# ---- design 1 ----
**src/rtl/spi_receiver.sv**
```systemverilog
// spi_receiver: SPI mode-0 target receiver, MSB first, CS active-low, sampled in clk_100.
// De-serialises words onto a valid/ready output with overrun and framing-error pulses.
module spi_receiver #(
   parameter int P_DATA_WIDTH  = 16,
   parameter int P_SYNC_STAGES = 2
) (
   input  logic                    clk_100,
   input  logic                    a_rst,
   input  logic                    sck_in,
   input  logic                    cs_n,
   input  logic                    mosi,
   input  logic                    ready_i,
   output logic                    valid_o,
   output logic [P_DATA_WIDTH-1:0] data_o,
   output logic                    overrun_o,
   output logic                    frame_err_o,
   output logic                    busy_o
);
   localparam int CW = $clog2(P_DATA_WIDTH);
   typedef enum logic [1:0] {WAIT_IDLE, IDLE, SHIFT} state_t;
   state_t                   state;
   logic [P_SYNC_STAGES-1:0] sck_sync, cs_sync, mosi_sync, primed;
   logic                     sck_prev, sck_s, cs_s, mosi_s, bit_in, done;
   logic [CW-1:0]            cnt, cnt_next;
   logic [P_DATA_WIDTH-1:0]  shift_reg, word;
   always_ff @(posedge clk_100 or posedge a_rst) begin
      if (a_rst) begin
         sck_sync  <= '0;
         cs_sync   <= '1;
         mosi_sync <= '0;
         primed    <= '0;
         sck_prev  <= 1'b0;
      end else begin
         sck_sync  <= {sck_sync[P_SYNC_STAGES-2:0], sck_in};
         cs_sync   <= {cs_sync[P_SYNC_STAGES-2:0], cs_n};
         mosi_sync <= {mosi_sync[P_SYNC_STAGES-2:0], mosi};
         primed    <= {primed[P_SYNC_STAGES-2:0], 1'b1};
         sck_prev  <= sck_s;
      end
   end
   always_comb begin
      sck_s    = sck_sync[P_SYNC_STAGES-1];
      cs_s     = cs_sync[P_SYNC_STAGES-1];
      mosi_s   = mosi_sync[P_SYNC_STAGES-1];
      bit_in   = (state == SHIFT) && sck_s && !sck_prev;
      done     = bit_in && (cnt == CW'(P_DATA_WIDTH-1));
      cnt_next = !bit_in ? cnt : done ? '0 : cnt + 1'b1;
      word     = {shift_reg[P_DATA_WIDTH-2:0], mosi_s};
   end
   always_ff @(posedge clk_100 or posedge a_rst) begin
      if (a_rst) begin
         state       <= WAIT_IDLE;
         cnt         <= '0;
         shift_reg   <= '0;
         valid_o     <= 1'b0;
         data_o      <= '0;
         overrun_o   <= 1'b0;
         frame_err_o <= 1'b0;
         busy_o      <= 1'b0;
      end else begin
         frame_err_o <= 1'b0;
         overrun_o   <= 1'b0;
         if (done && (!valid_o || ready_i)) begin
            data_o  <= word;
            valid_o <= 1'b1;
         end else begin
            overrun_o <= done;
            if (ready_i) valid_o <= 1'b0;
         end
         case (state)
            // Sync stages still hold reset values until flushed, so only trust CS once primed.
            WAIT_IDLE: if (primed[P_SYNC_STAGES-1] && cs_s) state <= IDLE;
            IDLE: begin
               cnt       <= '0;
               shift_reg <= '0;
               if (!cs_s) begin
                  state  <= SHIFT;
                  busy_o <= 1'b1;
               end
            end
            SHIFT: begin
               if (bit_in) shift_reg <= word;
               cnt <= cnt_next;
               if (cs_s) begin
                  state       <= IDLE;
                  busy_o      <= 1'b0;
                  frame_err_o <= (cnt_next != '0);
               end
            end
            default: state <= WAIT_IDLE;
         endcase
      end
   end
endmodule

```
**config.mk**
```make
export PLATFORM = sky130hd
export DESIGN_NAME = spi_receiver
export DESIGN_NICKNAME = d
export VERILOG_FILES = /design/src/rtl/spi_receiver.sv
export SDC_FILE = /design/constraint.sdc
export NUM_CORES = 1
export LEC_CHECK = 0
export ABC_AREA = 1
export CAP_MARGIN = 20
export CORE_ASPECT_RATIO = 1.2
export CORE_MARGIN = 2
export CORE_UTILIZATION = 42
export CTS_CLUSTER_DIAMETER = 200
export CTS_CLUSTER_SIZE = 25
export DETAILED_ROUTE_END_ITERATION = 12
export HOLD_SLACK_MARGIN = 0.03
export SLEW_MARGIN = 40
export SYNTH_ARGS = -nofsm -noshare
export SYNTH_HDL_FRONTEND = slang
export SYNTH_SLANG_ARGS = --single-unit
export TNS_END_PERCENT = 20
```
**constraint.sdc**
```tcl
create_clock -name clk_100 -period 2.65 [get_ports clk_100]
set_clock_uncertainty 0.2 [all_clocks]
set_input_delay 0.265 -clock clk_100 [delete_from_list [all_inputs] [get_ports clk_100]]
set_output_delay 0.265 -clock clk_100 [all_outputs]
set_load 0.02 [all_outputs]
```
**Design 1: power grid**

(6 px per um) Pins as bars on the die edge. Tap cells in gray.
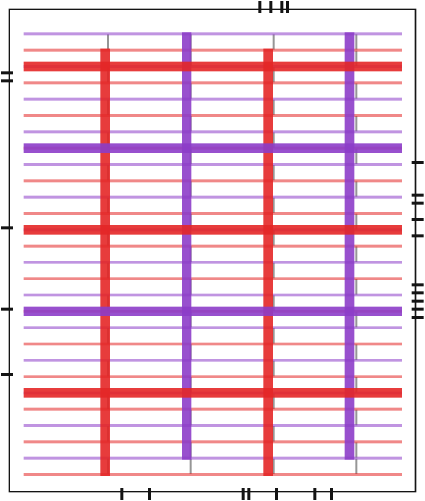
Key: VSS = red; VDD = purple
5 straps on met5. 28 met1 rails follow the rows. 4 straps on met4.
DIE HEIGHT: 80.1 um
die width: 67.5 um
Core Box Area: 4630 sq um

==> Changelog: implementation <==
### Implementation results

- Max-cap violations: 0
- Clk ins delay skew pair: 0.29 ns
- Hold Startpoint: primed[0]$_DFF_PP0_
- Wirelength per Cell: 12.0 um
- Die area: ~5400 sq um
- Yosys top cell by instances: dfrtp_1
- Logic pwr share: roughly a fifth
- RSZ-0062 raised after global routing: no
- WHS Path Cells: 0
- Final Util: between 50% and 60%
- Placed cell area: about 2300 sq um
- ClkCell Share: between 4 and 5%
- Pre-CTS setup slack: between 0.5 and 0.6 ns
- Mean Syn Cell Area: 10.7 sq um
- FP Util: 43.8%
- Mux frac, synth: 0%
- Rel. slew slack: 59.3%
- Sw Share: 28.4%
- Internal power: 1.19 mW
- Post-route setup slack: 0.530 ns
- First-pass GRT wire length: 5.78 mm
- Crit. Startpoint: state[0]$_DFFE_PP0P_
- CP max-delay cell: ha_1
- Flop share of the area: between 50% and 60%
- Initial DRC Count: between 100 and 150
- Most numerous logic cell after layout: dfrtp_1
- Syn Inst Count: around 190
- Post-synthesis cell area: 2030 sq um
- Status: finished clean
- CTS tree: yes
- Layout cells sized above 1: 12.4%

# ---- design 2 ----
`config.mk`:
```
export PLATFORM = sky130hd
export DESIGN_NAME = wb_regfile
export DESIGN_NICKNAME = d
export VERILOG_FILES = /design/src/rtl/wb_regfile_pkg.sv /design/src/rtl/wb_scoreboard.sv /design/src/rtl/wb_regfile.sv
export SDC_FILE = /design/constraint.sdc
export NUM_CORES = 2
export LEC_CHECK = 0
export ABC_AREA = 1
export CAP_MARGIN = 20
export CORE_UTILIZATION = 35
export CTS_CLUSTER_SIZE = 8
export DETAILED_ROUTE_END_ITERATION = 12
export SLEW_MARGIN = 20
export SYNTH_ARGS = -nofsm -noshare
export SYNTH_HDL_FRONTEND = slang
export SYNTH_SLANG_ARGS = --single-unit
```
`constraint.sdc`:
```
create_clock -name clk -period 3.9 [get_ports clk]
set_clock_uncertainty 0.1 [all_clocks]
set_input_delay 0.585 -clock clk [delete_from_list [all_inputs] [get_ports clk]]
set_output_delay 0.585 -clock clk [all_outputs]
set_load 0.02 [all_outputs]
```
`src/rtl/wb_regfile_pkg.sv`:
```
// Shared widths and constants for the write-back register file.
// Imported by wb_regfile and wb_scoreboard.
package wb_regfile_pkg;

    localparam int DATA_W_DEF = 32;
    localparam int ADDR_W_DEF = 5;
    localparam int REG_NUM    = 32;

    localparam logic [ADDR_W_DEF-1:0] REG_ZERO  = 5'd0;
    localparam logic [DATA_W_DEF-1:0] ZERO_WORD = 32'h0000_0000;
    localparam logic                  ENABLE    = 1'b1;
    localparam logic                  DISABLE   = 1'b0;

    // Write-back source select: load data or ALU result.
    function automatic logic [DATA_W_DEF-1:0] wb_select(
        input logic                  memtoreg,
        input logic [DATA_W_DEF-1:0] mmdata,
        input logic [DATA_W_DEF-1:0] result
    );
        return memtoreg ? mmdata : result;
    endfunction

endpackage

```
`src/rtl/wb_scoreboard.sv`:
```
// Pending-load scoreboard: one busy bit per GPR, r0 never busy.
// Ports: clk/rst, set (load issue), clr (effective write), two raw lookups.
module wb_scoreboard
    import wb_regfile_pkg::*;
#(
    parameter int ADDR_W = ADDR_W_DEF
) (
    input  logic              clk,
    input  logic              rst,
    input  logic              set_i,
    input  logic [ADDR_W-1:0] set_idx_i,
    input  logic              clr_i,
    input  logic [ADDR_W-1:0] clr_idx_i,
    input  logic [ADDR_W-1:0] a_idx_i,
    input  logic [ADDR_W-1:0] b_idx_i,
    output logic              a_busy_o,
    output logic              b_busy_o
);

    localparam int N = 1 << ADDR_W;

    logic [N-1:0] busy_q;
    logic [N-1:0] busy_d;

    // Clear is applied first so a same-cycle set (younger load) wins.
    always_comb begin
        busy_d = busy_q;
        if (clr_i) begin
            busy_d[clr_idx_i] = DISABLE;
        end
        if (set_i) begin
            busy_d[set_idx_i] = ENABLE;
        end
        busy_d[0] = DISABLE;
    end

    always_ff @(posedge clk) begin
        if (!rst) begin
            busy_q <= '0;
        end else begin
            busy_q <= busy_d;
        end
    end

    assign a_busy_o = busy_q[a_idx_i];
    assign b_busy_o = busy_q[b_idx_i];

endmodule

```
`src/rtl/wb_regfile.sv`:
```
// MEM/WB consumer: write-back mux, 32x32 GPR file with two bypassed read
// ports, pending-load scoreboard lookups and a committed-write counter.
module wb_regfile
    import wb_regfile_pkg::*;
#(
    parameter int DATA_W = DATA_W_DEF,
    parameter int ADDR_W = ADDR_W_DEF,
    parameter int BYPASS = 1
) (
    input  logic              clk,
    input  logic              rst,
    input  logic [DATA_W-1:0] wb_mmdata,
    input  logic [DATA_W-1:0] wb_result,
    input  logic [ADDR_W-1:0] wb_regdst,
    input  logic              wb_memtoreg,
    input  logic              wb_regwrite,
    input  logic [ADDR_W-1:0] rs_addr,
    input  logic [ADDR_W-1:0] rt_addr,
    output logic [DATA_W-1:0] rs_data,
    output logic [DATA_W-1:0] rt_data,
    input  logic              ld_issue,
    input  logic [ADDR_W-1:0] ld_dst,
    output logic              rs_busy,
    output logic              rt_busy,
    output logic [DATA_W-1:0] wb_wdata,
    output logic [31:0]       wb_commit_cnt
);

    localparam int  N      = 1 << ADDR_W;
    localparam bit  BYP_EN = (BYPASS != 0);

    logic [DATA_W-1:0] regs_q [N];
    logic [31:0]       cnt_q;
    logic [31:0]       cnt_d;
    logic              eff_wr;
    logic              byp_rs;
    logic              byp_rt;
    logic              sb_rs;
    logic              sb_rt;

    assign wb_wdata = wb_memtoreg ? wb_mmdata : wb_result;

    // rst folded in so bypass and busy clearing are inert during reset.
    assign eff_wr = rst && wb_regwrite && (wb_regdst != '0);

    assign byp_rs = BYP_EN && eff_wr && (wb_regdst == rs_addr);
    assign byp_rt = BYP_EN && eff_wr && (wb_regdst == rt_addr);

    always_comb begin
        rs_data = regs_q[rs_addr];
        if (rs_addr == '0) begin
            rs_data = '0;
        end else if (byp_rs) begin
            rs_data = wb_wdata;
        end
    end

    always_comb begin
        rt_data = regs_q[rt_addr];
        if (rt_addr == '0) begin
            rt_data = '0;
        end else if (byp_rt) begin
            rt_data = wb_wdata;
        end
    end

    always_ff @(posedge clk) begin
        if (!rst) begin
            for (int i = 0; i < N; i++) begin
                regs_q[i] <= '0;
            end
        end else if (eff_wr) begin
            regs_q[wb_regdst] <= wb_wdata;
        end
    end

    assign cnt_d = eff_wr ? cnt_q + 32'd1 : cnt_q;

    always_ff @(posedge clk) begin
        if (!rst) begin
            cnt_q <= '0;
        end else begin
            cnt_q <= cnt_d;
        end
    end

    assign wb_commit_cnt = cnt_q;

    wb_scoreboard #(
        .ADDR_W (ADDR_W)
    ) u_sb (
        .clk       (clk),
        .rst       (rst),
        .set_i     (ld_issue),
        .set_idx_i (ld_dst),
        .clr_i     (eff_wr),
        .clr_idx_i (wb_regdst),
        .a_idx_i   (rs_addr),
        .b_idx_i   (rt_addr),
        .a_busy_o  (sb_rs),
        .b_busy_o  (sb_rt)
    );

    // A load that is retiring this cycle no longer blocks its readers.
    assign rs_busy = rst && sb_rs && !byp_rs;
    assign rt_busy = rst && sb_rt && !byp_rt;

endmodule
```
**Design 2: power grid**

(1 px per um) Pins as bars on the die edge. Tap cells in gray.
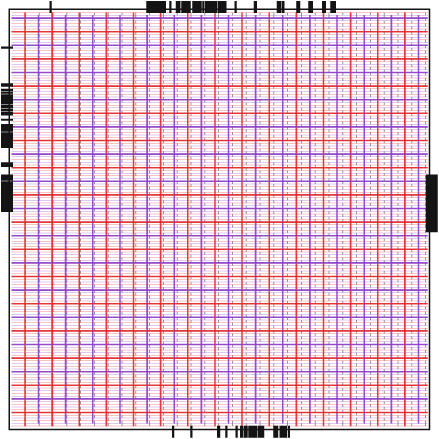
Key: VDD = purple; VSS = red
30 straps on met4. 219 signal pins sit on the boundary.
peak supply drop: 463 uV
DIE HEIGHT: 419 um
die width: 419 um
Core Box Area: 172000 sq um

==> Changelog: implementation <==
### Implementation results

- Critical path arrival: 3.10 ns
- Num CTS Buffers: 155
- Clock network power: 12.6 mW
- Mean Syn Cell Area: 8.22 sq um
- Switching pwr: 8.79 mW
- Met3 Wirelength: about 32 mm
- Worst-case clock buffer depth: 3
- RSZ-0062 raised after global routing: yes
- Grt peak-use layer: met2
- Pre-CTS setup slack: 0.108 ns
- Clk sinks: 1087
- Yosys adder share: 0.0206%
- Layout cells sized above 1: a little under a tenth
- Status: finished clean
- Setup violators final: 0
- Pwr/cell area: 430 nW/um^2
- Post-synth EDFFs: 1024
- Seq. pwr: between 10 and 15 mW
- Crit. Startpoint: wb_regdst[1]
- R2r setup slk: 1.71 ns
- Mux frac, synth: 0%
- # Taps: roughly 2300
- Largest net degree at the start of global routing: between 100 and 150
- GRT met1 Usage: a little under two fifths
- Hold buffers post-CTS: 0
- GRT met3 Usage: 6.81%
- Synth Seq Share: 52.6%
- Sequential share of power: between 40 and 50%
- Max power group: registers
- Slew Viols, Final: 0
- Family with the most delay on the worst path: buffers and inverters

# ---- design 3 ----
File: src/rtl/shape_processor_mc_if.sv
// Register bus between the bus bridge and the shape processor.
// The bridge drives strobes, address and write data; the SFR block returns read data and flags.
interface shape_processor_mc_if #(
    parameter int ADDR_W = 3
);
    logic              write;
    logic              read;
    logic [ADDR_W-1:0] addr;
    logic [31:0]       write_data;
    logic [31:0]       read_data;
    logic              read_valid;
    logic              error;

    modport master (
        output write, read, addr, write_data,
        input  read_data, read_valid, error
    );

    modport slave (
        input  write, read, addr, write_data,
        output read_data, read_valid, error
    );
endinterface

File: src/rtl/shape_processor_mc.sv
// Multi-channel shape/operation CTRL SFRs with shared STATUS (sticky errors + error counter).
// CTRL registers only ever hold legal shape/operation pairs; illegal writes are rejected.
module shape_processor_mc #(
    parameter int NUM_CHANNELS = 4,
    parameter bit STRICT       = 1'b1,
    parameter int CNT_W        = 8
) (
    input  logic                 clk,
    input  logic                 rst,
    shape_processor_mc_if.slave  bus
);
    localparam int ADDR_W = $clog2(NUM_CHANNELS + 1);
    localparam int CH_W   = (NUM_CHANNELS > 1) ? $clog2(NUM_CHANNELS) : 1;

    logic [3:0]              shape_q [NUM_CHANNELS];
    logic [3:0]              shape_d [NUM_CHANNELS];
    logic [3:0]              op_q    [NUM_CHANNELS];
    logic [3:0]              op_d    [NUM_CHANNELS];
    logic [NUM_CHANNELS-1:0] sticky_q, sticky_d;
    logic [CNT_W-1:0]        cnt_q, cnt_d;
    logic [31:0]             rdata_q, rdata_d;
    logic                    rvalid_q, rvalid_d;
    logic                    err_q, err_d;

    logic [ADDR_W-1:0] addr;
    logic [31:0]       wd;
    logic              is_ctrl, is_status;
    logic [CH_W-1:0]   ch;
    logic [3:0]        cur_s, cur_o, ws, wo, eff_s, eff_o;
    logic              rsv, shape_ok, op_ok, combo_ok, legal;
    logic [31:0]       rd_mux;

    assign addr      = bus.addr;
    assign wd        = bus.write_data;
    assign is_ctrl   = addr < ADDR_W'(NUM_CHANNELS);
    assign is_status = addr == ADDR_W'(NUM_CHANNELS);
    assign ch        = is_ctrl ? CH_W'(addr) : '0;

    assign cur_s = shape_q[ch];
    assign cur_o = op_q[ch];
    assign ws    = wd[3:0];
    assign wo    = wd[11:8];
    assign rsv   = |{wd[31:12], wd[7:4]};

    // KEEP (0) takes the channel's current value before the combo check
    assign eff_s = (ws == 4'd0) ? cur_s : ws;
    assign eff_o = (wo == 4'd0) ? cur_o : wo;

    assign shape_ok = ws <= 4'd3;
    assign op_ok    = wo <= 4'd5;

    always_comb begin
        combo_ok = 1'b0;
        unique case (eff_o)
            4'd1, 4'd2: combo_ok = eff_s inside {4'd1, 4'd2, 4'd3};
            4'd3:       combo_ok = eff_s == 4'd2;
            4'd4, 4'd5: combo_ok = eff_s == 4'd3;
            default:    combo_ok = 1'b0;
        endcase
    end

    assign legal = shape_ok && op_ok && combo_ok && (!STRICT || !rsv);

    always_comb begin
        rd_mux = '0;
        if (is_ctrl) begin
            rd_mux = {20'd0, cur_o, 4'd0, cur_s};
        end else if (is_status) begin
            rd_mux = {16'(cnt_q), 16'(sticky_q)};
        end
    end

    always_comb begin
        shape_d  = shape_q;
        op_d     = op_q;
        sticky_d = sticky_q;
        cnt_d    = cnt_q;
        err_d    = 1'b0;
        rvalid_d = bus.read;
        rdata_d  = bus.read ? rd_mux : rdata_q;
        if (bus.write) begin
            unique case (1'b1)
                is_ctrl && legal: begin
                    shape_d[ch] = eff_s;
                    op_d[ch]    = eff_o;
                end
                is_status: begin
                    sticky_d = sticky_q & ~wd[NUM_CHANNELS-1:0];
                    if (wd[31]) cnt_d = '0;
                end
                default: begin
                    err_d = 1'b1;
                    if (cnt_q != '1) cnt_d = cnt_q + CNT_W'(1);
                    if (is_ctrl) sticky_d[ch] = 1'b1;
                end
            endcase
        end
    end

    always_ff @(posedge clk or posedge rst) begin
        if (rst) begin
            for (int i = 0; i < NUM_CHANNELS; i++) begin
                shape_q[i] <= 4'd1;
                op_q[i]    <= 4'd1;
            end
            sticky_q <= '0;
            cnt_q    <= '0;
            rdata_q  <= '0;
            rvalid_q <= 1'b0;
            err_q    <= 1'b0;
        end else begin
            shape_q  <= shape_d;
            op_q     <= op_d;
            sticky_q <= sticky_d;
            cnt_q    <= cnt_d;
            rdata_q  <= rdata_d;
            rvalid_q <= rvalid_d;
            err_q    <= err_d;
        end
    end

    assign bus.read_data  = rdata_q;
    assign bus.read_valid = rvalid_q;
    assign bus.error      = err_q;
endmodule
File: src/flat_wrapper.sv
// flat-port wrapper written by rule: the top's interface ports become plain ports
module shape_processor_mc_flat 
#(
    parameter int NUM_CHANNELS = 4,
    parameter bit STRICT       = 1'b1,
    parameter int CNT_W        = 8
)
  (clk, rst, bus_write, bus_read, bus_addr, bus_write_data, bus_read_data, bus_read_valid, bus_error);
  shape_processor_mc_if bus_i ();
  input  logic clk;
  input  logic rst;
  input wire logic [$bits(bus_i.write)-1:0] bus_write;
  input wire logic [$bits(bus_i.read)-1:0] bus_read;
  input wire logic [$bits(bus_i.addr)-1:0] bus_addr;
  input wire logic [$bits(bus_i.write_data)-1:0] bus_write_data;
  output wire logic [$bits(bus_i.read_data)-1:0] bus_read_data;
  output wire logic [$bits(bus_i.read_valid)-1:0] bus_read_valid;
  output wire logic [$bits(bus_i.error)-1:0] bus_error;
  assign bus_i.write = bus_write;
  assign bus_i.read = bus_read;
  assign bus_i.addr = bus_addr;
  assign bus_i.write_data = bus_write_data;
  assign bus_read_data = bus_i.read_data;
  assign bus_read_valid = bus_i.read_valid;
  assign bus_error = bus_i.error;
  shape_processor_mc #(.NUM_CHANNELS(NUM_CHANNELS), .STRICT(STRICT), .CNT_W(CNT_W)) u_core (.clk(clk), .rst(rst), .bus(bus_i));
endmodule
File: config.mk
export PLATFORM = sky130hd
export DESIGN_NAME = shape_processor_mc_flat
export DESIGN_NICKNAME = d
export VERILOG_FILES = /design/src/rtl/shape_processor_mc_if.sv /design/src/rtl/shape_processor_mc.sv /design/src/flat_wrapper.sv
export SDC_FILE = /design/constraint.sdc
export NUM_CORES = 1
export LEC_CHECK = 0
export CAP_MARGIN = 20
export CORE_MARGIN = 3
export CORE_UTILIZATION = 50
export DETAILED_ROUTE_END_ITERATION = 10
export PLACE_DENSITY_LB_ADDON = 0.3
export SYNTH_ARGS = -nofsm -noshare
export SYNTH_HDL_FRONTEND = slang
export SYNTH_SLANG_ARGS = --single-unit
File: constraint.sdc
create_clock -name clk -period 4.8 [get_ports clk]
set_input_delay 0.48 -clock clk [delete_from_list [all_inputs] [get_ports clk]]
set_output_delay 0.48 -clock clk [all_outputs]
set_load 0.03 [all_outputs]
**Design 3: power grid**

(6 px per um) Pins as bars on the die edge. Tap cells in gray.
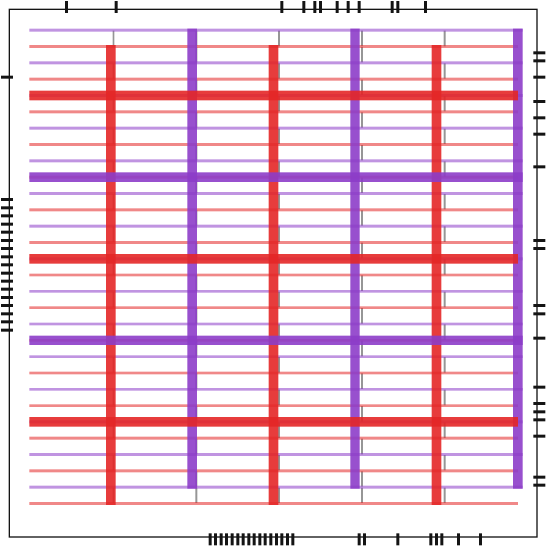
Key: VDD = purple; VSS = red
6 straps on met4. 77 tap cells. 5 straps on met5. 73 signal pins sit on the boundary. The core has 29 rows.
DIE HEIGHT: 87.7 um
die width: 87.7 um

**Design 3: placed cells, one color a class**

(6 px per um) Fill, decap, tap and diode cells in gray.
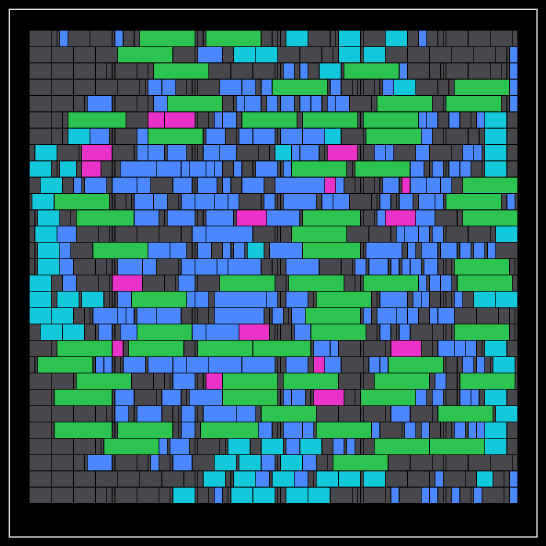
Key: other buffers and delay cells = cyan [cells 61]; clock drivers and dummy loads = magenta [cells 16]; flip-flops = green [cells 62]; all other logic = blue [cells 240]
Final Util: 63.3%
FP Rows: 29

==> Changelog: implementation <==
### Implementation results

- Core Box Area: 6420 sq um
- Ant diodes: 0
- Pwr/cell area: roughly 300 nW/um^2
- Synth Seq Share: 46.8%
- Logic area: 1570 sq um
- RD Place Congestion: 0.955
- Comb. pwr: 0.238 mW
- # Taps: 77
- Compound-Gate Fraction of Synth Area: 16.5%
- Placed insts: 440
- Hold buffers post-CTS: 0
- Yosys warning tally: 0
- Critical path endpoint: u_core.shape_q[9]$_DFFE_PP0P_
- Post-Route M1 WL: between 3 and 4 mm
- Layout cells sized above 1: around 14%
- Worst reg-to-reg path cell count: 8
- Ys cells: 317
- Post-synthesis cell area: 3340 sq um
- WL met2: 3.98 mm
- Global-route met2 utilization: 35.8%
- Post-Layout Cell Count: 456
- Hold Crit Class: reg2reg
- Status: finished clean
- Area leader share: 40.5%
- Number of global-route vias before repair: 2556
- Final Critical Period: 3.58 ns
- Yosys adder share: 0.375%
- Comb area leader: simple AND/OR/NAND/NOR gates
- H-tree Lvls: 3

# ---- design 4 ----
**Design 4: power grid**

(8 px per um) Pins as bars on the die edge. Tap cells in gray.
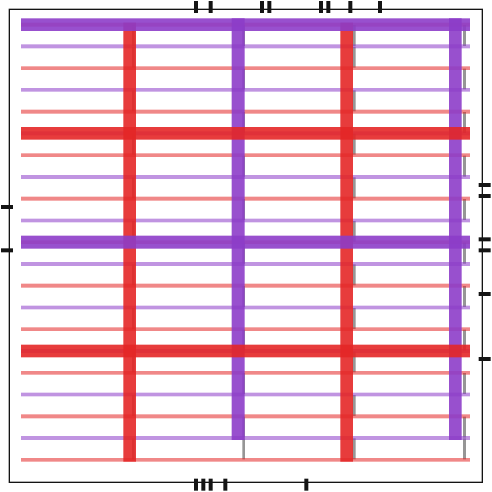
**Design 4: placed cells, one color a class**

(8 px per um) Fill, decap, tap and diode cells in gray.
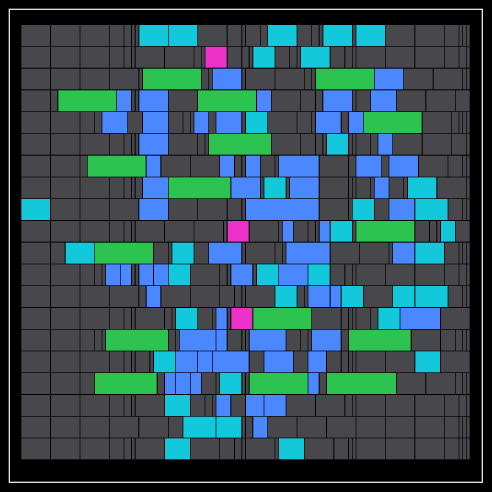
**Design 4: routed clock nets over the placement**

(6 px per um)
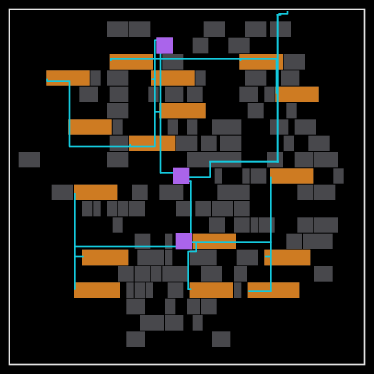
$ cat config.mk
export PLATFORM = sky130hd
export DESIGN_NAME = bit_serializer
export DESIGN_NICKNAME = d
export VERILOG_FILES = /design/src/rtl/bit_serializer_pkg.sv /design/src/rtl/bit_serializer_tick.sv /design/src/rtl/bit_serializer.sv
export SDC_FILE = /design/constraint.sdc
export NUM_CORES = 1
export LEC_CHECK = 0
export ABC_CLOCK_PERIOD_IN_PS = 1450
export CAP_MARGIN = 20
export CORE_UTILIZATION = 24
export CTS_CLUSTER_DIAMETER = 40
export DETAILED_ROUTE_END_ITERATION = 10
export PLACE_DENSITY = 0.47
export SYNTH_ARGS = -nofsm -noshare
export SYNTH_HDL_FRONTEND = slang
export SYNTH_SLANG_ARGS = --single-unit
export TNS_END_PERCENT = 5
$ cat constraint.sdc
create_clock -name clk -period 1.45 [get_ports clk]
set_input_delay 0.29 -clock clk [delete_from_list [all_inputs] [get_ports clk]]
set_output_delay 0.29 -clock clk [all_outputs]
set_load 0.02 [all_outputs]
$ cat src/rtl/bit_serializer_pkg.sv
// Shared definitions for the bit serializer and its tick divider.
//   - State encodings of the serializer FSM (IDLE, SHIFT, DONE).
//   - cnt_width(): counter width for a modulo-n counter, never below 1 bit.
package bit_serializer_pkg;

  localparam logic [1:0] ST_IDLE_ENC  = 2'd0;
  localparam logic [1:0] ST_SHIFT_ENC = 2'd1;
  localparam logic [1:0] ST_DONE_ENC  = 2'd2;

  typedef enum logic [1:0] {
    IDLE  = ST_IDLE_ENC,
    SHIFT = ST_SHIFT_ENC,
    DONE  = ST_DONE_ENC
  } state_e;

  // A modulo-1 counter still needs a 1-bit register so the compare is legal.
  function automatic int cnt_width(input int n);
    return (n > 1) ? $clog2(n) : 1;
  endfunction

endpackage

$ cat src/rtl/bit_serializer_tick.sv
// tick_divider: prescaler producing a one-cycle strobe every DIV enabled cycles.
// Ports:
//   clk   in  system clock
//   reset in  synchronous active-high reset, clears the prescaler
//   en    in  count enable; the strobe is only produced while enabled
//   clr   in  synchronous clear (frame load); has priority over en
//   tick  out high on the last cycle of each DIV-cycle period
module tick_divider
  import bit_serializer_pkg::*;
#(
  parameter int DIV = 4
) (
  input  logic clk,
  input  logic reset,
  input  logic en,
  input  logic clr,
  output logic tick
);

  localparam int            PW   = cnt_width(DIV);
  localparam logic [PW-1:0] LAST = PW'(DIV - 1);

  logic [PW-1:0] cnt_q, cnt_d;
  logic          at_last;

  // With DIV=1 LAST is 0 and the counter never leaves 0, so every enabled
  // cycle is a tick.
  assign at_last = (cnt_q == LAST);

  always_comb begin
    cnt_d = cnt_q;
    if (clr) begin
      cnt_d = '0;
    end else if (en) begin
      cnt_d = at_last ? '0 : cnt_q + 1'b1;
    end
  end

  always_ff @(posedge clk) begin
    if (reset) begin
      cnt_q <= '0;
    end else begin
      cnt_q <= cnt_d;
    end
  end

  assign tick = en & at_last;

endmodule

$ cat src/rtl/bit_serializer.sv
// bit_serializer: loads a parallel word and shifts it out MSB first, one bit
// per DIV clock cycles, with a tick strobe marking when bit_out is valid.
// Ports:
//   clk       in  system clock
//   reset     in  synchronous active-high reset, clears all state
//   start     in  load data_in and begin a frame (only honoured in IDLE)
//   data_in   in  WIDTH-bit word, bit WIDTH-1 sent first
//   bit_out   out current serial bit (0 outside SHIFT)
//   tick      out one-cycle strobe; downstream samples bit_out when high
//   busy      out high while a frame is shifting
//   done      out one-cycle pulse after the last bit's tick
//   bits_left out bits not yet ticked out in the current frame
//   state_dbg out current FSM state encoding
// Handshake: start is a level request; it is consumed on the cycle the FSM
// is in IDLE and ignored otherwise. There is no backpressure on tick: the
// consumer must take bit_out on every cycle tick is high.
module bit_serializer
  import bit_serializer_pkg::*;
#(
  parameter int WIDTH = 8,
  parameter int DIV   = 4
) (
  input  logic                         clk,
  input  logic                         reset,
  input  logic                         start,
  input  logic [WIDTH-1:0]             data_in,
  output logic                         bit_out,
  output logic                         tick,
  output logic                         busy,
  output logic                         done,
  output logic [$clog2(WIDTH+1)-1:0]   bits_left,
  output logic [1:0]                   state_dbg
);

  localparam int BLW = $clog2(WIDTH + 1);

  state_e           state_q, state_d;
  logic [WIDTH-1:0] shreg_q, shreg_d;
  logic [BLW-1:0]   bits_left_q, bits_left_d;
  logic             load;
  logic             shifting;

  assign shifting = (state_q == SHIFT);
  assign load     = (state_q == IDLE) & start;

  tick_divider #(
    .DIV (DIV)
  ) u_tick_divider (
    .clk   (clk),
    .reset (reset),
    .en    (shifting),
    .clr   (load),
    .tick  (tick)
  );

  always_comb begin
    state_d     = state_q;
    shreg_d     = shreg_q;
    bits_left_d = bits_left_q;
    case (state_q)
      IDLE: begin
        if (start) begin
          shreg_d     = data_in;
          bits_left_d = BLW'(WIDTH);
          state_d     = SHIFT;
        end
      end
      SHIFT: begin
        if (tick) begin
          shreg_d     = {shreg_q[WIDTH-2:0], 1'b0};
          bits_left_d = bits_left_q - 1'b1;
          // The last bit has just been ticked out; bits_left reaches 0 here.
          if (bits_left_q == BLW'(1)) begin
            state_d = DONE;
          end
        end
      end
      DONE: begin
        state_d = IDLE;
      end
      default: begin
        state_d = IDLE;
      end
    endcase
  end

  always_ff @(posedge clk) begin
    if (reset) begin
      state_q     <= IDLE;
      shreg_q     <= '0;
      bits_left_q <= '0;
    end else begin
      state_q     <= state_d;
      shreg_q     <= shreg_d;
      bits_left_q <= bits_left_d;
    end
  end

  assign busy      = shifting;
  assign done      = (state_q == DONE);
  assign bit_out   = shifting & shreg_q[WIDTH-1];
  assign bits_left = bits_left_q;
  assign state_dbg = state_q;

endmodule
==> Changelog: implementation <==
### Implementation results

- Crit share post-route: between 90% and 100%
- Via density: 4.62
- Global-route met2 utilization: roughly a fifth
- First-pass DRT Iterations: 4
- Ant diodes: 0
- Clock buffers: 3
- Distinct cells, synth: 24
- Hold Crit Class: reg2reg
- Worst reg-to-reg path cell count: 4
- Least-Margin Pin Slew: 0.333 ns
- Most numerous logic cell after layout: buf_4
- Yosys adder share: 4.82%
- Synth async-reset ratio: 0%
- NonClk Buf Share: 26.0%
- RD Place Congestion: 0.732
- Die area: 3470 sq um
- Mean Syn Cell Area: 9.38 sq um
- Hpwl dp: roughly 1.4 mm
- Pre-CTS setup slack: -0.222 ns
- Area Growth Syn to Fin: 53.4%
- Max reg flops: 8
- Hold Crit Endpoint: shreg_q[0]$_SDFFE_PP0P_
- Synthesis area per yosys: around 780 sq um
- Initial antenna violation count: 0
- Hold buffers post-CTS: 0
- Nets: between 100 and 150
- Port Buf Inserts: 20
- Status: finished clean
- Overflow after GRT: 0
About 'power grid' of design 4:
Key: VDD = purple; VSS = red
21 met1 rails follow the rows. 21 signal pins sit on the boundary. The core has 20 rows. 4 straps on met4.
die width: 58.9 um
peak supply drop: 235 uV
DIE HEIGHT: 58.9 um
Core Box Area: 3050 sq um

About 'placed cells, one color a class' of design 4:
Key: all other logic = blue [cells 61]; cells driving clock nets = magenta [cells 3]; flip-flops = green [cells 16]; other buffers and delay cells = cyan [cells 36]
fin area: 1190 sq um
flop share of the area: 27.7%

About 'routed clock nets over the placement' of design 4:
Key: clock wires = cyan [length 250 um]; cells driving clock nets = purple [count 3]; flip-flops = orange [count 16]
There are 4 routed clock nets.
clock network power: 0.232 mW
Layout Skew: 0.00135 ns


# ---- design 5 ----
**Design 5: routing congestion map**

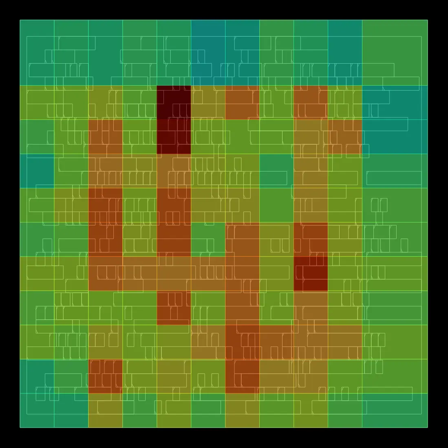
**Design 5: placed cells, one color a class**

(6 px per um) Fill, decap, tap and diode cells in gray.
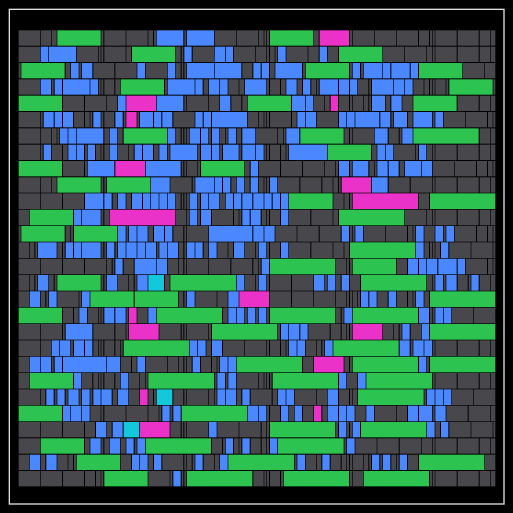
**Design 5: routed clock nets over the placement**

(4 px per um)
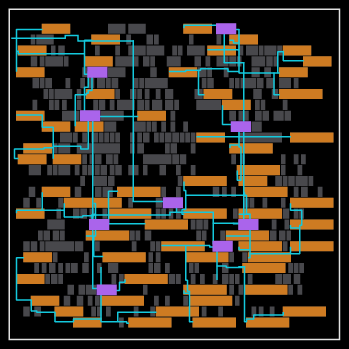
`src/rtl/lib_uart.sv`:
```
// Shared UART definitions: transmitter FSM state encoding and default sizing.
package lib_uart;

    // Transmitter frame states; the reset state is ST_IDLE
    typedef enum logic [1:0] {
        ST_IDLE  = 2'd0,
        ST_START = 2'd1,
        ST_DATA  = 2'd2,
        ST_STOP  = 2'd3
    } tx_state_e;

    // 100 MHz / 115200 baud
    localparam int unsigned CLKS_PER_BIT_DEFAULT = 868;
    localparam int unsigned DEPTH_DEFAULT        = 4;
    localparam int unsigned DATA_BITS            = 8;

endpackage : lib_uart

```
`src/rtl/uart_fifo.sv`:
```
// Transmit byte FIFO. Head data is presented combinationally on pop_data.
// Pushes while full and pops while empty are ignored.
module uart_fifo
    import lib_uart::*;
#(
    parameter int unsigned DEPTH = DEPTH_DEFAULT,
    localparam int unsigned PTR_W = $clog2(DEPTH),
    localparam int unsigned CNT_W = PTR_W + 1
) (
    input  logic             clk,
    input  logic             rst,
    input  logic             push,
    input  logic [7:0]       push_data,
    input  logic             pop,
    output logic [7:0]       pop_data,
    output logic [CNT_W-1:0] count,
    output logic             full,
    output logic             empty
);

    logic [7:0]       mem_q [DEPTH];
    logic [PTR_W-1:0] wr_ptr_q;
    logic [PTR_W-1:0] wr_ptr_d;
    logic [PTR_W-1:0] rd_ptr_q;
    logic [PTR_W-1:0] rd_ptr_d;
    logic [CNT_W-1:0] count_q;
    logic [CNT_W-1:0] count_d;
    logic             push_ok_s;
    logic             pop_ok_s;

    assign full      = (count_q == CNT_W'(DEPTH));
    assign empty     = (count_q == CNT_W'(0));
    assign count     = count_q;
    assign pop_data  = mem_q[rd_ptr_q];
    assign push_ok_s = push & ~full;
    assign pop_ok_s  = pop & ~empty;

    // Pointer and occupancy next-state; pointers wrap naturally at DEPTH
    always_comb begin
        wr_ptr_d = wr_ptr_q;
        rd_ptr_d = rd_ptr_q;
        count_d  = count_q;
        if (push_ok_s) begin
            wr_ptr_d = wr_ptr_q + PTR_W'(1);
        end else begin
            wr_ptr_d = wr_ptr_q;
        end
        if (pop_ok_s) begin
            rd_ptr_d = rd_ptr_q + PTR_W'(1);
        end else begin
            rd_ptr_d = rd_ptr_q;
        end
        case ({push_ok_s, pop_ok_s})
            2'b10:   count_d = count_q + CNT_W'(1);
            2'b01:   count_d = count_q - CNT_W'(1);
            default: count_d = count_q;
        endcase
    end

    // Pointer, count and storage registers
    always_ff @(posedge clk) begin
        if (rst) begin
            wr_ptr_q <= PTR_W'(0);
            rd_ptr_q <= PTR_W'(0);
            count_q  <= CNT_W'(0);
            for (int i = 0; i < int'(DEPTH); i++) begin
                mem_q[i] <= 8'd0;
            end
        end else begin
            wr_ptr_q <= wr_ptr_d;
            rd_ptr_q <= rd_ptr_d;
            count_q  <= count_d;
            if (push_ok_s) begin
                mem_q[wr_ptr_q] <= push_data;
            end
        end
    end

endmodule : uart_fifo

```
`src/rtl/uart_tx.sv`:
```
// 8N1 UART transmitter with a small write FIFO. Frames are sent back to back
// while bytes are queued; tx is a registered output computed from next state.
module uart_tx
    import lib_uart::*;
#(
    parameter int unsigned CLKS_PER_BIT = CLKS_PER_BIT_DEFAULT,
    parameter int unsigned DEPTH        = DEPTH_DEFAULT
) (
    input  logic       clk,
    input  logic       rst,
    input  logic       w_req,
    input  logic [7:0] w_data,
    output logic       w_busy,
    output logic       tx,
    output logic       tx_active
);

    localparam int unsigned BAUD_W = $clog2(CLKS_PER_BIT);
    localparam int unsigned CNT_W  = $clog2(DEPTH) + 1;

    tx_state_e         state_q;
    tx_state_e         state_d;
    logic [BAUD_W-1:0] baud_q;
    logic [BAUD_W-1:0] baud_d;
    logic [2:0]        bit_q;
    logic [2:0]        bit_d;
    logic [7:0]        shift_q;
    logic [7:0]        shift_d;
    logic              tx_q;
    logic              tx_d;

    logic              baud_done_s;
    logic              fifo_push_s;
    logic              fifo_pop_s;
    logic [7:0]        fifo_data_s;
    logic [CNT_W-1:0]  fifo_count_s;
    logic              fifo_full_s;
    logic              fifo_empty_s;

    // The FIFO also guards against overflow; gating here keeps the intent visible
    assign fifo_push_s = w_req & ~fifo_full_s;
    assign w_busy      = (fifo_count_s == CNT_W'(DEPTH));
    assign baud_done_s = (baud_q == BAUD_W'(CLKS_PER_BIT - 1));
    assign tx          = tx_q;
    assign tx_active   = (state_q != ST_IDLE);

    uart_fifo #(
        .DEPTH (DEPTH)
    ) u_fifo (
        .clk       (clk),
        .rst       (rst),
        .push      (fifo_push_s),
        .push_data (w_data),
        .pop       (fifo_pop_s),
        .pop_data  (fifo_data_s),
        .count     (fifo_count_s),
        .full      (fifo_full_s),
        .empty     (fifo_empty_s)
    );

    // State, counters, shift register and the registered serial output
    always_ff @(posedge clk) begin
        if (rst) begin
            state_q <= ST_IDLE;
            baud_q  <= BAUD_W'(0);
            bit_q   <= 3'd0;
            shift_q <= 8'd0;
            tx_q    <= 1'b1;
        end else begin
            state_q <= state_d;
            baud_q  <= baud_d;
            bit_q   <= bit_d;
            shift_q <= shift_d;
            tx_q    <= tx_d;
        end
    end

    // Next-state logic: each non-idle state lasts one full baud period
    always_comb begin
        state_d = state_q;
        case (state_q)
            ST_IDLE: begin
                if (!fifo_empty_s) begin
                    state_d = ST_START;
                end else begin
                    state_d = ST_IDLE;
                end
            end
            ST_START: begin
                if (baud_done_s) begin
                    state_d = ST_DATA;
                end else begin
                    state_d = ST_START;
                end
            end
            ST_DATA: begin
                if (baud_done_s && (bit_q == 3'd7)) begin
                    state_d = ST_STOP;
                end else begin
                    state_d = ST_DATA;
                end
            end
            ST_STOP: begin
                if (!baud_done_s) begin
                    state_d = ST_STOP;
                end else if (!fifo_empty_s) begin
                    state_d = ST_START;
                end else begin
                    state_d = ST_IDLE;
                end
            end
            default: state_d = ST_IDLE;
        endcase
    end

    // Datapath: baud/bit counting, shifting, and FIFO pop when a frame begins
    always_comb begin
        baud_d     = baud_q;
        bit_d      = bit_q;
        shift_d    = shift_q;
        fifo_pop_s = 1'b0;
        case (state_q)
            ST_IDLE: begin
                baud_d = BAUD_W'(0);
                if (!fifo_empty_s) begin
                    fifo_pop_s = 1'b1;
                    shift_d    = fifo_data_s;
                    bit_d      = 3'd0;
                end else begin
                    fifo_pop_s = 1'b0;
                end
            end
            ST_START: begin
                if (baud_done_s) begin
                    baud_d = BAUD_W'(0);
                end else begin
                    baud_d = baud_q + BAUD_W'(1);
                end
            end
            ST_DATA: begin
                if (baud_done_s) begin
                    baud_d  = BAUD_W'(0);
                    shift_d = {1'b0, shift_q[7:1]};
                    bit_d   = bit_q + 3'd1;
                end else begin
                    baud_d = baud_q + BAUD_W'(1);
                end
            end
            ST_STOP: begin
                if (baud_done_s) begin
                    baud_d = BAUD_W'(0);
                    if (!fifo_empty_s) begin
                        fifo_pop_s = 1'b1;
                        shift_d    = fifo_data_s;
                        bit_d      = 3'd0;
                    end else begin
                        fifo_pop_s = 1'b0;
                    end
                end else begin
                    baud_d = baud_q + BAUD_W'(1);
                end
            end
            default: begin
                baud_d = BAUD_W'(0);
                bit_d  = 3'd0;
            end
        endcase
    end

    // Output decode from the next state so tx changes on the same edge as the state
    always_comb begin
        tx_d = 1'b1;
        case (state_d)
            ST_IDLE:  tx_d = 1'b1;
            ST_START: tx_d = 1'b0;
            ST_DATA:  tx_d = shift_d[0];
            ST_STOP:  tx_d = 1'b1;
            default:  tx_d = 1'b1;
        endcase
    end

endmodule : uart_tx

```
`config.mk`:
```
export PLATFORM = sky130hd
export DESIGN_NAME = uart_tx
export DESIGN_NICKNAME = d
export VERILOG_FILES = /design/src/rtl/lib_uart.sv /design/src/rtl/uart_fifo.sv /design/src/rtl/uart_tx.sv
export SDC_FILE = /design/constraint.sdc
export NUM_CORES = 1
export LEC_CHECK = 0
export ABC_AREA = 1
export CAP_MARGIN = 20
export CORE_UTILIZATION = 50
export CTS_CLUSTER_DIAMETER = 30
export CTS_CLUSTER_SIZE = 8
export DETAILED_ROUTE_END_ITERATION = 6
export DONT_BUFFER_PORTS = 1
export SLEW_MARGIN = 20
export SYNTH_ARGS = -nofsm -noshare
export SYNTH_HDL_FRONTEND = slang
export SYNTH_SLANG_ARGS = --single-unit
```
`constraint.sdc`:
```
create_clock -name clk -period 3.21 [get_ports clk]
set_clock_uncertainty 0.2 [all_clocks]
set_input_delay 0.642 -clock clk [delete_from_list [all_inputs] [get_ports clk]]
set_output_delay 0.642 -clock clk [all_outputs]
set_load 0.01 [all_outputs]
```
==> Changelog: implementation <==
### Implementation results

- Seq. pwr: 1.10 mW
- Max-cap violations: 0
- Least-Margin Pin Slew: between 0.6 and 0.7 ns
- GRT met1 Usage: 29.3%
- RD Place Congestion: 0.754
- Vias: 2354
- Crit share post-route: 80.8%
- Yosys adder share: 5.29%
- Ys cells: 380
- Nets: 411
- Status: finished clean
- Most numerous logic cell after layout: nand2_1
- Post-Layout Cell Count: 467
- Critical path endpoint: u_fifo.count[2]$_SDFFE_PP0P_
- Hold Crit Class: in2reg
- Area Growth Syn to Fin: 8.72%
- Number of sequential cells: 65
- Root buf cell: clkbuf_8
- Post-synthesis cell area: about 3200 sq um
- Clock Pin Slew Worst Setup and Hold Paths: 0.07 ns
- Port Buf Inserts: 0
- Multi-input gates: 252
- Worst R2R End: u_fifo.count[2]$_SDFFE_PP0P_
- NonClk Buf Share: less than 1%
- Largest Register: u_fifo.mem_q
- RSZ-0062 raised after global routing: no
- Biggest area cells: edfxtp_1 (30%), dfxtp_1 (21%), nand2_1 (7.9%)
- Num CTS Buffers: 9
About 'routing congestion map' of design 5:
gr usage total: 21.8%
Final Util: 57.7%
Wirelength per Cell: 13.7 um

About 'placed cells, one color a class' of design 5:
Key: other buffers and delay cells = cyan [cells 3]; all other logic = blue [cells 308]; clock drivers and dummy loads = magenta [cells 16]; flip-flops = green [cells 65]
Core Box Area: 6060 sq um
fin area: 3500 sq um
flop share of the area: 46.4%

About 'routed clock nets over the placement' of design 5:
Key: flip-flops = orange [count 65]; cells driving clock nets = purple [count 9]; clock wires = cyan [length 859 um]
Position of the flops: all over the die. There are 10 routed clock nets.
clk ins delay skew pair: 0.34 ns
Clock power frac: 26.5%
clock network power: 0.738 mW


# ---- design 6 ----
### config.mk
export PLATFORM = sky130hd
export DESIGN_NAME = multicycle_control_fsm
export DESIGN_NICKNAME = d
export VERILOG_FILES = /design/src/rtl/multicycle_pkg.sv /design/src/rtl/multicycle_control_fsm_wait_timer.sv /design/src/rtl/multicycle_control_fsm.sv
export SDC_FILE = /design/constraint.sdc
export NUM_CORES = 1
export LEC_CHECK = 0
export ABC_CLOCK_PERIOD_IN_PS = 4100
export CORE_MARGIN = 2
export CORE_UTILIZATION = 30
export DETAILED_ROUTE_END_ITERATION = 8
export SLEW_MARGIN = 20
export SYNTH_ARGS = -nofsm -noshare
export SYNTH_HDL_FRONTEND = slang
export SYNTH_SLANG_ARGS = --single-unit
### constraint.sdc
create_clock -name clk -period 4.1 [get_ports clk]
set_clock_uncertainty 0.2 [all_clocks]
set_input_delay 0.41 -clock clk [delete_from_list [all_inputs] [get_ports clk]]
set_output_delay 0.41 -clock clk [all_outputs]
set_load 0.02 [all_outputs]
### src/rtl/multicycle_pkg.sv
// Shared encodings for the multicycle CPU control path: opcodes, FSM states,
// and the mux-select codes consumed by the ALU control and datapath.
package multicycle_pkg;

    localparam logic [5:0] OP_RTYPE = 6'h00;
    localparam logic [5:0] OP_J     = 6'h02;
    localparam logic [5:0] OP_BEQ   = 6'h04;
    localparam logic [5:0] OP_ADDI  = 6'h08;
    localparam logic [5:0] OP_ANDI  = 6'h0C;
    localparam logic [5:0] OP_ORI   = 6'h0D;
    localparam logic [5:0] OP_LW    = 6'h23;
    localparam logic [5:0] OP_SW    = 6'h2B;

    localparam logic [1:0] SRCB_B      = 2'b00;
    localparam logic [1:0] SRCB_FOUR   = 2'b01;
    localparam logic [1:0] SRCB_IMM    = 2'b10;
    localparam logic [1:0] SRCB_IMM_SH = 2'b11;

    localparam logic [1:0] ALUOP_ADD   = 2'b00;
    localparam logic [1:0] ALUOP_SUB   = 2'b01;
    localparam logic [1:0] ALUOP_FUNCT = 2'b10;
    localparam logic [1:0] ALUOP_IMM   = 2'b11;

    localparam logic [1:0] PCSRC_ALU    = 2'b00;
    localparam logic [1:0] PCSRC_ALUOUT = 2'b01;
    localparam logic [1:0] PCSRC_JUMP   = 2'b10;

    typedef enum logic [3:0] {
        S_IDLE   = 4'd0,
        S_FETCH  = 4'd1,
        S_DECODE = 4'd2,
        S_MEMADR = 4'd3,
        S_MEMRD  = 4'd4,
        S_MEMWB  = 4'd5,
        S_MEMWR  = 4'd6,
        S_EXEC   = 4'd7,
        S_RWB    = 4'd8,
        S_BRANCH = 4'd9,
        S_JUMP   = 4'd10,
        S_IEXEC  = 4'd11,
        S_IWB    = 4'd12
    } state_t;

endpackage

### src/rtl/multicycle_control_fsm_wait_timer.sv
// Saturating memory-wait counter; expired flags that the wait budget is used up.
module mc_wait_timer #(
    parameter int unsigned CNT_W = 4,
    parameter int unsigned LIMIT = 15
) (
    input  logic             clk,
    input  logic             reset,
    input  logic             clr,
    input  logic             en,
    output logic [CNT_W-1:0] cnt,
    output logic             expired
);

    always_ff @(posedge clk or posedge reset) begin
        if (reset)
            cnt <= '0;
        else if (clr)
            cnt <= '0;
        else if (en && (cnt != '1))
            cnt <= cnt + CNT_W'(1);
    end

    assign expired = (cnt == CNT_W'(LIMIT));

endmodule

### src/rtl/multicycle_control_fsm.sv
// Main control FSM of the multicycle CPU: state register, opcode dispatch,
// per-state datapath control decode and bounded memory-wait handling.
module multicycle_control_fsm
    import multicycle_pkg::*;
#(
    parameter int unsigned TIMEOUT_CYCLES = 15,
    parameter int unsigned CNT_W          = 4
) (
    input  logic       clk,
    input  logic       reset,
    input  logic [5:0] OPcode,
    input  logic       mem_ready,
    output logic       IRWrite,
    output logic       PCWrite,
    output logic       PCWriteCond,
    output logic       IorD,
    output logic       MemRead,
    output logic       MemWrite,
    output logic       MemtoReg,
    output logic       RegDst,
    output logic       RegWrite,
    output logic       ALUSrcA,
    output logic [1:0] ALUSrcB,
    output logic [1:0] ALUOp,
    output logic [1:0] PCSource,
    output logic [3:0] state,
    output logic       illegal_op,
    output logic       mem_timeout
);

    state_t             cur_state, nxt_state;
    logic               mem_wait, wait_expired, timed_out;
    logic [CNT_W-1:0]   wait_cnt;
    logic               unused_wait_cnt;

    always_ff @(posedge clk or posedge reset) begin
        if (reset)
            cur_state <= S_IDLE;
        else
            cur_state <= nxt_state;
    end

    assign mem_wait  = (cur_state == S_FETCH) || (cur_state == S_MEMRD) || (cur_state == S_MEMWR);
    assign timed_out = mem_wait && !mem_ready && wait_expired;

    mc_wait_timer #(
        .CNT_W (CNT_W),
        .LIMIT (TIMEOUT_CYCLES)
    ) u_wait_timer (
        .clk     (clk),
        .reset   (reset),
        .clr     (nxt_state != cur_state),
        .en      (mem_wait && !mem_ready),
        .cnt     (wait_cnt),
        .expired (wait_expired)
    );

    // The raw count is kept for debug probing only; decisions use expired.
    assign unused_wait_cnt = ^wait_cnt;

    always_comb begin
        nxt_state = cur_state;
        case (cur_state)
            S_IDLE:   nxt_state = S_FETCH;
            S_FETCH:  if (mem_ready) nxt_state = S_DECODE;
                      else if (timed_out) nxt_state = S_IDLE;
            S_DECODE: begin
                case (OPcode)
                    OP_LW, OP_SW:              nxt_state = S_MEMADR;
                    OP_RTYPE:                  nxt_state = S_EXEC;
                    OP_BEQ:                    nxt_state = S_BRANCH;
                    OP_J:                      nxt_state = S_JUMP;
                    OP_ADDI, OP_ANDI, OP_ORI:  nxt_state = S_IEXEC;
                    default:                   nxt_state = S_FETCH;
                endcase
            end
            S_MEMADR: nxt_state = (OPcode == OP_LW) ? S_MEMRD : S_MEMWR;
            S_MEMRD:  if (mem_ready) nxt_state = S_MEMWB;
                      else if (timed_out) nxt_state = S_FETCH;
            S_MEMWR:  if (mem_ready || timed_out) nxt_state = S_FETCH;
            S_EXEC:   nxt_state = S_RWB;
            S_IEXEC:  nxt_state = S_IWB;
            S_MEMWB, S_RWB, S_BRANCH, S_JUMP, S_IWB: nxt_state = S_FETCH;
            default:  nxt_state = S_IDLE;
        endcase
    end

    always_comb begin
        IRWrite     = 1'b0;
        PCWrite     = 1'b0;
        PCWriteCond = 1'b0;
        IorD        = 1'b0;
        MemRead     = 1'b0;
        MemWrite    = 1'b0;
        MemtoReg    = 1'b0;
        RegDst      = 1'b0;
        RegWrite    = 1'b0;
        ALUSrcA     = 1'b0;
        ALUSrcB     = SRCB_B;
        ALUOp       = ALUOP_ADD;
        PCSource    = PCSRC_ALU;
        illegal_op  = 1'b0;
        case (cur_state)
            S_FETCH: begin
                MemRead = 1'b1;
                ALUSrcB = SRCB_FOUR;
                // IR load and PC+4 commit only on the cycle memory delivers.
                IRWrite = mem_ready;
                PCWrite = mem_ready;
            end
            S_DECODE: begin
                ALUSrcB = SRCB_IMM_SH;
                case (OPcode)
                    OP_LW, OP_SW, OP_RTYPE, OP_BEQ, OP_J,
                    OP_ADDI, OP_ANDI, OP_ORI: illegal_op = 1'b0;
                    default:                  illegal_op = 1'b1;
                endcase
            end
            S_MEMADR: begin
                ALUSrcA = 1'b1;
                ALUSrcB = SRCB_IMM;
            end
            S_MEMRD: begin
                MemRead = 1'b1;
                IorD    = 1'b1;
            end
            S_MEMWB: begin
                RegWrite = 1'b1;
                MemtoReg = 1'b1;
            end
            S_MEMWR: begin
                MemWrite = 1'b1;
                IorD     = 1'b1;
            end
            S_EXEC: begin
                ALUSrcA = 1'b1;
                ALUOp   = ALUOP_FUNCT;
            end
            S_RWB: begin
                RegWrite = 1'b1;
                RegDst   = 1'b1;
            end
            S_BRANCH: begin
                ALUSrcA     = 1'b1;
                ALUOp       = ALUOP_SUB;
                PCWriteCond = 1'b1;
                PCSource    = PCSRC_ALUOUT;
            end
            S_JUMP: begin
                PCWrite  = 1'b1;
                PCSource = PCSRC_JUMP;
            end
            S_IEXEC: begin
                ALUSrcA = 1'b1;
                ALUSrcB = SRCB_IMM;
                ALUOp   = ALUOP_IMM;
            end
            S_IWB: RegWrite = 1'b1;
            default: ;
        endcase
    end

    assign state       = cur_state;
    assign mem_timeout = timed_out;

endmodule

**Design 6: power grid**

(8 px per um) Pins as bars on the die edge. Tap cells in gray.
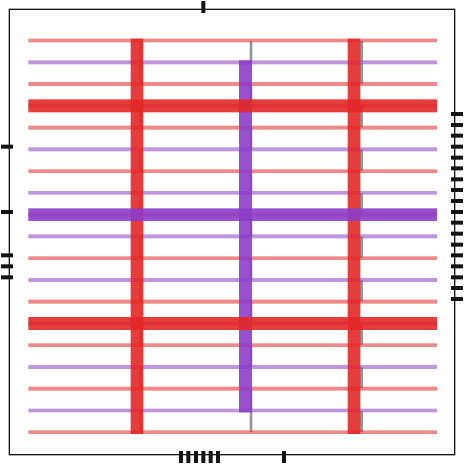
Key: VDD = purple; VSS = red
3 straps on met4. 30 tap cells. The core has 18 rows. 19 met1 rails follow the rows.
die width: 55.5 um
Core Box Area: 2500 sq um

**Design 6: placed cells, one color a class**

(8 px per um) Fill, decap, tap and diode cells in gray.
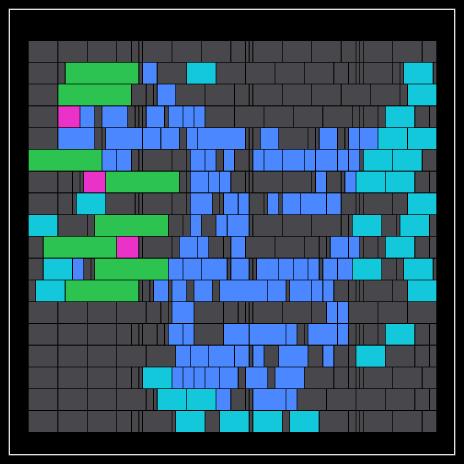
Key: flip-flops = green [cells 8]; other buffers and delay cells = cyan [cells 30]; cells driving clock nets = magenta [cells 3]; all other logic = blue [cells 96]

==> Changelog: implementation <==
### Implementation results

- Non-clock buffers: 30
- Final hold vios: 0
- Worst setup SP type: input pin
- Internal power: 0.328 mW
- Clk ins delay skew pair: 0.25 ns
- Pwr/cell area: between 500 and 600 nW/um^2
- Syn nets: approximately 120
- Simple share: 36.9%
- Max Freq: 0.358 GHz
- Post-Route M1 WL: 1.09 mm
- Fin area: about 1100 sq um
- Global-route met2 utilization: 21.6%
- Post-route ant nets: 0
- Grt peak-use layer: met1
- Log Warnings: 26
- Crit Path Max Fanout: 6
- Logic area: 546 sq um
- Inverters, non-clock: 5
- Yosys top cell by instances: nor2_1
- Synthesis area per yosys: 796 sq um
- Area Growth Syn to Fin: 41.4%
- Clk sinks: 8
- Placed cell area: about 1100 sq um
- Layout cells sized above 1: 10.2%
- Status: finished clean
- Crit path DRT: 3.49 ns
- Critical path endpoint: illegal_op
- Final WL: 2.09 mm

# ---- design 7 ----
**config.mk**
```make
export PLATFORM = sky130hd
export DESIGN_NAME = hazard_ctrl_flat
export DESIGN_NICKNAME = d
export VERILOG_FILES = /design/src/rtl/hazard_ctrl_if.sv /design/src/rtl/hazard_ctrl.sv /design/src/flat_wrapper.sv
export SDC_FILE = /design/constraint.sdc
export NUM_CORES = 1
export LEC_CHECK = 0
export ABC_AREA = 1
export CAP_MARGIN = 15
export CORE_MARGIN = 5
export CORE_UTILIZATION = 38
export CTS_BUF_LIST = sky130_fd_sc_hd__clkbuf_8
export DETAILED_ROUTE_END_ITERATION = 10
export PLACE_DENSITY = 0.8
export SLEW_MARGIN = 20
export SYNTH_ARGS = -nofsm -noshare
export SYNTH_HDL_FRONTEND = slang
export SYNTH_SLANG_ARGS = --single-unit
```
**constraint.sdc**
```tcl
create_clock -name clk -period 3.56 [get_ports clk]
set_clock_uncertainty 0.2 [all_clocks]
set_input_delay 1.068 -clock clk [delete_from_list [all_inputs] [get_ports clk]]
set_output_delay 1.068 -clock clk [all_outputs]
set_load 0.01 [all_outputs]
```
**src/rtl/hazard_ctrl_if.sv**
```systemverilog
// hazard_ctrl_if: pipeline hazard query/response bundle between the datapath and hazard_ctrl.
interface hazard_ctrl_if;
    logic [4:0]  d_rs;
    logic [4:0]  d_rt;
    logic [1:0]  d_tuse_rs;
    logic [1:0]  d_tuse_rt;
    logic        d_md;
    logic [4:0]  e_rs;
    logic [4:0]  e_rt;
    logic [4:0]  e_wa;
    logic [4:0]  m_wa;
    logic [4:0]  w_wa;
    logic [1:0]  e_tnew;
    logic [1:0]  m_tnew;
    logic        e_md_start;
    logic        e_md_div;
    logic        stall;
    logic        flush_e;
    logic [1:0]  fwd_d_rs;
    logic [1:0]  fwd_d_rt;
    logic [1:0]  fwd_e_rs;
    logic [1:0]  fwd_e_rt;
    logic        md_busy;
    logic [31:0] stall_cnt;

    modport master (
        output d_rs, d_rt, d_tuse_rs, d_tuse_rt, d_md, e_rs, e_rt, e_wa, m_wa, w_wa,
               e_tnew, m_tnew, e_md_start, e_md_div,
        input  stall, flush_e, fwd_d_rs, fwd_d_rt, fwd_e_rs, fwd_e_rt, md_busy, stall_cnt
    );
    modport slave (
        input  d_rs, d_rt, d_tuse_rs, d_tuse_rt, d_md, e_rs, e_rt, e_wa, m_wa, w_wa,
               e_tnew, m_tnew, e_md_start, e_md_div,
        output stall, flush_e, fwd_d_rs, fwd_d_rt, fwd_e_rs, fwd_e_rt, md_busy, stall_cnt
    );
endinterface

```
**src/rtl/hazard_ctrl.sv**
```systemverilog
// hazard_ctrl: stall/flush/forwarding control plus HI/LO busy tracking for a 5-stage MIPS pipeline.
// Optional HAZARD_STALL_CNT_EN adds a saturating stall-cycle counter; otherwise stall_cnt is 0.
module hazard_ctrl (
    input  logic         clk,
    input  logic         reset,
    hazard_ctrl_if.slave hz
);
    typedef enum logic {IDLE, BUSY} md_state_e;

    md_state_e   state_q, state_d;
    logic [3:0]  cnt_q, cnt_d;
    logic        raw_rs, raw_rt;

    function automatic logic raw(input logic [4:0] src, input logic [1:0] tuse,
                                 input logic [4:0] e_wa, input logic [1:0] e_tnew,
                                 input logic [4:0] m_wa, input logic [1:0] m_tnew);
        return (src != 5'd0) && ((src == e_wa && tuse < e_tnew) || (src == m_wa && tuse < m_tnew));
    endfunction

    // M wins over W; W results are always ready, M only once its tnew has reached 0
    function automatic logic [1:0] fwd_sel(input logic [4:0] src, input logic [4:0] m_wa,
                                           input logic [1:0] m_tnew, input logic [4:0] w_wa);
        return (src == 5'd0) ? 2'd0 :
               (src == m_wa && m_tnew == 2'd0) ? 2'd1 :
               (src == w_wa) ? 2'd2 : 2'd0;
    endfunction

    always_comb begin
        state_d = state_q;
        cnt_d   = cnt_q;
        if (state_q == IDLE) begin
            if (hz.e_md_start) begin
                cnt_d   = hz.e_md_div ? 4'd10 : 4'd5;
                state_d = BUSY;
            end
        end else begin
            cnt_d   = cnt_q - 4'd1;
            state_d = (cnt_q <= 4'd1) ? IDLE : BUSY;
        end
    end

    always_ff @(posedge clk) begin
        if (reset) begin
            state_q <= IDLE;
            cnt_q   <= 4'd0;
        end else begin
            state_q <= state_d;
            cnt_q   <= cnt_d;
        end
    end

    assign raw_rs     = raw(hz.d_rs, hz.d_tuse_rs, hz.e_wa, hz.e_tnew, hz.m_wa, hz.m_tnew);
    assign raw_rt     = raw(hz.d_rt, hz.d_tuse_rt, hz.e_wa, hz.e_tnew, hz.m_wa, hz.m_tnew);
    assign hz.md_busy = !reset && (hz.e_md_start || state_q == BUSY);
    assign hz.stall   = !reset && (raw_rs || raw_rt || (hz.d_md && hz.md_busy));
    assign hz.flush_e = hz.stall;
    assign hz.fwd_d_rs = fwd_sel(hz.d_rs, hz.m_wa, hz.m_tnew, hz.w_wa);
    assign hz.fwd_d_rt = fwd_sel(hz.d_rt, hz.m_wa, hz.m_tnew, hz.w_wa);
    assign hz.fwd_e_rs = fwd_sel(hz.e_rs, hz.m_wa, hz.m_tnew, hz.w_wa);
    assign hz.fwd_e_rt = fwd_sel(hz.e_rt, hz.m_wa, hz.m_tnew, hz.w_wa);

`ifdef HAZARD_STALL_CNT_EN
    logic [31:0] stall_cnt_q;
    always_ff @(posedge clk) begin
        if (reset)
            stall_cnt_q <= 32'd0;
        else if (hz.stall && !(&stall_cnt_q))
            stall_cnt_q <= stall_cnt_q + 32'd1;
    end
    assign hz.stall_cnt = stall_cnt_q;
`else
    assign hz.stall_cnt = 32'd0;
`endif
endmodule

```
**src/flat_wrapper.sv**
```systemverilog
// flat-port wrapper written by rule: the top's interface ports become plain ports
module hazard_ctrl_flat 
  (clk, reset, hz_d_rs, hz_d_rt, hz_d_tuse_rs, hz_d_tuse_rt, hz_d_md, hz_e_rs, hz_e_rt, hz_e_wa, hz_m_wa, hz_w_wa, hz_e_tnew, hz_m_tnew, hz_e_md_start, hz_e_md_div, hz_stall, hz_flush_e, hz_fwd_d_rs, hz_fwd_d_rt, hz_fwd_e_rs, hz_fwd_e_rt, hz_md_busy, hz_stall_cnt);
  hazard_ctrl_if hz_i ();
  input  logic clk;
  input  logic reset;
  input wire logic [$bits(hz_i.d_rs)-1:0] hz_d_rs;
  input wire logic [$bits(hz_i.d_rt)-1:0] hz_d_rt;
  input wire logic [$bits(hz_i.d_tuse_rs)-1:0] hz_d_tuse_rs;
  input wire logic [$bits(hz_i.d_tuse_rt)-1:0] hz_d_tuse_rt;
  input wire logic [$bits(hz_i.d_md)-1:0] hz_d_md;
  input wire logic [$bits(hz_i.e_rs)-1:0] hz_e_rs;
  input wire logic [$bits(hz_i.e_rt)-1:0] hz_e_rt;
  input wire logic [$bits(hz_i.e_wa)-1:0] hz_e_wa;
  input wire logic [$bits(hz_i.m_wa)-1:0] hz_m_wa;
  input wire logic [$bits(hz_i.w_wa)-1:0] hz_w_wa;
  input wire logic [$bits(hz_i.e_tnew)-1:0] hz_e_tnew;
  input wire logic [$bits(hz_i.m_tnew)-1:0] hz_m_tnew;
  input wire logic [$bits(hz_i.e_md_start)-1:0] hz_e_md_start;
  input wire logic [$bits(hz_i.e_md_div)-1:0] hz_e_md_div;
  output wire logic [$bits(hz_i.stall)-1:0] hz_stall;
  output wire logic [$bits(hz_i.flush_e)-1:0] hz_flush_e;
  output wire logic [$bits(hz_i.fwd_d_rs)-1:0] hz_fwd_d_rs;
  output wire logic [$bits(hz_i.fwd_d_rt)-1:0] hz_fwd_d_rt;
  output wire logic [$bits(hz_i.fwd_e_rs)-1:0] hz_fwd_e_rs;
  output wire logic [$bits(hz_i.fwd_e_rt)-1:0] hz_fwd_e_rt;
  output wire logic [$bits(hz_i.md_busy)-1:0] hz_md_busy;
  output wire logic [$bits(hz_i.stall_cnt)-1:0] hz_stall_cnt;
  assign hz_i.d_rs = hz_d_rs;
  assign hz_i.d_rt = hz_d_rt;
  assign hz_i.d_tuse_rs = hz_d_tuse_rs;
  assign hz_i.d_tuse_rt = hz_d_tuse_rt;
  assign hz_i.d_md = hz_d_md;
  assign hz_i.e_rs = hz_e_rs;
  assign hz_i.e_rt = hz_e_rt;
  assign hz_i.e_wa = hz_e_wa;
  assign hz_i.m_wa = hz_m_wa;
  assign hz_i.w_wa = hz_w_wa;
  assign hz_i.e_tnew = hz_e_tnew;
  assign hz_i.m_tnew = hz_m_tnew;
  assign hz_i.e_md_start = hz_e_md_start;
  assign hz_i.e_md_div = hz_e_md_div;
  assign hz_stall = hz_i.stall;
  assign hz_flush_e = hz_i.flush_e;
  assign hz_fwd_d_rs = hz_i.fwd_d_rs;
  assign hz_fwd_d_rt = hz_i.fwd_d_rt;
  assign hz_fwd_e_rs = hz_i.fwd_e_rs;
  assign hz_fwd_e_rt = hz_i.fwd_e_rt;
  assign hz_md_busy = hz_i.md_busy;
  assign hz_stall_cnt = hz_i.stall_cnt;
  hazard_ctrl u_core (.clk(clk), .reset(reset), .hz(hz_i));
endmodule
```
**Design 7: power grid**

(6 px per um) Pins as bars on the die edge. Tap cells in gray.
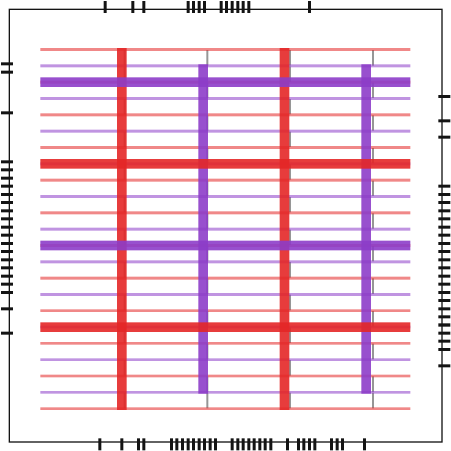
Key: VDD = purple; VSS = red
48 tap cells. 91 signal pins sit on the boundary.
die width: 71.9 um
DIE HEIGHT: 71.9 um

**Design 7: placed cells, one color a class**

(6 px per um) Fill, decap, tap and diode cells in gray.
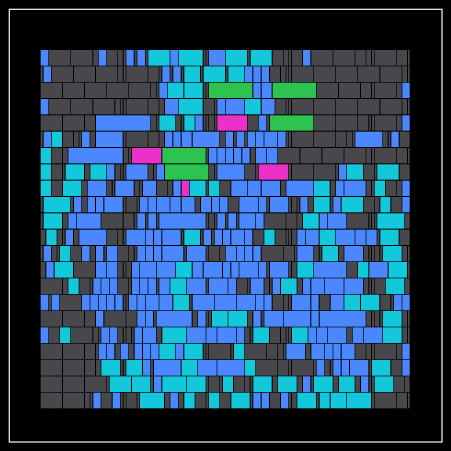
Key: all other logic = blue [cells 232]; flip-flops = green [cells 5]; clock drivers and dummy loads = magenta [cells 4]; other buffers and delay cells = cyan [cells 87]

==> Changelog: implementation <==
### Implementation results

- Post-synthesis cell area: 1460 sq um
- Yosys top cell by instances: nand2_1
- Max-cap violations: 0
- WL met2: between 2 and 2.5 mm
- XOR/XNOR Fraction of Synth Area: 17.5%
- Post-Route M1 WL: 1.83 mm
- Compound-Gate Fraction of Synth Area: roughly 10%
- Yosys adder share: 5.16%
- Top Registers: u_core.cnt_q: 4 flops, u_core.state_q: 1 flops
- Layout fillers: 360
- Seq. pwr: slightly below 0.07 mW
- Grt peak-use layer: met2
- Hold Crit Class: reg2reg
- Register area: 100 sq um
- Status: finished clean

# ---- design 8 ----
$ cat config.mk
export PLATFORM = sky130hd
export DESIGN_NAME = bool_packing_scheduler
export DESIGN_NICKNAME = d
export VERILOG_FILES = /design/src/rtl/bool_packing_scheduler.sv
export SDC_FILE = /design/constraint.sdc
export NUM_CORES = 1
export LEC_CHECK = 0
export ABC_AREA = 1
export CORE_AREA = 8 8 152 154
export DETAILED_ROUTE_END_ITERATION = 8
export DIE_AREA = 0 0 160 162
export GPL_TIMING_DRIVEN = 0
export RECOVER_POWER = 100
export SLEW_MARGIN = 10
export SYNTH_ARGS = -nofsm -noshare
export SYNTH_HDL_FRONTEND = slang
export SYNTH_SLANG_ARGS = --single-unit
$ cat constraint.sdc
create_clock -name clk -period 6.7 [get_ports clk]
set_input_delay 1.34 -clock clk [delete_from_list [all_inputs] [get_ports clk]]
set_output_delay 1.34 -clock clk [all_outputs]
set_load 0.02 [all_outputs]
$ cat src/rtl/bool_packing_scheduler.sv
// Buffers a mixed CDF/Boolean symbol stream and issues one bundle per cycle: a lone CDF
// symbol or a run of 1-3 consecutive bools, with a wait timeout and end-of-frame flush.
module bool_packing_scheduler #(
  parameter int RANGE_WIDTH  = 16,
  parameter int SYMBOL_WIDTH = 4,
  parameter int DEPTH        = 4,
  parameter int MAX_WAIT     = 4
) (
  input  logic                    clk,
  input  logic                    reset,
  input  logic                    in_valid,
  output logic                    in_ready,
  input  logic                    in_bool,
  input  logic [SYMBOL_WIDTH-1:0] in_symbol,
  input  logic [RANGE_WIDTH-1:0]  in_fl,
  input  logic [RANGE_WIDTH-1:0]  in_fh,
  input  logic                    in_flush,
  output logic                    out_valid,
  input  logic                    out_ready,
  output logic                    out_bool_1,
  output logic                    out_bool_2,
  output logic                    out_bool_3,
  output logic [SYMBOL_WIDTH-1:0] out_symbol_1,
  output logic [SYMBOL_WIDTH-1:0] out_symbol_2,
  output logic [SYMBOL_WIDTH-1:0] out_symbol_3,
  output logic [RANGE_WIDTH-1:0]  out_fl,
  output logic [RANGE_WIDTH-1:0]  out_fh,
  output logic                    flush_done
);
  localparam int PW = $clog2(DEPTH);
  localparam int CW = $clog2(DEPTH + 1);
  localparam int WW = $clog2(MAX_WAIT + 1);
  localparam logic [WW-1:0] WAIT_LAST = WW'(MAX_WAIT - 1);

  logic                    buf_bool [DEPTH];
  logic [SYMBOL_WIDTH-1:0] buf_sym  [DEPTH];
  logic [RANGE_WIDTH-1:0]  buf_fl   [DEPTH];
  logic [RANGE_WIDTH-1:0]  buf_fh   [DEPTH];

  logic [PW-1:0]           rd_ptr_reg, wr_ptr_reg;
  logic [CW-1:0]           count_reg;
  logic [WW-1:0]           wait_cnt_reg;
  logic                    flush_pending_reg;
  logic                    out_valid_reg;
  logic [2:0]              out_flag_reg;
  logic [SYMBOL_WIDTH-1:0] out_sym_reg [3];
  logic [RANGE_WIDTH-1:0]  out_fl_reg, out_fh_reg;

  logic [PW-1:0]           peek_idx [3];
  logic [2:0]              lane_present, lane_bool, lane_flag;
  logic [SYMBOL_WIDTH-1:0] lane_sym [3];
  logic [1:0]              run_len, pop_cnt;
  logic                    head_cdf, bool_ready, formable, load, accept, flush_done_int;

  // Look at the first three buffered entries; lanes beyond the fill level read as absent.
  genvar gi;
  generate
    for (gi = 0; gi < 3; gi++) begin : g_lane
      assign peek_idx[gi]     = rd_ptr_reg + PW'(gi);
      assign lane_present[gi] = count_reg > CW'(gi);
      assign lane_bool[gi]    = lane_present[gi] & buf_bool[peek_idx[gi]];
      assign lane_flag[gi]    = run_len > 2'(gi);
      assign lane_sym[gi]     = (lane_flag[gi] | (head_cdf & (gi == 0))) ? buf_sym[peek_idx[gi]] : '0;
    end
  endgenerate

  always_comb begin
    run_len = 2'd0;
    if (lane_bool[0]) run_len = lane_bool[1] ? (lane_bool[2] ? 2'd3 : 2'd2) : 2'd1;
  end

  assign head_cdf = lane_present[0] & ~buf_bool[rd_ptr_reg];
  // A short run may go only once it can no longer grow, has waited long enough, or a flush is on.
  assign bool_ready = (run_len == 2'd3) || (count_reg > CW'(run_len)) ||
                      (wait_cnt_reg == WAIT_LAST) || flush_pending_reg;
  assign formable       = head_cdf | ((run_len != 2'd0) & bool_ready);
  assign load           = formable & (~out_valid_reg | out_ready);
  assign pop_cnt        = !load ? 2'd0 : (head_cdf ? 2'd1 : run_len);
  assign in_ready       = ~reset & (count_reg < CW'(DEPTH));
  assign accept         = in_valid & in_ready;
  assign flush_done_int = flush_pending_reg & (count_reg == '0) & ~out_valid_reg;

  always_ff @(posedge clk) begin
    if (accept) begin
      buf_bool[wr_ptr_reg] <= in_bool;
      buf_sym[wr_ptr_reg]  <= in_symbol;
      buf_fl[wr_ptr_reg]   <= in_fl;
      buf_fh[wr_ptr_reg]   <= in_fh;
    end
  end

  always_ff @(posedge clk) begin
    if (reset) begin
      rd_ptr_reg        <= '0;
      wr_ptr_reg        <= '0;
      count_reg         <= '0;
      wait_cnt_reg      <= '0;
      flush_pending_reg <= 1'b0;
      out_valid_reg     <= 1'b0;
      out_flag_reg      <= '0;
      out_fl_reg        <= '0;
      out_fh_reg        <= '0;
      for (int i = 0; i < 3; i++) out_sym_reg[i] <= '0;
    end else begin
      rd_ptr_reg <= rd_ptr_reg + PW'(pop_cnt);
      wr_ptr_reg <= wr_ptr_reg + PW'(accept);
      count_reg  <= count_reg + CW'(accept) - CW'(pop_cnt);

      if (!lane_bool[0] || load)       wait_cnt_reg <= '0;
      else if (wait_cnt_reg != WAIT_LAST) wait_cnt_reg <= wait_cnt_reg + 1'b1;

      if (flush_done_int) flush_pending_reg <= 1'b0;
      else if (in_flush)  flush_pending_reg <= 1'b1;

      if (load) begin
        out_valid_reg <= 1'b1;
        out_flag_reg  <= lane_flag;
        out_fl_reg    <= head_cdf ? buf_fl[rd_ptr_reg] : '0;
        out_fh_reg    <= head_cdf ? buf_fh[rd_ptr_reg] : '0;
        for (int i = 0; i < 3; i++) out_sym_reg[i] <= lane_sym[i];
      end else if (out_ready) begin
        out_valid_reg <= 1'b0;
        out_flag_reg  <= '0;
        out_fl_reg    <= '0;
        out_fh_reg    <= '0;
        for (int i = 0; i < 3; i++) out_sym_reg[i] <= '0;
      end
    end
  end

  assign out_valid    = out_valid_reg;
  assign out_bool_1   = out_flag_reg[0];
  assign out_bool_2   = out_flag_reg[1];
  assign out_bool_3   = out_flag_reg[2];
  assign out_symbol_1 = out_sym_reg[0];
  assign out_symbol_2 = out_sym_reg[1];
  assign out_symbol_3 = out_sym_reg[2];
  assign out_fl       = out_fl_reg;
  assign out_fh       = out_fh_reg;
  assign flush_done   = flush_done_int;
endmodule

==> Changelog: implementation <==
### Implementation results

- Status: finished clean
- Root buf cell: clkbuf_16
- Sw Share: 29.9%
- Global-route met2 utilization: roughly a quarter
- Yosys warning tally: 0
- Top cell type by total area after synthesis: edfxtp_1
- Top cell by count, worst path: nand2_1
- Seq. pwr: 1.58 mW
- Most instantiated logic cells after routing: nand2_1 (204), edfxtp_1 (160), dlygate4sd3_1 (87), clkbuf_1 (49), dfxtp_1 (47)
- Final Power: between 3 and 4 mW
- # Taps: 275
- Nets: 853
- Switching pwr: 1.12 mW
- Worst setup EP type: flip-flop
- Pwr/cell area: 370 nW/um^2
- Layout fillers: 1888
- Clock buffers: 29
- Slew Viols, Final: 0
- Die area: approximately 26000 sq um
- Clock network power: 1.26 mW
- Most numerous logic cell after layout: nand2_1
- I/O pin cnt: 92
- Ys cells: 670
**Design 8: routed clock nets over the placement**

(2 px per um)
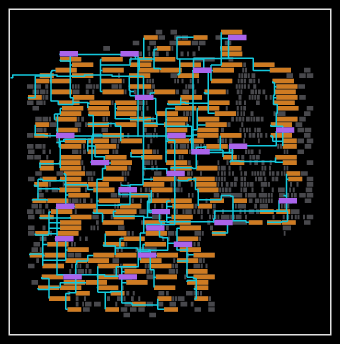
Key: clock wires = cyan [length 2400 um]; cells driving clock nets = purple [count 23]; flip-flops = orange [count 207]
There are 24 routed clock nets. Position of the flops: all over the die.

**Design 8: metal layers overlaid**

(3 px per um)
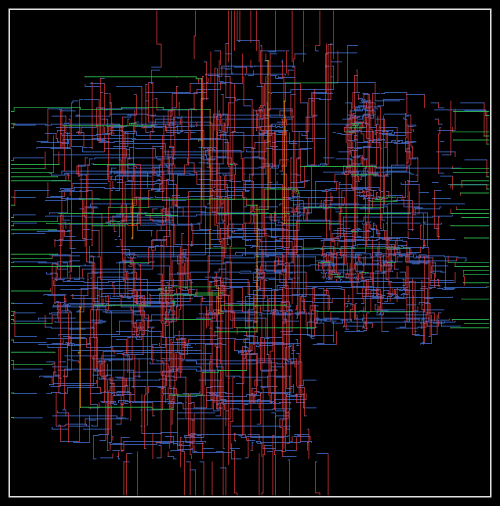
Key: met1 = blue [wire length 8290 um]; met3 = green [wire length 1300 um]; met2 = red [wire length 9570 um]; met4 = orange [wire length 276 um]
gr usage total: 14.9%
final WL: 19.4 mm
Wirelength per Cell: 17.8 um
Vias: 5516


# ---- design 9 ----
**src/rtl/uart_fifo_peripheral.sv**
```systemverilog
`default_nettype none
// +--------------------------------------------------------------------------+
// | uart_fifo_peripheral: bus-mapped 8-bit UART with TX/RX FIFOs, baud       |
// | divisor, sticky error flags, level irq. Option macro: UART_PARITY_EN.    |
// | Revision: 1.0                                                            |
// +--------------------------------------------------------------------------+
module uart_fifo_peripheral #(
  parameter int CLK_HZ       = 50000000,
  parameter int BAUD_DEFAULT = 115200,
  parameter int TX_DEPTH     = 16,
  parameter int RX_DEPTH     = 16,
  parameter int DIV_W        = 16
) (
  input  logic        clk,
  input  logic        rst,
  input  logic        enable,
  input  logic        r_w,
  input  logic [3:0]  byte_en,
  input  logic [1:0]  addr,
  input  logic [31:0] wdata,
  output logic [31:0] rdata,
  output logic        irq,
  output logic        tx,
  input  logic        rx
);
  localparam int c_tx_aw = $clog2(TX_DEPTH);
  localparam int c_rx_aw = $clog2(RX_DEPTH);
  localparam logic [DIV_W-1:0] c_div_rst = DIV_W'(CLK_HZ / BAUD_DEFAULT);
  localparam logic [DIV_W-1:0] c_div_min = DIV_W'(8);
  localparam logic [DIV_W-1:0] c_div_one = DIV_W'(1);
  localparam logic [c_tx_aw:0] c_tx_one  = (c_tx_aw+1)'(1);
  localparam logic [c_rx_aw:0] c_rx_one  = (c_rx_aw+1)'(1);
`ifdef UART_PARITY_EN
  localparam logic [8:0] c_ctrl_mask = 9'h1F3;
`else
  localparam logic [8:0] c_ctrl_mask = 9'h073;
`endif

  typedef enum logic [2:0] {
    S_IDLE = 3'd0, S_START = 3'd1, S_DATA = 3'd2, S_PARITY = 3'd3, S_STOP = 3'd4
  } state_t;

  logic [8:0]       r_ctrl;
  logic [DIV_W-1:0] r_div, w_div_new;
  logic             r_tx_ovf, r_rx_ovr, r_frame_err, r_parity_err;
  logic [7:0]       r_tx_mem [TX_DEPTH];
  logic [7:0]       r_rx_mem [RX_DEPTH];
  logic [c_tx_aw:0] r_tx_wp, r_tx_rp;
  logic [c_rx_aw:0] r_rx_wp, r_rx_rp, w_rx_count;
  logic [31:0]      w_rx_cnt32, w_status;
  logic [3:0]       w_rx_cnt_sat;
  state_t           r_tx_state, r_rx_state;
  logic [DIV_W-1:0] r_tx_cnt, r_tx_div, r_rx_cnt, r_rx_div;
  logic [2:0]       r_tx_bit, r_rx_bit;
  logic [7:0]       r_tx_sh, r_rx_sh, r_rx_byte;
  logic             r_tx_par, r_tx_pen, r_rx_pen, r_rx_podd, r_rx_pbad;
  logic             r_rx_s1, r_rx_s2, r_rx_s3, r_rx_push, r_ferr_set, r_perr_set;
  logic             w_par_en, w_par_odd, w_unused;

`ifdef UART_PARITY_EN
  assign w_par_en  = r_ctrl[8];
  assign w_par_odd = r_ctrl[7];
`else
  assign w_par_en  = 1'b0;
  assign w_par_odd = 1'b0;
`endif
  assign w_unused = ^{wdata, byte_en};

  wire w_wr        = enable & ~r_w;
  wire w_rd        = enable & r_w;
  wire w_ctrl_wr   = w_wr & (addr == 2'd2);
  wire w_st_clr    = w_wr & (addr == 2'd1);
  wire w_tx_flush  = w_ctrl_wr & byte_en[0] & wdata[2];
  wire w_rx_flush  = w_ctrl_wr & byte_en[0] & wdata[3];
  wire w_tx_empty  = (r_tx_wp == r_tx_rp);
  wire w_tx_full   = (r_tx_wp[c_tx_aw] != r_tx_rp[c_tx_aw]) &&
                     (r_tx_wp[c_tx_aw-1:0] == r_tx_rp[c_tx_aw-1:0]);
  wire w_rx_empty  = (r_rx_wp == r_rx_rp);
  wire w_rx_full   = (r_rx_wp[c_rx_aw] != r_rx_rp[c_rx_aw]) &&
                     (r_rx_wp[c_rx_aw-1:0] == r_rx_rp[c_rx_aw-1:0]);
  wire w_tx_busy   = (r_tx_state != S_IDLE);
  wire w_tx_req    = w_wr & (addr == 2'd0) & byte_en[0];
  wire w_tx_push   = w_tx_req & ~w_tx_full;
  wire w_tx_pop    = (r_tx_state == S_IDLE) & r_ctrl[0] & ~w_tx_empty;
  wire w_rx_pop    = w_rd & (addr == 2'd0) & ~w_rx_empty;
  wire w_rx_push   = r_rx_push & ~w_rx_full;
  wire [7:0] w_tx_head = r_tx_mem[r_tx_rp[c_tx_aw-1:0]];
  wire [7:0] w_rx_head = r_rx_mem[r_rx_rp[c_rx_aw-1:0]];

  assign w_rx_count   = r_rx_wp - r_rx_rp;
  assign w_rx_cnt32   = 32'(w_rx_count);
  assign w_rx_cnt_sat = (w_rx_cnt32 > 32'd15) ? 4'hF : w_rx_cnt32[3:0];
  assign w_status = {16'd0, w_rx_cnt_sat, 3'd0, r_parity_err, r_frame_err, r_rx_ovr,
                     r_tx_ovf, w_tx_busy, w_rx_empty, w_rx_full, w_tx_empty, w_tx_full};

  always_comb begin
    w_div_new = r_div;
    for (int i = 0; i < DIV_W; i++)
      if (byte_en[i/8]) w_div_new[i] = wdata[i];
  end

  // Control, divisor, sticky flags, read data and interrupt.
  always_ff @(posedge clk or posedge rst) begin
    if (rst) begin
      r_ctrl <= '0; r_div <= c_div_rst; rdata <= '0; irq <= 1'b0;
      r_tx_ovf <= 1'b0; r_rx_ovr <= 1'b0; r_frame_err <= 1'b0; r_parity_err <= 1'b0;
    end else begin
      if (w_ctrl_wr && byte_en[0]) r_ctrl[7:0] <= wdata[7:0] & c_ctrl_mask[7:0];
      if (w_ctrl_wr && byte_en[1]) r_ctrl[8] <= wdata[8] & c_ctrl_mask[8];
      if (w_wr && addr == 2'd3) r_div <= (w_div_new < c_div_min) ? c_div_min : w_div_new;
      // A new error in the same cycle as its clear wins.
      r_tx_ovf     <= (r_tx_ovf & ~(w_st_clr & byte_en[0] & wdata[5])) | (w_tx_req & w_tx_full);
      r_rx_ovr     <= (r_rx_ovr & ~(w_st_clr & byte_en[0] & wdata[6])) | (r_rx_push & w_rx_full);
      r_frame_err  <= (r_frame_err & ~(w_st_clr & byte_en[0] & wdata[7])) | r_ferr_set;
      r_parity_err <= (r_parity_err & ~(w_st_clr & byte_en[1] & wdata[8])) | r_perr_set;
      if (w_rd) begin
        case (addr)
          2'd0:    rdata <= w_rx_empty ? 32'd0 : {23'd0, 1'b1, w_rx_head};
          2'd1:    rdata <= w_status;
          2'd2:    rdata <= {23'd0, r_ctrl};
          default: rdata <= 32'(r_div);
        endcase
      end
      irq <= (r_ctrl[4] & ~w_rx_empty) | (r_ctrl[5] & w_tx_empty & ~w_tx_busy) |
             (r_ctrl[6] & (r_tx_ovf | r_rx_ovr | r_frame_err | r_parity_err));
    end
  end

  always_ff @(posedge clk) begin
    if (w_tx_push) r_tx_mem[r_tx_wp[c_tx_aw-1:0]] <= wdata[7:0];
    if (w_rx_push) r_rx_mem[r_rx_wp[c_rx_aw-1:0]] <= r_rx_byte;
  end

  always_ff @(posedge clk or posedge rst) begin
    if (rst) begin
      r_tx_wp <= '0; r_tx_rp <= '0; r_rx_wp <= '0; r_rx_rp <= '0;
    end else begin
      if (w_tx_flush) begin
        r_tx_wp <= '0; r_tx_rp <= '0;
      end else begin
        if (w_tx_push) r_tx_wp <= r_tx_wp + c_tx_one;
        if (w_tx_pop)  r_tx_rp <= r_tx_rp + c_tx_one;
      end
      if (w_rx_flush) begin
        r_rx_wp <= '0; r_rx_rp <= '0;
      end else begin
        if (w_rx_push) r_rx_wp <= r_rx_wp + c_rx_one;
        if (w_rx_pop)  r_rx_rp <= r_rx_rp + c_rx_one;
      end
    end
  end

  // Transmitter: divisor and parity mode are captured at frame start.
  always_ff @(posedge clk or posedge rst) begin
    if (rst) begin
      r_tx_state <= S_IDLE; tx <= 1'b1; r_tx_cnt <= '0; r_tx_div <= c_div_min;
      r_tx_bit <= '0; r_tx_sh <= '0; r_tx_par <= 1'b0; r_tx_pen <= 1'b0;
    end else if (r_tx_state == S_IDLE) begin
      if (w_tx_pop) begin
        r_tx_state <= S_START; tx <= 1'b0; r_tx_cnt <= '0; r_tx_div <= r_div;
        r_tx_bit <= '0; r_tx_sh <= w_tx_head;
        r_tx_par <= (^w_tx_head) ^ w_par_odd; r_tx_pen <= w_par_en;
      end
    end else if (r_tx_cnt == r_tx_div - c_div_one) begin
      r_tx_cnt <= '0;
      case (r_tx_state)
        S_START: begin r_tx_state <= S_DATA; tx <= r_tx_sh[0]; end
        S_DATA: begin
          if (r_tx_bit == 3'd7) begin
            r_tx_state <= r_tx_pen ? S_PARITY : S_STOP;
            tx <= r_tx_pen ? r_tx_par : 1'b1;
          end else begin
            r_tx_bit <= r_tx_bit + 3'd1; r_tx_sh <= r_tx_sh >> 1; tx <= r_tx_sh[1];
          end
        end
        S_PARITY: begin r_tx_state <= S_STOP; tx <= 1'b1; end
        default:  begin r_tx_state <= S_IDLE; tx <= 1'b1; end
      endcase
    end else begin
      r_tx_cnt <= r_tx_cnt + c_div_one;
    end
  end

  wire w_rx_fall = r_rx_s3 & ~r_rx_s2;
  wire w_rx_half = (r_rx_cnt == (r_rx_div >> 1));
  wire w_rx_end  = (r_rx_cnt == r_rx_div - c_div_one);

  // Receiver: returns to IDLE at mid-stop so back-to-back frames are caught.
  always_ff @(posedge clk or posedge rst) begin
    if (rst) begin
      r_rx_s1 <= 1'b1; r_rx_s2 <= 1'b1; r_rx_s3 <= 1'b1;
      r_rx_state <= S_IDLE; r_rx_cnt <= '0; r_rx_div <= c_div_min; r_rx_bit <= '0;
      r_rx_sh <= '0; r_rx_byte <= '0; r_rx_pen <= 1'b0; r_rx_podd <= 1'b0; r_rx_pbad <= 1'b0;
      r_rx_push <= 1'b0; r_ferr_set <= 1'b0; r_perr_set <= 1'b0;
    end else begin
      r_rx_s1 <= rx; r_rx_s2 <= r_rx_s1; r_rx_s3 <= r_rx_s2;
      r_rx_push <= 1'b0; r_ferr_set <= 1'b0; r_perr_set <= 1'b0;
      if (r_rx_state != S_IDLE && !r_ctrl[1]) begin
        r_rx_state <= S_IDLE;
      end else if (r_rx_state == S_IDLE) begin
        if (r_ctrl[1] && w_rx_fall) begin
          r_rx_state <= S_START; r_rx_cnt <= '0; r_rx_div <= r_div; r_rx_bit <= '0;
          r_rx_pen <= w_par_en; r_rx_podd <= w_par_odd; r_rx_pbad <= 1'b0;
        end
      end else begin
        r_rx_cnt <= w_rx_end ? '0 : r_rx_cnt + c_div_one;
        case (r_rx_state)
          S_START: begin
            if (w_rx_half && r_rx_s2) r_rx_state <= S_IDLE;
            else if (w_rx_end)        r_rx_state <= S_DATA;
          end
          S_DATA: begin
            if (w_rx_half) r_rx_sh <= {r_rx_s2, r_rx_sh[7:1]};
            if (w_rx_end) begin
              if (r_rx_bit == 3'd7) r_rx_state <= r_rx_pen ? S_PARITY : S_STOP;
              else                  r_rx_bit <= r_rx_bit + 3'd1;
            end
          end
          S_PARITY: begin
            if (w_rx_half) r_rx_pbad <= r_rx_s2 ^ (^r_rx_sh) ^ r_rx_podd;
            if (w_rx_end)  r_rx_state <= S_STOP;
          end
          default: begin
            if (w_rx_half) begin
              r_rx_state <= S_IDLE;
              if (!r_rx_s2) begin
                r_ferr_set <= 1'b1;
              end else begin
                r_rx_push <= 1'b1; r_rx_byte <= r_rx_sh; r_perr_set <= r_rx_pen & r_rx_pbad;
              end
            end
          end
        endcase
      end
    end
  end
endmodule
`default_nettype wire

```
**config.mk**
```make
export PLATFORM = sky130hd
export DESIGN_NAME = uart_fifo_peripheral
export DESIGN_NICKNAME = d
export VERILOG_FILES = /design/src/rtl/uart_fifo_peripheral.sv
export SDC_FILE = /design/constraint.sdc
export NUM_CORES = 1
export LEC_CHECK = 0
export CAP_MARGIN = 25
export CORE_MARGIN = 5
export CORE_UTILIZATION = 23
export CTS_BUF_LIST = sky130_fd_sc_hd__clkbuf_4 sky130_fd_sc_hd__clkbuf_8
export DETAILED_ROUTE_END_ITERATION = 10
export GPL_TIMING_DRIVEN = 0
export PLACE_DENSITY = 0.33
export SETUP_SLACK_MARGIN = 0.4
export SYNTH_ARGS = -nofsm -noshare
export SYNTH_HDL_FRONTEND = slang
export SYNTH_SLANG_ARGS = --single-unit
```
**constraint.sdc**
```tcl
create_clock -name clk -period 10.8 [get_ports clk]
set_input_delay 1.08 -clock clk [delete_from_list [all_inputs] [get_ports clk]]
set_output_delay 1.08 -clock clk [all_outputs]
set_load 0.01 [all_outputs]
```
**Design 9: power grid**

(1.5 px per um) Pins as bars on the die edge. Tap cells in gray.
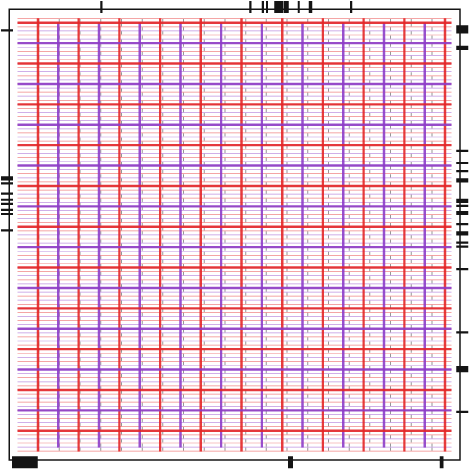
Key: VSS = red; VDD = purple
The core has 106 rows. 1080 tap cells. 107 met1 rails follow the rows. 21 straps on met4. 21 straps on met5.

**Design 9: placed cells, one color a class**

(1.5 px per um) Fill, decap, tap and diode cells in gray.
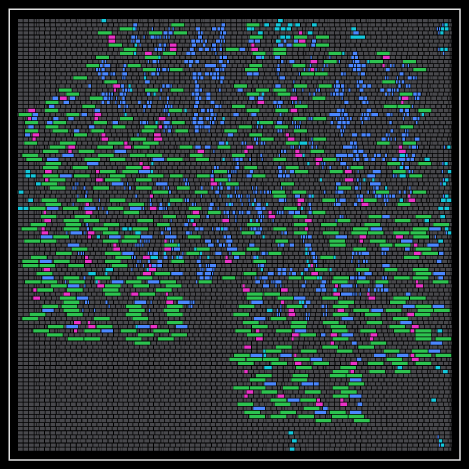
Key: clock drivers and dummy loads = magenta [cells 153]; flip-flops = green [cells 424]; other buffers and delay cells = cyan [cells 138]; all other logic = blue [cells 942]
fin area: 23000 sq um
FP Rows: 106
Core Box Area: 83400 sq um
flop share of the area: 51.8%
Final Util: 27.5%

==> Changelog: implementation <==
### Implementation results

- Final hold vios: 0
- Buf+Inv Stages, Crit Path: 4
- Post-synth EDFFs: 256
- Clock buffers: 127
- Ant diodes: 3
- Top cell by count, worst path: clkbuf_1
- Post-Layout Cell Count: 2740
- I/O pin cnt: 77
- DIE HEIGHT: 300 um
- Simple share: 11.1%
- Crit share post-route: 43.2%
- GRT met3 Usage: 2.45%
- Worst setup EP type: flip-flop
- Worst-case clock buffer depth: 3
- Logic share of the area: 30.2%
- Max power group: registers
- Switching pwr: 1.90 mW
- Clock Pin Slew Worst Setup and Hold Paths: 0.05 ns
- Peak supply drop: 72.5 uV
- Status: finished clean
- Clk ins delay skew pair: about 0.66 ns
- Internal power: 3.51 mW
- Placed insts: 2581
- Least-Margin Pin Slew: between 1 and 1.5 ns
- Synth async-reset ratio: 39.6%
- Layout Skew: 0.0411 ns
- Most instantiated logic cells after routing: edfxtp_1 (256), nand2_1 (161), dfrtp_1 (157), nor2_1 (116), clkbuf_8 (86)
- CTS tree: yes
**Design 9: routed clock nets over the placement**

(1 px per um)
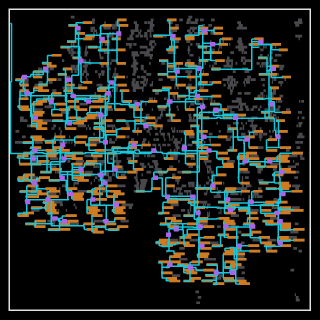
Key: clock wires = cyan [length 7190 um]; cells driving clock nets = purple [count 83]; flip-flops = orange [count 424]
There are 84 routed clock nets.


# ---- design 10 ----
**Design 10: power grid**

(4 px per um) Pins as bars on the die edge. Tap cells in gray.
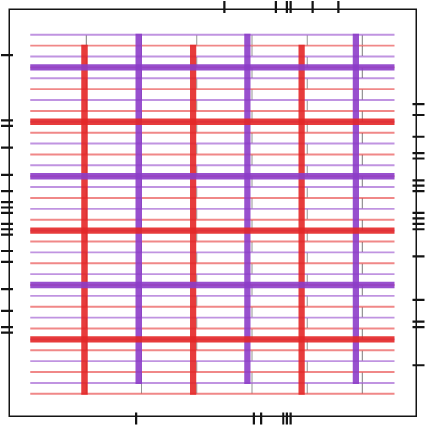
**Design 10: placed cells, one color a class**

(4 px per um) Fill, decap, tap and diode cells in gray.
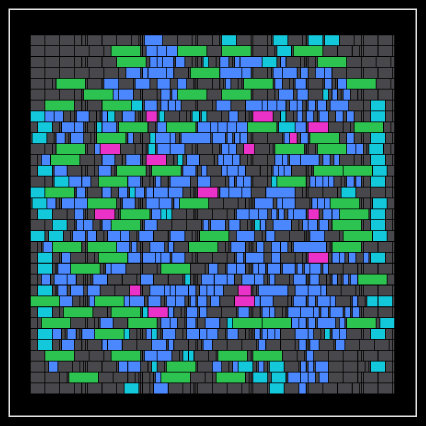
$ cat src/rtl/seg_readback.sv
`default_nettype none
// ============================================================================
// seg_readback : glitch-filtered readback, BCD decode and step check of a
//                two-digit seven-segment bus.   Revision 1.0
// ============================================================================
module seg_readback #(
   parameter int STABLE_CYCLES = 16,
   parameter int ERR_CNT_W     = 8
) (
   input  logic                 clk,
   input  logic                 rst,
   input  logic [8:0]           led_1,
   input  logic [8:0]           led_2,
   output logic                 valid,
   output logic [3:0]           units,
   output logic [3:0]           tens,
   output logic [6:0]           value,
   output logic                 update,
   output logic                 bad_code,
   output logic                 step_err,
   output logic [ERR_CNT_W-1:0] err_count
);

   localparam int              CNT_W     = $clog2(STABLE_CYCLES);
   localparam logic [CNT_W-1:0] c_cnt_max = CNT_W'(STABLE_CYCLES - 1);
   localparam logic [CNT_W-1:0] c_cnt_pre = CNT_W'(STABLE_CYCLES - 2);

   typedef enum logic [1:0] {S_INIT, S_TRACK, S_BAD} state_t;

   // Returns {decoded_ok, digit}; anything outside the table is a bad code.
   function automatic logic [4:0] f_decode(input logic [8:0] pat);
      case (pat)
         9'h03F:  return {1'b1, 4'd0};
         9'h006:  return {1'b1, 4'd1};
         9'h05B:  return {1'b1, 4'd2};
         9'h04F:  return {1'b1, 4'd3};
         9'h066:  return {1'b1, 4'd4};
         9'h06D:  return {1'b1, 4'd5};
         9'h07D:  return {1'b1, 4'd6};
         9'h007:  return {1'b1, 4'd7};
         9'h07F:  return {1'b1, 4'd8};
         9'h06F:  return {1'b1, 4'd9};
         default: return 5'd0;
      endcase
   endfunction

   logic [17:0]          cand_q, acc_q;
   logic [CNT_W-1:0]     cnt_q;
   logic                 acc_pend_q;
   state_t               state_q, state_d;
   logic                 valid_q, valid_d, update_q, update_d;
   logic                 bad_q, bad_d, step_err_q, step_err_d;
   logic [3:0]           units_q, units_d, tens_q, tens_d;
   logic [6:0]           value_q, value_d;
   logic [ERR_CNT_W-1:0] err_q, err_d;

   logic [17:0] w_sample;
   logic        w_same, w_accept, w_good, w_legal, w_err_inc;
   logic [4:0]  w_u, w_t;
   logic [6:0]  w_v, w_next_p;

   assign w_sample = {led_2, led_1};
   assign w_same   = (w_sample == cand_q);
   // Fires on the edge where the counter would reach its ceiling.
   assign w_accept = w_same && (cnt_q == c_cnt_pre) && (cand_q != acc_q);

   always_ff @(posedge clk) begin
      if (rst) begin
         cand_q     <= '0;
         cnt_q      <= '0;
         acc_q      <= '0;
         acc_pend_q <= 1'b0;
      end else begin
         if (!w_same) begin
            cand_q <= w_sample;
            cnt_q  <= '0;
         end else if (cnt_q != c_cnt_max) begin
            cnt_q <= cnt_q + CNT_W'(1);
         end
         acc_pend_q <= w_accept;
         if (w_accept) acc_q <= cand_q;
      end
   end

   assign w_u      = f_decode(acc_q[8:0]);
   assign w_t      = f_decode(acc_q[17:9]);
   assign w_good   = w_u[4] & w_t[4];
   assign w_v      = 7'(w_t[3:0]) * 7'd10 + 7'(w_u[3:0]);
   assign w_next_p = (value_q == 7'd99) ? 7'd0 : value_q + 7'd1;
   assign w_legal  = (w_v == w_next_p) || (w_v == 7'd0);

   always_comb begin
      state_d    = state_q;
      valid_d    = valid_q;
      units_d    = units_q;
      tens_d     = tens_q;
      value_d    = value_q;
      bad_d      = bad_q;
      update_d   = 1'b0;
      step_err_d = 1'b0;
      w_err_inc  = 1'b0;
      if (acc_pend_q) begin
         if (!w_good) begin
            if (state_q != S_BAD) begin
               state_d   = S_BAD;
               valid_d   = 1'b0;
               bad_d     = 1'b1;
               w_err_inc = 1'b1;
            end
         end else begin
            // Only an established TRACK baseline is step-checked.
            if ((state_q == S_TRACK) && !w_legal) begin
               step_err_d = 1'b1;
               w_err_inc  = 1'b1;
            end
            state_d  = S_TRACK;
            valid_d  = 1'b1;
            bad_d    = 1'b0;
            update_d = 1'b1;
            units_d  = w_u[3:0];
            tens_d   = w_t[3:0];
            value_d  = w_v;
         end
      end
      err_d = (w_err_inc && (err_q != '1)) ? err_q + ERR_CNT_W'(1) : err_q;
   end

   always_ff @(posedge clk) begin
      if (rst) begin
         state_q    <= S_INIT;
         valid_q    <= 1'b0;
         units_q    <= '0;
         tens_q     <= '0;
         value_q    <= '0;
         bad_q      <= 1'b0;
         update_q   <= 1'b0;
         step_err_q <= 1'b0;
         err_q      <= '0;
      end else begin
         state_q    <= state_d;
         valid_q    <= valid_d;
         units_q    <= units_d;
         tens_q     <= tens_d;
         value_q    <= value_d;
         bad_q      <= bad_d;
         update_q   <= update_d;
         step_err_q <= step_err_d;
         err_q      <= err_d;
      end
   end

   assign valid     = valid_q;
   assign units     = units_q;
   assign tens      = tens_q;
   assign value     = value_q;
   assign update    = update_q;
   assign bad_code  = bad_q;
   assign step_err  = step_err_q;
   assign err_count = err_q;

endmodule
`default_nettype wire
$ cat config.mk
export PLATFORM = sky130hd
export DESIGN_NAME = seg_readback
export DESIGN_NICKNAME = d
export VERILOG_FILES = /design/src/rtl/seg_readback.sv
export SDC_FILE = /design/constraint.sdc
export NUM_CORES = 1
export LEC_CHECK = 0
export CORE_MARGIN = 5
export CORE_UTILIZATION = 45
export DETAILED_ROUTE_END_ITERATION = 6
export GPL_ROUTABILITY_DRIVEN = 0
export GPL_TIMING_DRIVEN = 0
export PLACE_DENSITY_LB_ADDON = 0.12
export SLEW_MARGIN = 20
export SYNTH_ARGS = -nofsm -noshare
export SYNTH_HDL_FRONTEND = slang
export SYNTH_SLANG_ARGS = --single-unit
$ cat constraint.sdc
create_clock -name clk -period 11.7 [get_ports clk]
set_input_delay 2.34 -clock clk [delete_from_list [all_inputs] [get_ports clk]]
set_output_delay 2.34 -clock clk [all_outputs]
set_load 0.05 [all_outputs]
==> Changelog: implementation <==
### Implementation results

- Status: finished clean
- Worst-case clock buffer depth: 2
- Sequential share of power: 55.0%
- Setup Fix Bufs, Post-CTS: 0
- Setup violators final: 0
- FF-to-FF Start: acc_q[13]$_SDFFE_PP0P_
- Critical path arrival: ~5.2 ns
- Num CTS Buffers: 9
- Synth async-reset ratio: 0%
- Area leader share: a little over a third
- XOR/XNOR Fraction of Synth Area: 12.9%
- Drt drc: 0
- WHS: about 0.45 ns
- Placed cell area: 4350 sq um
- Register area: approximately 1300 sq um
- Distinct cells, synth: between 50 and 60
- Layout cells sized above 1: 6.81%
- Clk ins delay skew pair: 0.35 ns
- FP Util: 46.0%
- Initial DRC Count: 130
- Mux frac, synth: 6.69%
- Yosys warning tally: 0
- Simple share: 25.8%
- First-pass DRT Iterations: 4
- Hpwl dp: approximately 6.6 mm
- RSZ-0062 raised after global routing: no
- Seq. pwr: ~0.24 mW
- Lkg Pwr: 1.70 nW
- Logic pwr share: under 10%
- Clock buffers: 9
- Crit. Startpoint: led_2[6]
- Setup TNS: 0 ns
- Least-Margin Pin Slew: roughly 0.80 ns
About 'power grid' of design 10:
Key: VDD = purple; VSS = red
6 straps on met5. 34 met1 rails follow the rows. The core has 33 rows. 105 tap cells.
die width: 101 um
Core Box Area: 8180 sq um
DIE HEIGHT: 101 um
peak supply drop: 61.4 uV

About 'placed cells, one color a class' of design 10:
Key: other buffers and delay cells = cyan [cells 74]; flip-flops = green [cells 67]; all other logic = blue [cells 343]; clock drivers and dummy loads = magenta [cells 15]
flop share of the area: 29.7%
fin area: 4520 sq um
Final Util: 55.3%


# ---- design 11 ----
**Design 11: power grid**

(2 px per um) Pins as bars on the die edge. Tap cells in gray.
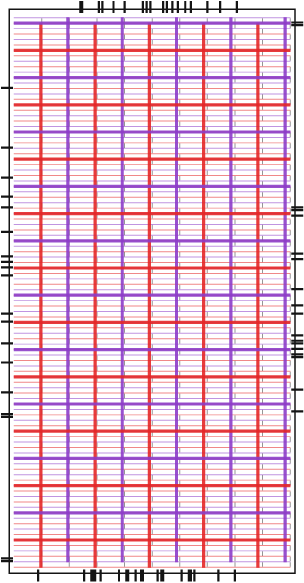
**Design 11: placed cells, one color a class**

(2 px per um) Fill, decap, tap and diode cells in gray.
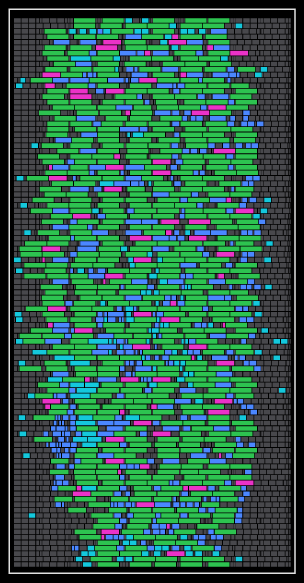
--- config.mk ---
export PLATFORM = sky130hd
export DESIGN_NAME = frame_buf_multi
export DESIGN_NICKNAME = d
export VERILOG_FILES = /design/src/rtl/frame_buf_multi.sv
export SDC_FILE = /design/constraint.sdc
export NUM_CORES = 1
export LEC_CHECK = 0
export CAP_MARGIN = 5
export CORE_ASPECT_RATIO = 2
export CORE_MARGIN = 1.5
export CORE_UTILIZATION = 55
export CTS_BUF_LIST = sky130_fd_sc_hd__clkbuf_4 sky130_fd_sc_hd__clkbuf_8 sky130_fd_sc_hd__clkbuf_16
export DETAILED_ROUTE_END_ITERATION = 10
export GPL_TIMING_DRIVEN = 0
export PLACE_DENSITY = 0.83
export SKIP_CTS_REPAIR_TIMING = 1
export SLEW_MARGIN = 20
export SYNTH_ARGS = -nofsm -noshare
export SYNTH_HDL_FRONTEND = slang
export SYNTH_SLANG_ARGS = --single-unit
export TNS_END_PERCENT = 5
--- constraint.sdc ---
create_clock -name clk -period 2.1 [get_ports clk]
set_input_delay 0.315 -clock clk [delete_from_list [all_inputs] [get_ports clk]]
set_output_delay 0.315 -clock clk [all_outputs]
set_load 0.01 [all_outputs]
--- src/rtl/frame_buf_multi.sv ---
// Multi-bank frame buffer: the producer fills banks round-robin and the consumer drains
// committed banks in the same order, so whole-frame capture and playback overlap.
module frame_buf_multi #(
  parameter int unsigned DATA_WIDTH  = 32,
  parameter int unsigned ADDR_WIDTH  = 3,
  parameter int unsigned FRAME_DEPTH = 1 << ADDR_WIDTH,
  parameter int unsigned BUF_WIDTH   = 1,
  parameter int unsigned NUM_BUFS    = 2
) (
  input  logic                  clk,
  input  logic                  reset,
  input  logic                  wr_en_in,
  input  logic [DATA_WIDTH-1:0] data_in,
  input  logic                  rd_en_in,
  output logic [DATA_WIDTH-1:0] data_out,
  output logic                  rd_data_valid,
  output logic                  frame_wr_done,
  output logic                  frame_rd_done,
  output logic                  full,
  output logic                  empty,
  output logic                  overflow,
  output logic [BUF_WIDTH-1:0]  wr_buf_idx,
  output logic [BUF_WIDTH-1:0]  rd_buf_idx
);

  localparam int unsigned           MemWords = NUM_BUFS * FRAME_DEPTH;
  localparam logic [ADDR_WIDTH-1:0] LastAddr = ADDR_WIDTH'(FRAME_DEPTH - 1);
  localparam logic [BUF_WIDTH-1:0]  LastBuf  = BUF_WIDTH'(NUM_BUFS - 1);
  localparam logic [BUF_WIDTH:0]    FullCnt  = (BUF_WIDTH + 1)'(NUM_BUFS);

  logic [DATA_WIDTH-1:0] mem [MemWords];
  logic [ADDR_WIDTH-1:0] wr_addr;
  logic [ADDR_WIDTH-1:0] rd_addr;
  logic [BUF_WIDTH:0]    frame_cnt;

  logic wr_req;
  logic wr_accept;
  logic rd_accept;
  logic commit;
  logic frame_release;

  // Accept decisions use the pre-edge frame count, so a write while full is dropped even
  // when a release happens on the same edge.
  assign wr_req        = !wr_en_in;
  assign wr_accept     = wr_req && (frame_cnt < FullCnt);
  assign rd_accept     = !rd_en_in && (frame_cnt != '0);
  assign commit        = wr_accept && (wr_addr == LastAddr);
  assign frame_release = rd_accept && (rd_addr == LastAddr);

  assign full  = (frame_cnt == FullCnt);
  assign empty = (frame_cnt == '0);

  // Storage is not reset; only committed banks are ever read.
  always_ff @(posedge clk) begin
    if (wr_accept) begin
      mem[{wr_buf_idx, wr_addr}] <= data_in;
    end
  end

  always_ff @(posedge clk or negedge reset) begin
    if (!reset) begin
      wr_addr       <= '0;
      rd_addr       <= '0;
      wr_buf_idx    <= '0;
      rd_buf_idx    <= '0;
      frame_cnt     <= '0;
      data_out      <= '0;
      rd_data_valid <= 1'b0;
      frame_wr_done <= 1'b0;
      frame_rd_done <= 1'b0;
      overflow      <= 1'b0;
    end else begin
      rd_data_valid <= rd_accept;
      frame_wr_done <= commit;
      frame_rd_done <= frame_release;

      if (wr_req && !wr_accept) begin
        overflow <= 1'b1;
      end

      if (wr_accept) begin
        wr_addr <= wr_addr + 1'b1;
      end
      if (commit) begin
        wr_addr    <= '0;
        wr_buf_idx <= (wr_buf_idx == LastBuf) ? '0 : wr_buf_idx + 1'b1;
      end

      if (rd_accept) begin
        data_out <= mem[{rd_buf_idx, rd_addr}];
        rd_addr  <= rd_addr + 1'b1;
      end
      if (frame_release) begin
        rd_addr    <= '0;
        rd_buf_idx <= (rd_buf_idx == LastBuf) ? '0 : rd_buf_idx + 1'b1;
      end

      unique case ({commit, frame_release})
        2'b10:   frame_cnt <= frame_cnt + 1'b1;
        2'b01:   frame_cnt <= frame_cnt - 1'b1;
        default: frame_cnt <= frame_cnt;
      endcase
    end
  end

endmodule

==> Changelog: implementation <==
### Implementation results

- ClkCell Share: 5.93%
- Number of sequential cells: between 500 and 600
- Post-Layout Cell Count: 1690
- Status: complete, but fails checks
- Setup violators final: 20
- Violated checks: setup timing
- WHS: around 0.15 ns
- Final WL: 50.8 mm
- Mean Syn Cell Area: 21.2 sq um
- Log Warnings: 31
- Worst R2R End: data_out[2]$_DFFE_PN0P_
- Post-route setup slack: -0.146 ns
- Crit share post-route: 107%
- Syn nets: 1049
- R2r setup slk: -0.15 ns
About 'power grid' of design 11:
Key: VDD = purple; VSS = red
10 straps on met4. 102 met1 rails follow the rows. 515 tap cells.

About 'placed cells, one color a class' of design 11:
Key: flip-flops = green [cells 558]; other buffers and delay cells = cyan [cells 146]; clock drivers and dummy loads = magenta [cells 77]; all other logic = blue [cells 394]
fin area: 24700 sq um
FP Rows: 101
flop share of the area: 67.0%
Final Util: 64.9%
Core Box Area: 38000 sq um


# ---- design 12 ----
## src/rtl/pcm_to_i2s.sv

```systemverilog
// pcm_to_i2s: I2S transmitter serialising buffered left/right PCM pairs MSB-first
module pcm_to_i2s #(
  parameter int NUMBER_OF_BITS = 8,
  parameter int SLOT_BITS = 16,
  parameter int CLK_DIV = 2
) (
  input  logic clk,
  input  logic reset,
  input  logic [NUMBER_OF_BITS-1:0] data_left,
  input  logic [NUMBER_OF_BITS-1:0] data_right,
  input  logic in_valid,
  output logic in_ready,
  output logic sck,
  output logic ws,
  output logic sd,
  output logic frame_start,
  output logic underrun
);
  localparam int DW = CLK_DIV > 1 ? $clog2(CLK_DIV) : 1;
  localparam int BW = $clog2(2 * SLOT_BITS);
  localparam logic [BW-1:0] LAST = BW'(2 * SLOT_BITS - 1);
  logic [DW-1:0] div_q, div_d;
  logic [BW-1:0] bit_q, bit_d, idx;
  logic sck_q, sck_d, ws_q, ws_d, sd_q, sd_d, fs_q, fs_d, ur_q, ur_d;
  logic hold_full_q, hold_full_d;
  logic [NUMBER_OF_BITS-1:0] hold_l_q, hold_l_d, hold_r_q, hold_r_d;
  logic [NUMBER_OF_BITS-1:0] left_q, left_d, right_q, right_d, word, sh;
  logic tick, fall, wrap, accept, in_right;
  // divider, frame position, holding register and the next bit/word-select to drive
  always_comb begin
    tick = div_q == DW'(CLK_DIV - 1);
    div_d = tick ? '0 : div_q + 1'b1;
    fall = tick & sck_q;
    sck_d = sck_q ^ tick;
    wrap = fall & (bit_q == LAST);
    bit_d = fall ? (bit_q == LAST ? '0 : bit_q + 1'b1) : bit_q;
    accept = in_valid & ~hold_full_q;
    hold_full_d = accept | (hold_full_q & ~wrap);
    hold_l_d = accept ? data_left : hold_l_q;
    hold_r_d = accept ? data_right : hold_r_q;
    left_d = wrap ? (hold_full_q ? hold_l_q : '0) : left_q;
    right_d = wrap ? (hold_full_q ? hold_r_q : '0) : right_q;
    in_right = bit_d >= BW'(SLOT_BITS);
    idx = in_right ? bit_d - BW'(SLOT_BITS) : bit_d;
    word = in_right ? right_d : left_d;
    sh = word << idx;
    sd_d = fall ? sh[NUMBER_OF_BITS-1] : sd_q;
    ws_d = fall ? (bit_d >= BW'(SLOT_BITS - 1)) && (bit_d != LAST) : ws_q;
    fs_d = wrap;
    ur_d = wrap & ~hold_full_q;
  end
  // state registers; reset abandons the frame and discards any held pair
  always_ff @(posedge clk) begin
    if (reset) begin
      div_q <= '0;
      bit_q <= LAST;
      sck_q <= 1'b0;
      ws_q <= 1'b0;
      sd_q <= 1'b0;
      fs_q <= 1'b0;
      ur_q <= 1'b0;
      hold_full_q <= 1'b0;
      hold_l_q <= '0;
      hold_r_q <= '0;
      left_q <= '0;
      right_q <= '0;
    end else begin
      div_q <= div_d;
      bit_q <= bit_d;
      sck_q <= sck_d;
      ws_q <= ws_d;
      sd_q <= sd_d;
      fs_q <= fs_d;
      ur_q <= ur_d;
      hold_full_q <= hold_full_d;
      hold_l_q <= hold_l_d;
      hold_r_q <= hold_r_d;
      left_q <= left_d;
      right_q <= right_d;
    end
  end
  assign in_ready = ~hold_full_q;
  assign sck = sck_q;
  assign ws = ws_q;
  assign sd = sd_q;
  assign frame_start = fs_q;
  assign underrun = ur_q;
endmodule

```

## config.mk

```make
export PLATFORM = sky130hd
export DESIGN_NAME = pcm_to_i2s
export DESIGN_NICKNAME = d
export VERILOG_FILES = /design/src/rtl/pcm_to_i2s.sv
export SDC_FILE = /design/constraint.sdc
export NUM_CORES = 1
export LEC_CHECK = 0
export CORE_MARGIN = 10
export CORE_UTILIZATION = 35
export DETAILED_ROUTE_END_ITERATION = 16
export PLACE_DENSITY = 0.58
export SKIP_CTS_REPAIR_TIMING = 1
export SLEW_MARGIN = 20
export SYNTH_ARGS = -nofsm -noshare
export SYNTH_HDL_FRONTEND = slang
export SYNTH_SLANG_ARGS = --single-unit
```

## constraint.sdc

```tcl
create_clock -name clk -period 7.25 [get_ports clk]
set_input_delay 1.0875 -clock clk [delete_from_list [all_inputs] [get_ports clk]]
set_output_delay 1.0875 -clock clk [all_outputs]
set_load 0.01 [all_outputs]
```

**Design 12: power grid**

(4 px per um) Pins as bars on the die edge. Tap cells in gray.
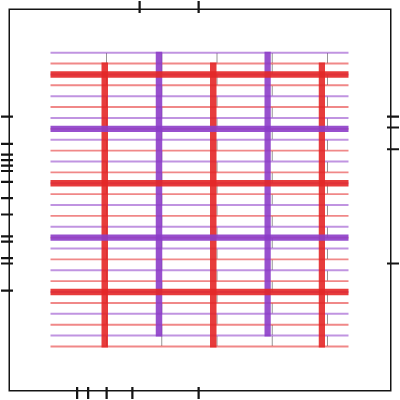
Key: VDD = purple; VSS = red
25 signal pins sit on the boundary. 28 met1 rails follow the rows. 5 straps on met5.

==> Changelog: implementation <==
### Implementation results

- Status: finished clean
- Area Growth Syn to Fin: 18.2%
- Wirelength per Cell: 13.3 um
- Num CTS Buffers: 5
- Worst R2R End: sd$_SDFFE_PP0N_
- Post-Route M1 WL: 2.24 mm
- Crit path DRT: 7.49 ns
- Post-route ant nets: 0
- Clock buffers: 6
- Most instantiated logic cells after routing: dfxtp_1 (44), nand2_1 (39), a21oi_1 (30), clkdlybuf4s50_1 (24), nor2_1 (17)
- Kind of critical path: reg2reg
- Synthesis area per yosys: 1970 sq um
- Hold Startpoint: div_q$_SDFF_PP0_
- Port Buf Inserts: 24
- Number of sequential cells: between 40 and 50
- Top Metal Used: met4

# ---- design 13 ----
**Design 13: power grid**

(10 px per um) Pins as bars on the die edge. Tap cells in gray.
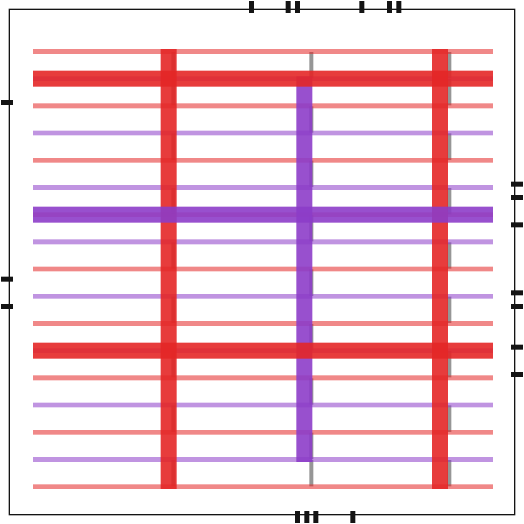
**Design 13: placed cells, one color a class**

(10 px per um) Fill, decap, tap and diode cells in gray.
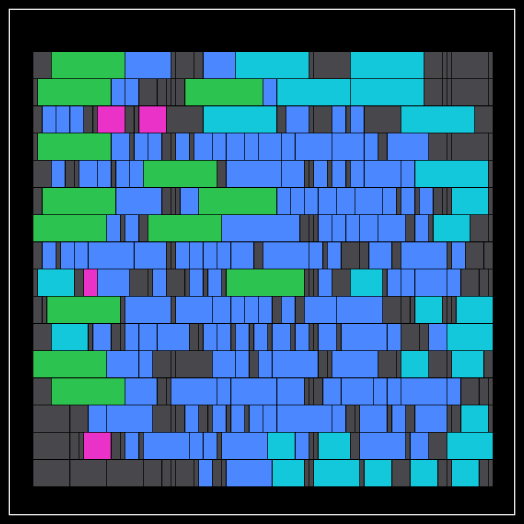
$ cat src/rtl/fsm_climate_ctrl.sv
`default_nettype none
// =============================================================================
// Module   : fsm_climate_ctrl
// Purpose  : Climate controller FSM with debounced power button, hysteresis,
//            minimum heat/cool dwell and four operating modes.
// Revision : 1.0
// =============================================================================
module fsm_climate_ctrl #(
   parameter int TEMP_W     = 4,
   parameter int HYST       = 1,
   parameter int DEB_CYCLES = 4,
   parameter int MIN_ON     = 8
) (
   input  logic              clk,
   input  logic              rst_n,
   input  logic              bt,
   input  logic [TEMP_W-1:0] temp,
   input  logic [TEMP_W-1:0] setpoint,
   input  logic [1:0]        mode,
   output logic [2:0]        state,
   output logic              heat,
   output logic              cool,
   output logic              fan,
   output logic              press
);

   typedef enum logic [2:0] {
      S_OFF  = 3'd0,
      S_IDLE = 3'd1,
      S_HEAT = 3'd2,
      S_COOL = 3'd3,
      S_FAN  = 3'd4
   } state_e;

   localparam int                DEB_W   = $clog2(DEB_CYCLES + 1);
   localparam int                DW_W    = $clog2(MIN_ON) + 1;
   localparam logic [DEB_W-1:0]  DEB_MAX = DEB_W'(DEB_CYCLES);
   localparam logic [DEB_W-1:0]  DEB_ARM = DEB_W'(DEB_CYCLES - 1);
   localparam logic [DW_W-1:0]   DW_LOAD = DW_W'(MIN_ON - 1);
   localparam logic [TEMP_W:0]   HYST_X  = (TEMP_W + 1)'(HYST);

   logic             bt_s1_q, bt_s1_d;
   logic             bt_s2_q, bt_s2_d;
   logic [DEB_W-1:0] deb_cnt_q, deb_cnt_d;
   logic             press_q, press_d;
   logic [2:0]       state_q, state_d;
   logic [DW_W-1:0]  dwell_q, dwell_d;

   logic [TEMP_W:0]  temp_x, sp_x;
   logic             cold, warm, at_sp_h, at_sp_c;
   logic             heat_ok, cool_ok, fan_ok, expired;

   always_ff @(posedge clk) begin
      if (!rst_n) begin
         bt_s1_q   <= 1'b0;
         bt_s2_q   <= 1'b0;
         deb_cnt_q <= '0;
         press_q   <= 1'b0;
         state_q   <= S_OFF;
         dwell_q   <= '0;
      end else begin
         bt_s1_q   <= bt_s1_d;
         bt_s2_q   <= bt_s2_d;
         deb_cnt_q <= deb_cnt_d;
         press_q   <= press_d;
         state_q   <= state_d;
         dwell_q   <= dwell_d;
      end
   end

   // Counter saturates at DEB_MAX so a held button cannot retrigger.
   always_comb begin
      bt_s1_d   = bt;
      bt_s2_d   = bt_s1_q;
      deb_cnt_d = '0;
      press_d   = 1'b0;
      if (bt_s2_q) begin
         deb_cnt_d = (deb_cnt_q == DEB_MAX) ? DEB_MAX : deb_cnt_q + DEB_W'(1);
         press_d   = (deb_cnt_q == DEB_ARM);
      end
   end

   always_comb begin
      temp_x  = {1'b0, temp};
      sp_x    = {1'b0, setpoint};
      cold    = (temp_x + HYST_X) < sp_x;
      warm    = temp_x > (sp_x + HYST_X);
      at_sp_h = temp_x >= sp_x;
      at_sp_c = temp_x <= sp_x;
      heat_ok = ~mode[1];
      cool_ok = ~mode[0];
      fan_ok  = &mode;
      expired = (dwell_q == '0);
   end

   always_comb begin
      state_d = state_q;
      case (state_q)
         S_OFF: begin
            if (press_q) state_d = S_IDLE;
         end
         S_IDLE: begin
            if (press_q)                state_d = S_OFF;
            else if (fan_ok)            state_d = S_FAN;
            else if (cold && heat_ok)   state_d = S_HEAT;
            else if (warm && cool_ok)   state_d = S_COOL;
         end
         S_HEAT: begin
            if (press_q)                state_d = S_OFF;
            else if (!heat_ok)          state_d = S_IDLE;
            else if (at_sp_h && expired) state_d = S_IDLE;
         end
         S_COOL: begin
            if (press_q)                state_d = S_OFF;
            else if (!cool_ok)          state_d = S_IDLE;
            else if (at_sp_c && expired) state_d = S_IDLE;
         end
         S_FAN: begin
            if (press_q)                state_d = S_OFF;
            else if (!fan_ok)           state_d = S_IDLE;
         end
         default: state_d = S_OFF;
      endcase
   end

   always_comb begin
      dwell_d = dwell_q;
      if ((state_d == S_HEAT || state_d == S_COOL) && (state_d != state_q))
         dwell_d = DW_LOAD;
      else if (!expired)
         dwell_d = dwell_q - DW_W'(1);
   end

   always_comb begin
      heat = 1'b0;
      cool = 1'b0;
      fan  = 1'b0;
      case (state_q)
         S_HEAT: begin
            heat = 1'b1;
            fan  = 1'b1;
         end
         S_COOL: begin
            cool = 1'b1;
            fan  = 1'b1;
         end
         S_FAN:   fan = 1'b1;
         default: fan = 1'b0;
      endcase
   end

   assign state = state_q;
   assign press = press_q;

endmodule
`default_nettype wire

$ cat config.mk
export PLATFORM = sky130hd
export DESIGN_NAME = fsm_climate_ctrl
export DESIGN_NICKNAME = d
export VERILOG_FILES = /design/src/rtl/fsm_climate_ctrl.sv
export SDC_FILE = /design/constraint.sdc
export NUM_CORES = 1
export LEC_CHECK = 0
export ABC_AREA = 1
export CAP_MARGIN = 30
export CORE_MARGIN = 2
export CORE_UTILIZATION = 51
export DETAILED_ROUTE_END_ITERATION = 6
export PLACE_DENSITY = 0.75
export SYNTH_ARGS = -nofsm -noshare
export SYNTH_HDL_FRONTEND = slang
export SYNTH_SLANG_ARGS = --single-unit
export TNS_END_PERCENT = 10
$ cat constraint.sdc
create_clock -name clk -period 1.9 [get_ports clk]
set_input_delay 0.38 -clock clk [delete_from_list [all_inputs] [get_ports clk]]
set_output_delay 0.38 -clock clk [all_outputs]
set_load 0.1 [all_outputs]
==> Changelog: implementation <==
### Implementation results

- Worst-case clock buffer depth: 2
- Worst setup SP type: input pin
- Final Util: 75.6%
- Logic share of the area: 47.9%
- Slew Viols, Final: 0
- WHS Path Cells: 2
- # Taps: 27
- Placed cell area: about 1500 sq um
- Biggest area cells: dfxtp_1 (24%), ha_1 (22%), inv_1 (13%)
- GRT met1 Usage: 25.3%
- Max-cap violations: 0
- Compound-Gate Fraction of Synth Area: 9.12%
- Setup violators final: 0
- Setup TNS: 0 ns
- Yosys adder share: 21.7%
- Pwr/cell area: 631 nW/um^2
- Max reg flops: 4
- Hpwl dp: just under 2 mm
- Status: finished clean
- Comb area leader: simple AND/OR/NAND/NOR gates
- Ys cells: 158
- Post-Layout Cell Count: 215
- Synth async-reset ratio: 0%
- Global-route met2 utilization: 37.9%
- Number of global-route vias before repair: between 1000 and 1500
- Logic pwr share: 46.5%
- Worst reg-to-reg path cell count: 10
- Clock Pin Slew Worst Setup and Hold Paths: 0.08 ns
- Kind of critical path: in2reg
- Synth Seq Share: about a quarter
- CP max-delay cell: ha_2
About 'power grid' of design 13:
Key: VDD = purple; VSS = red
3 straps on met4. 3 straps on met5. The core has 16 rows.
peak supply drop: 573 uV
Core Box Area: 2000 sq um
die width: 50.4 um

About 'placed cells, one color a class' of design 13:
Key: clock drivers and dummy loads = magenta [cells 4]; all other logic = blue [cells 145]; flip-flops = green [cells 13]; other buffers and delay cells = cyan [cells 26]
flop share of the area: 17.4%
fin area: 1510 sq um



==> layout pictures side by side <==
Routed clock nets over the placement.
image #1
(6 px per um)
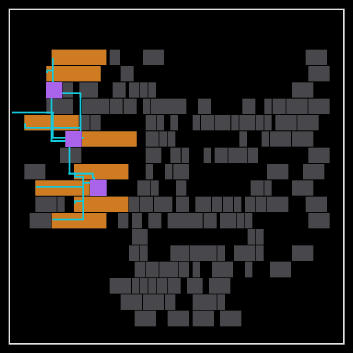
image #2
(8 px per um)
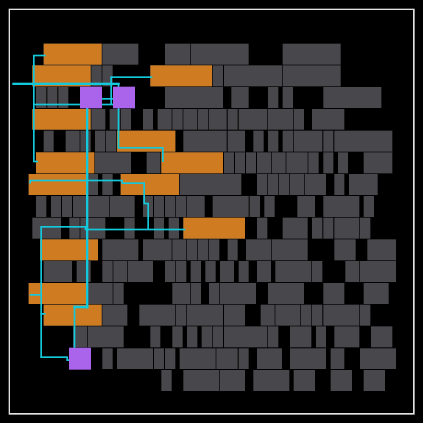
image #3
(1.5 px per um)
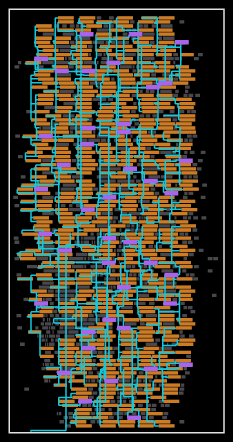
image #4
(1 px per um)
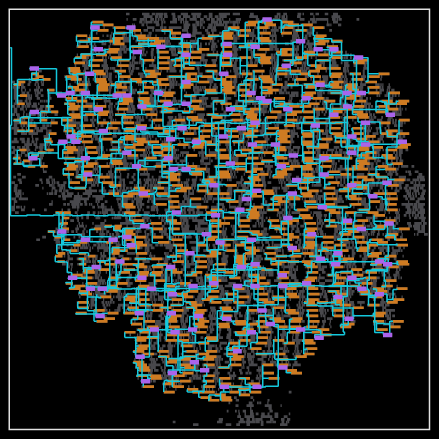
image #5
(4 px per um)
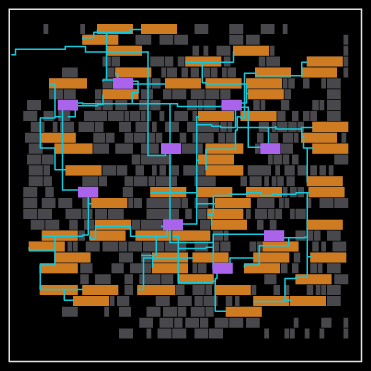
image #6
(4 px per um)
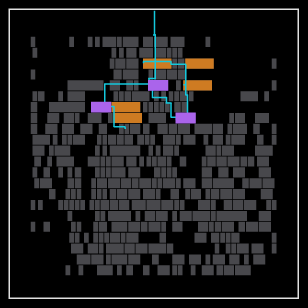
- most sequential cells: image #4
- smallest die: image #2
Image #5 comes from design 3.
Image #6 comes from design 7.
Image #2 comes from design 13.
Image #3 comes from design 11.
Image #4 comes from design 2.
Image #1 comes from design 6.


==> notes/layouts.md <==
Pictures saved along the way, in no particular order.

Routing congestion map.
Plate I
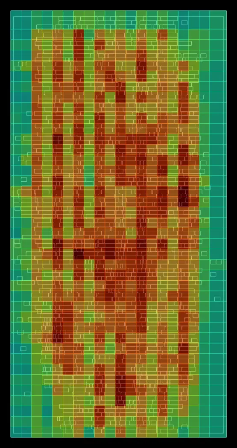
Plate II
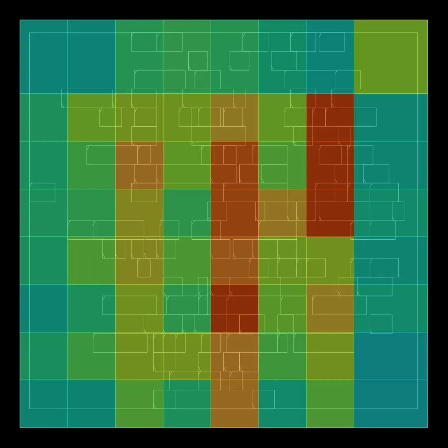
Plate III
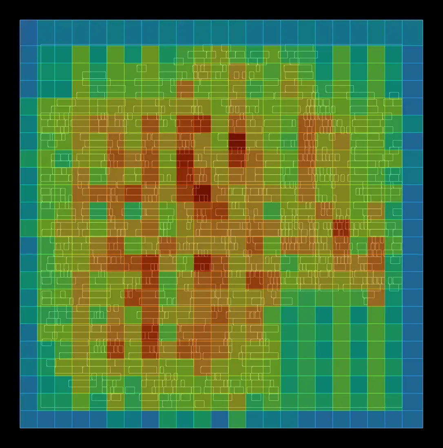
Plate IV
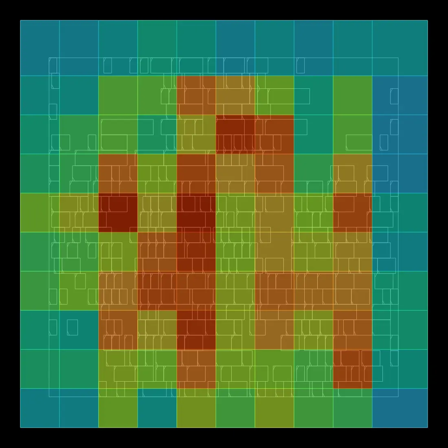
Plate V
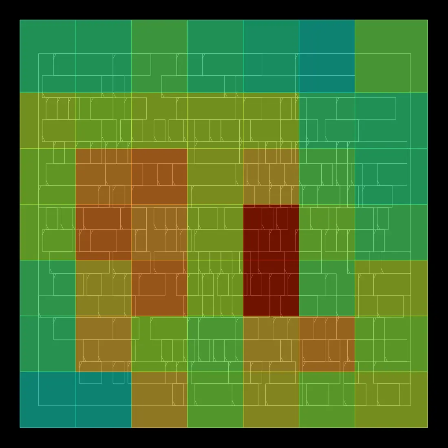
Plate VI
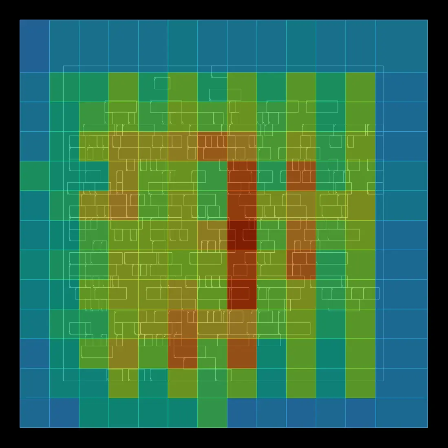
Design 13 is Plate V.
Design 11 is Plate I.
Design 4 is Plate II.
Design 7 is Plate IV.
Design 12 is Plate VI.
Design 8 is Plate III.

No activity file was given, so power comes from the tool's default toggle rates.
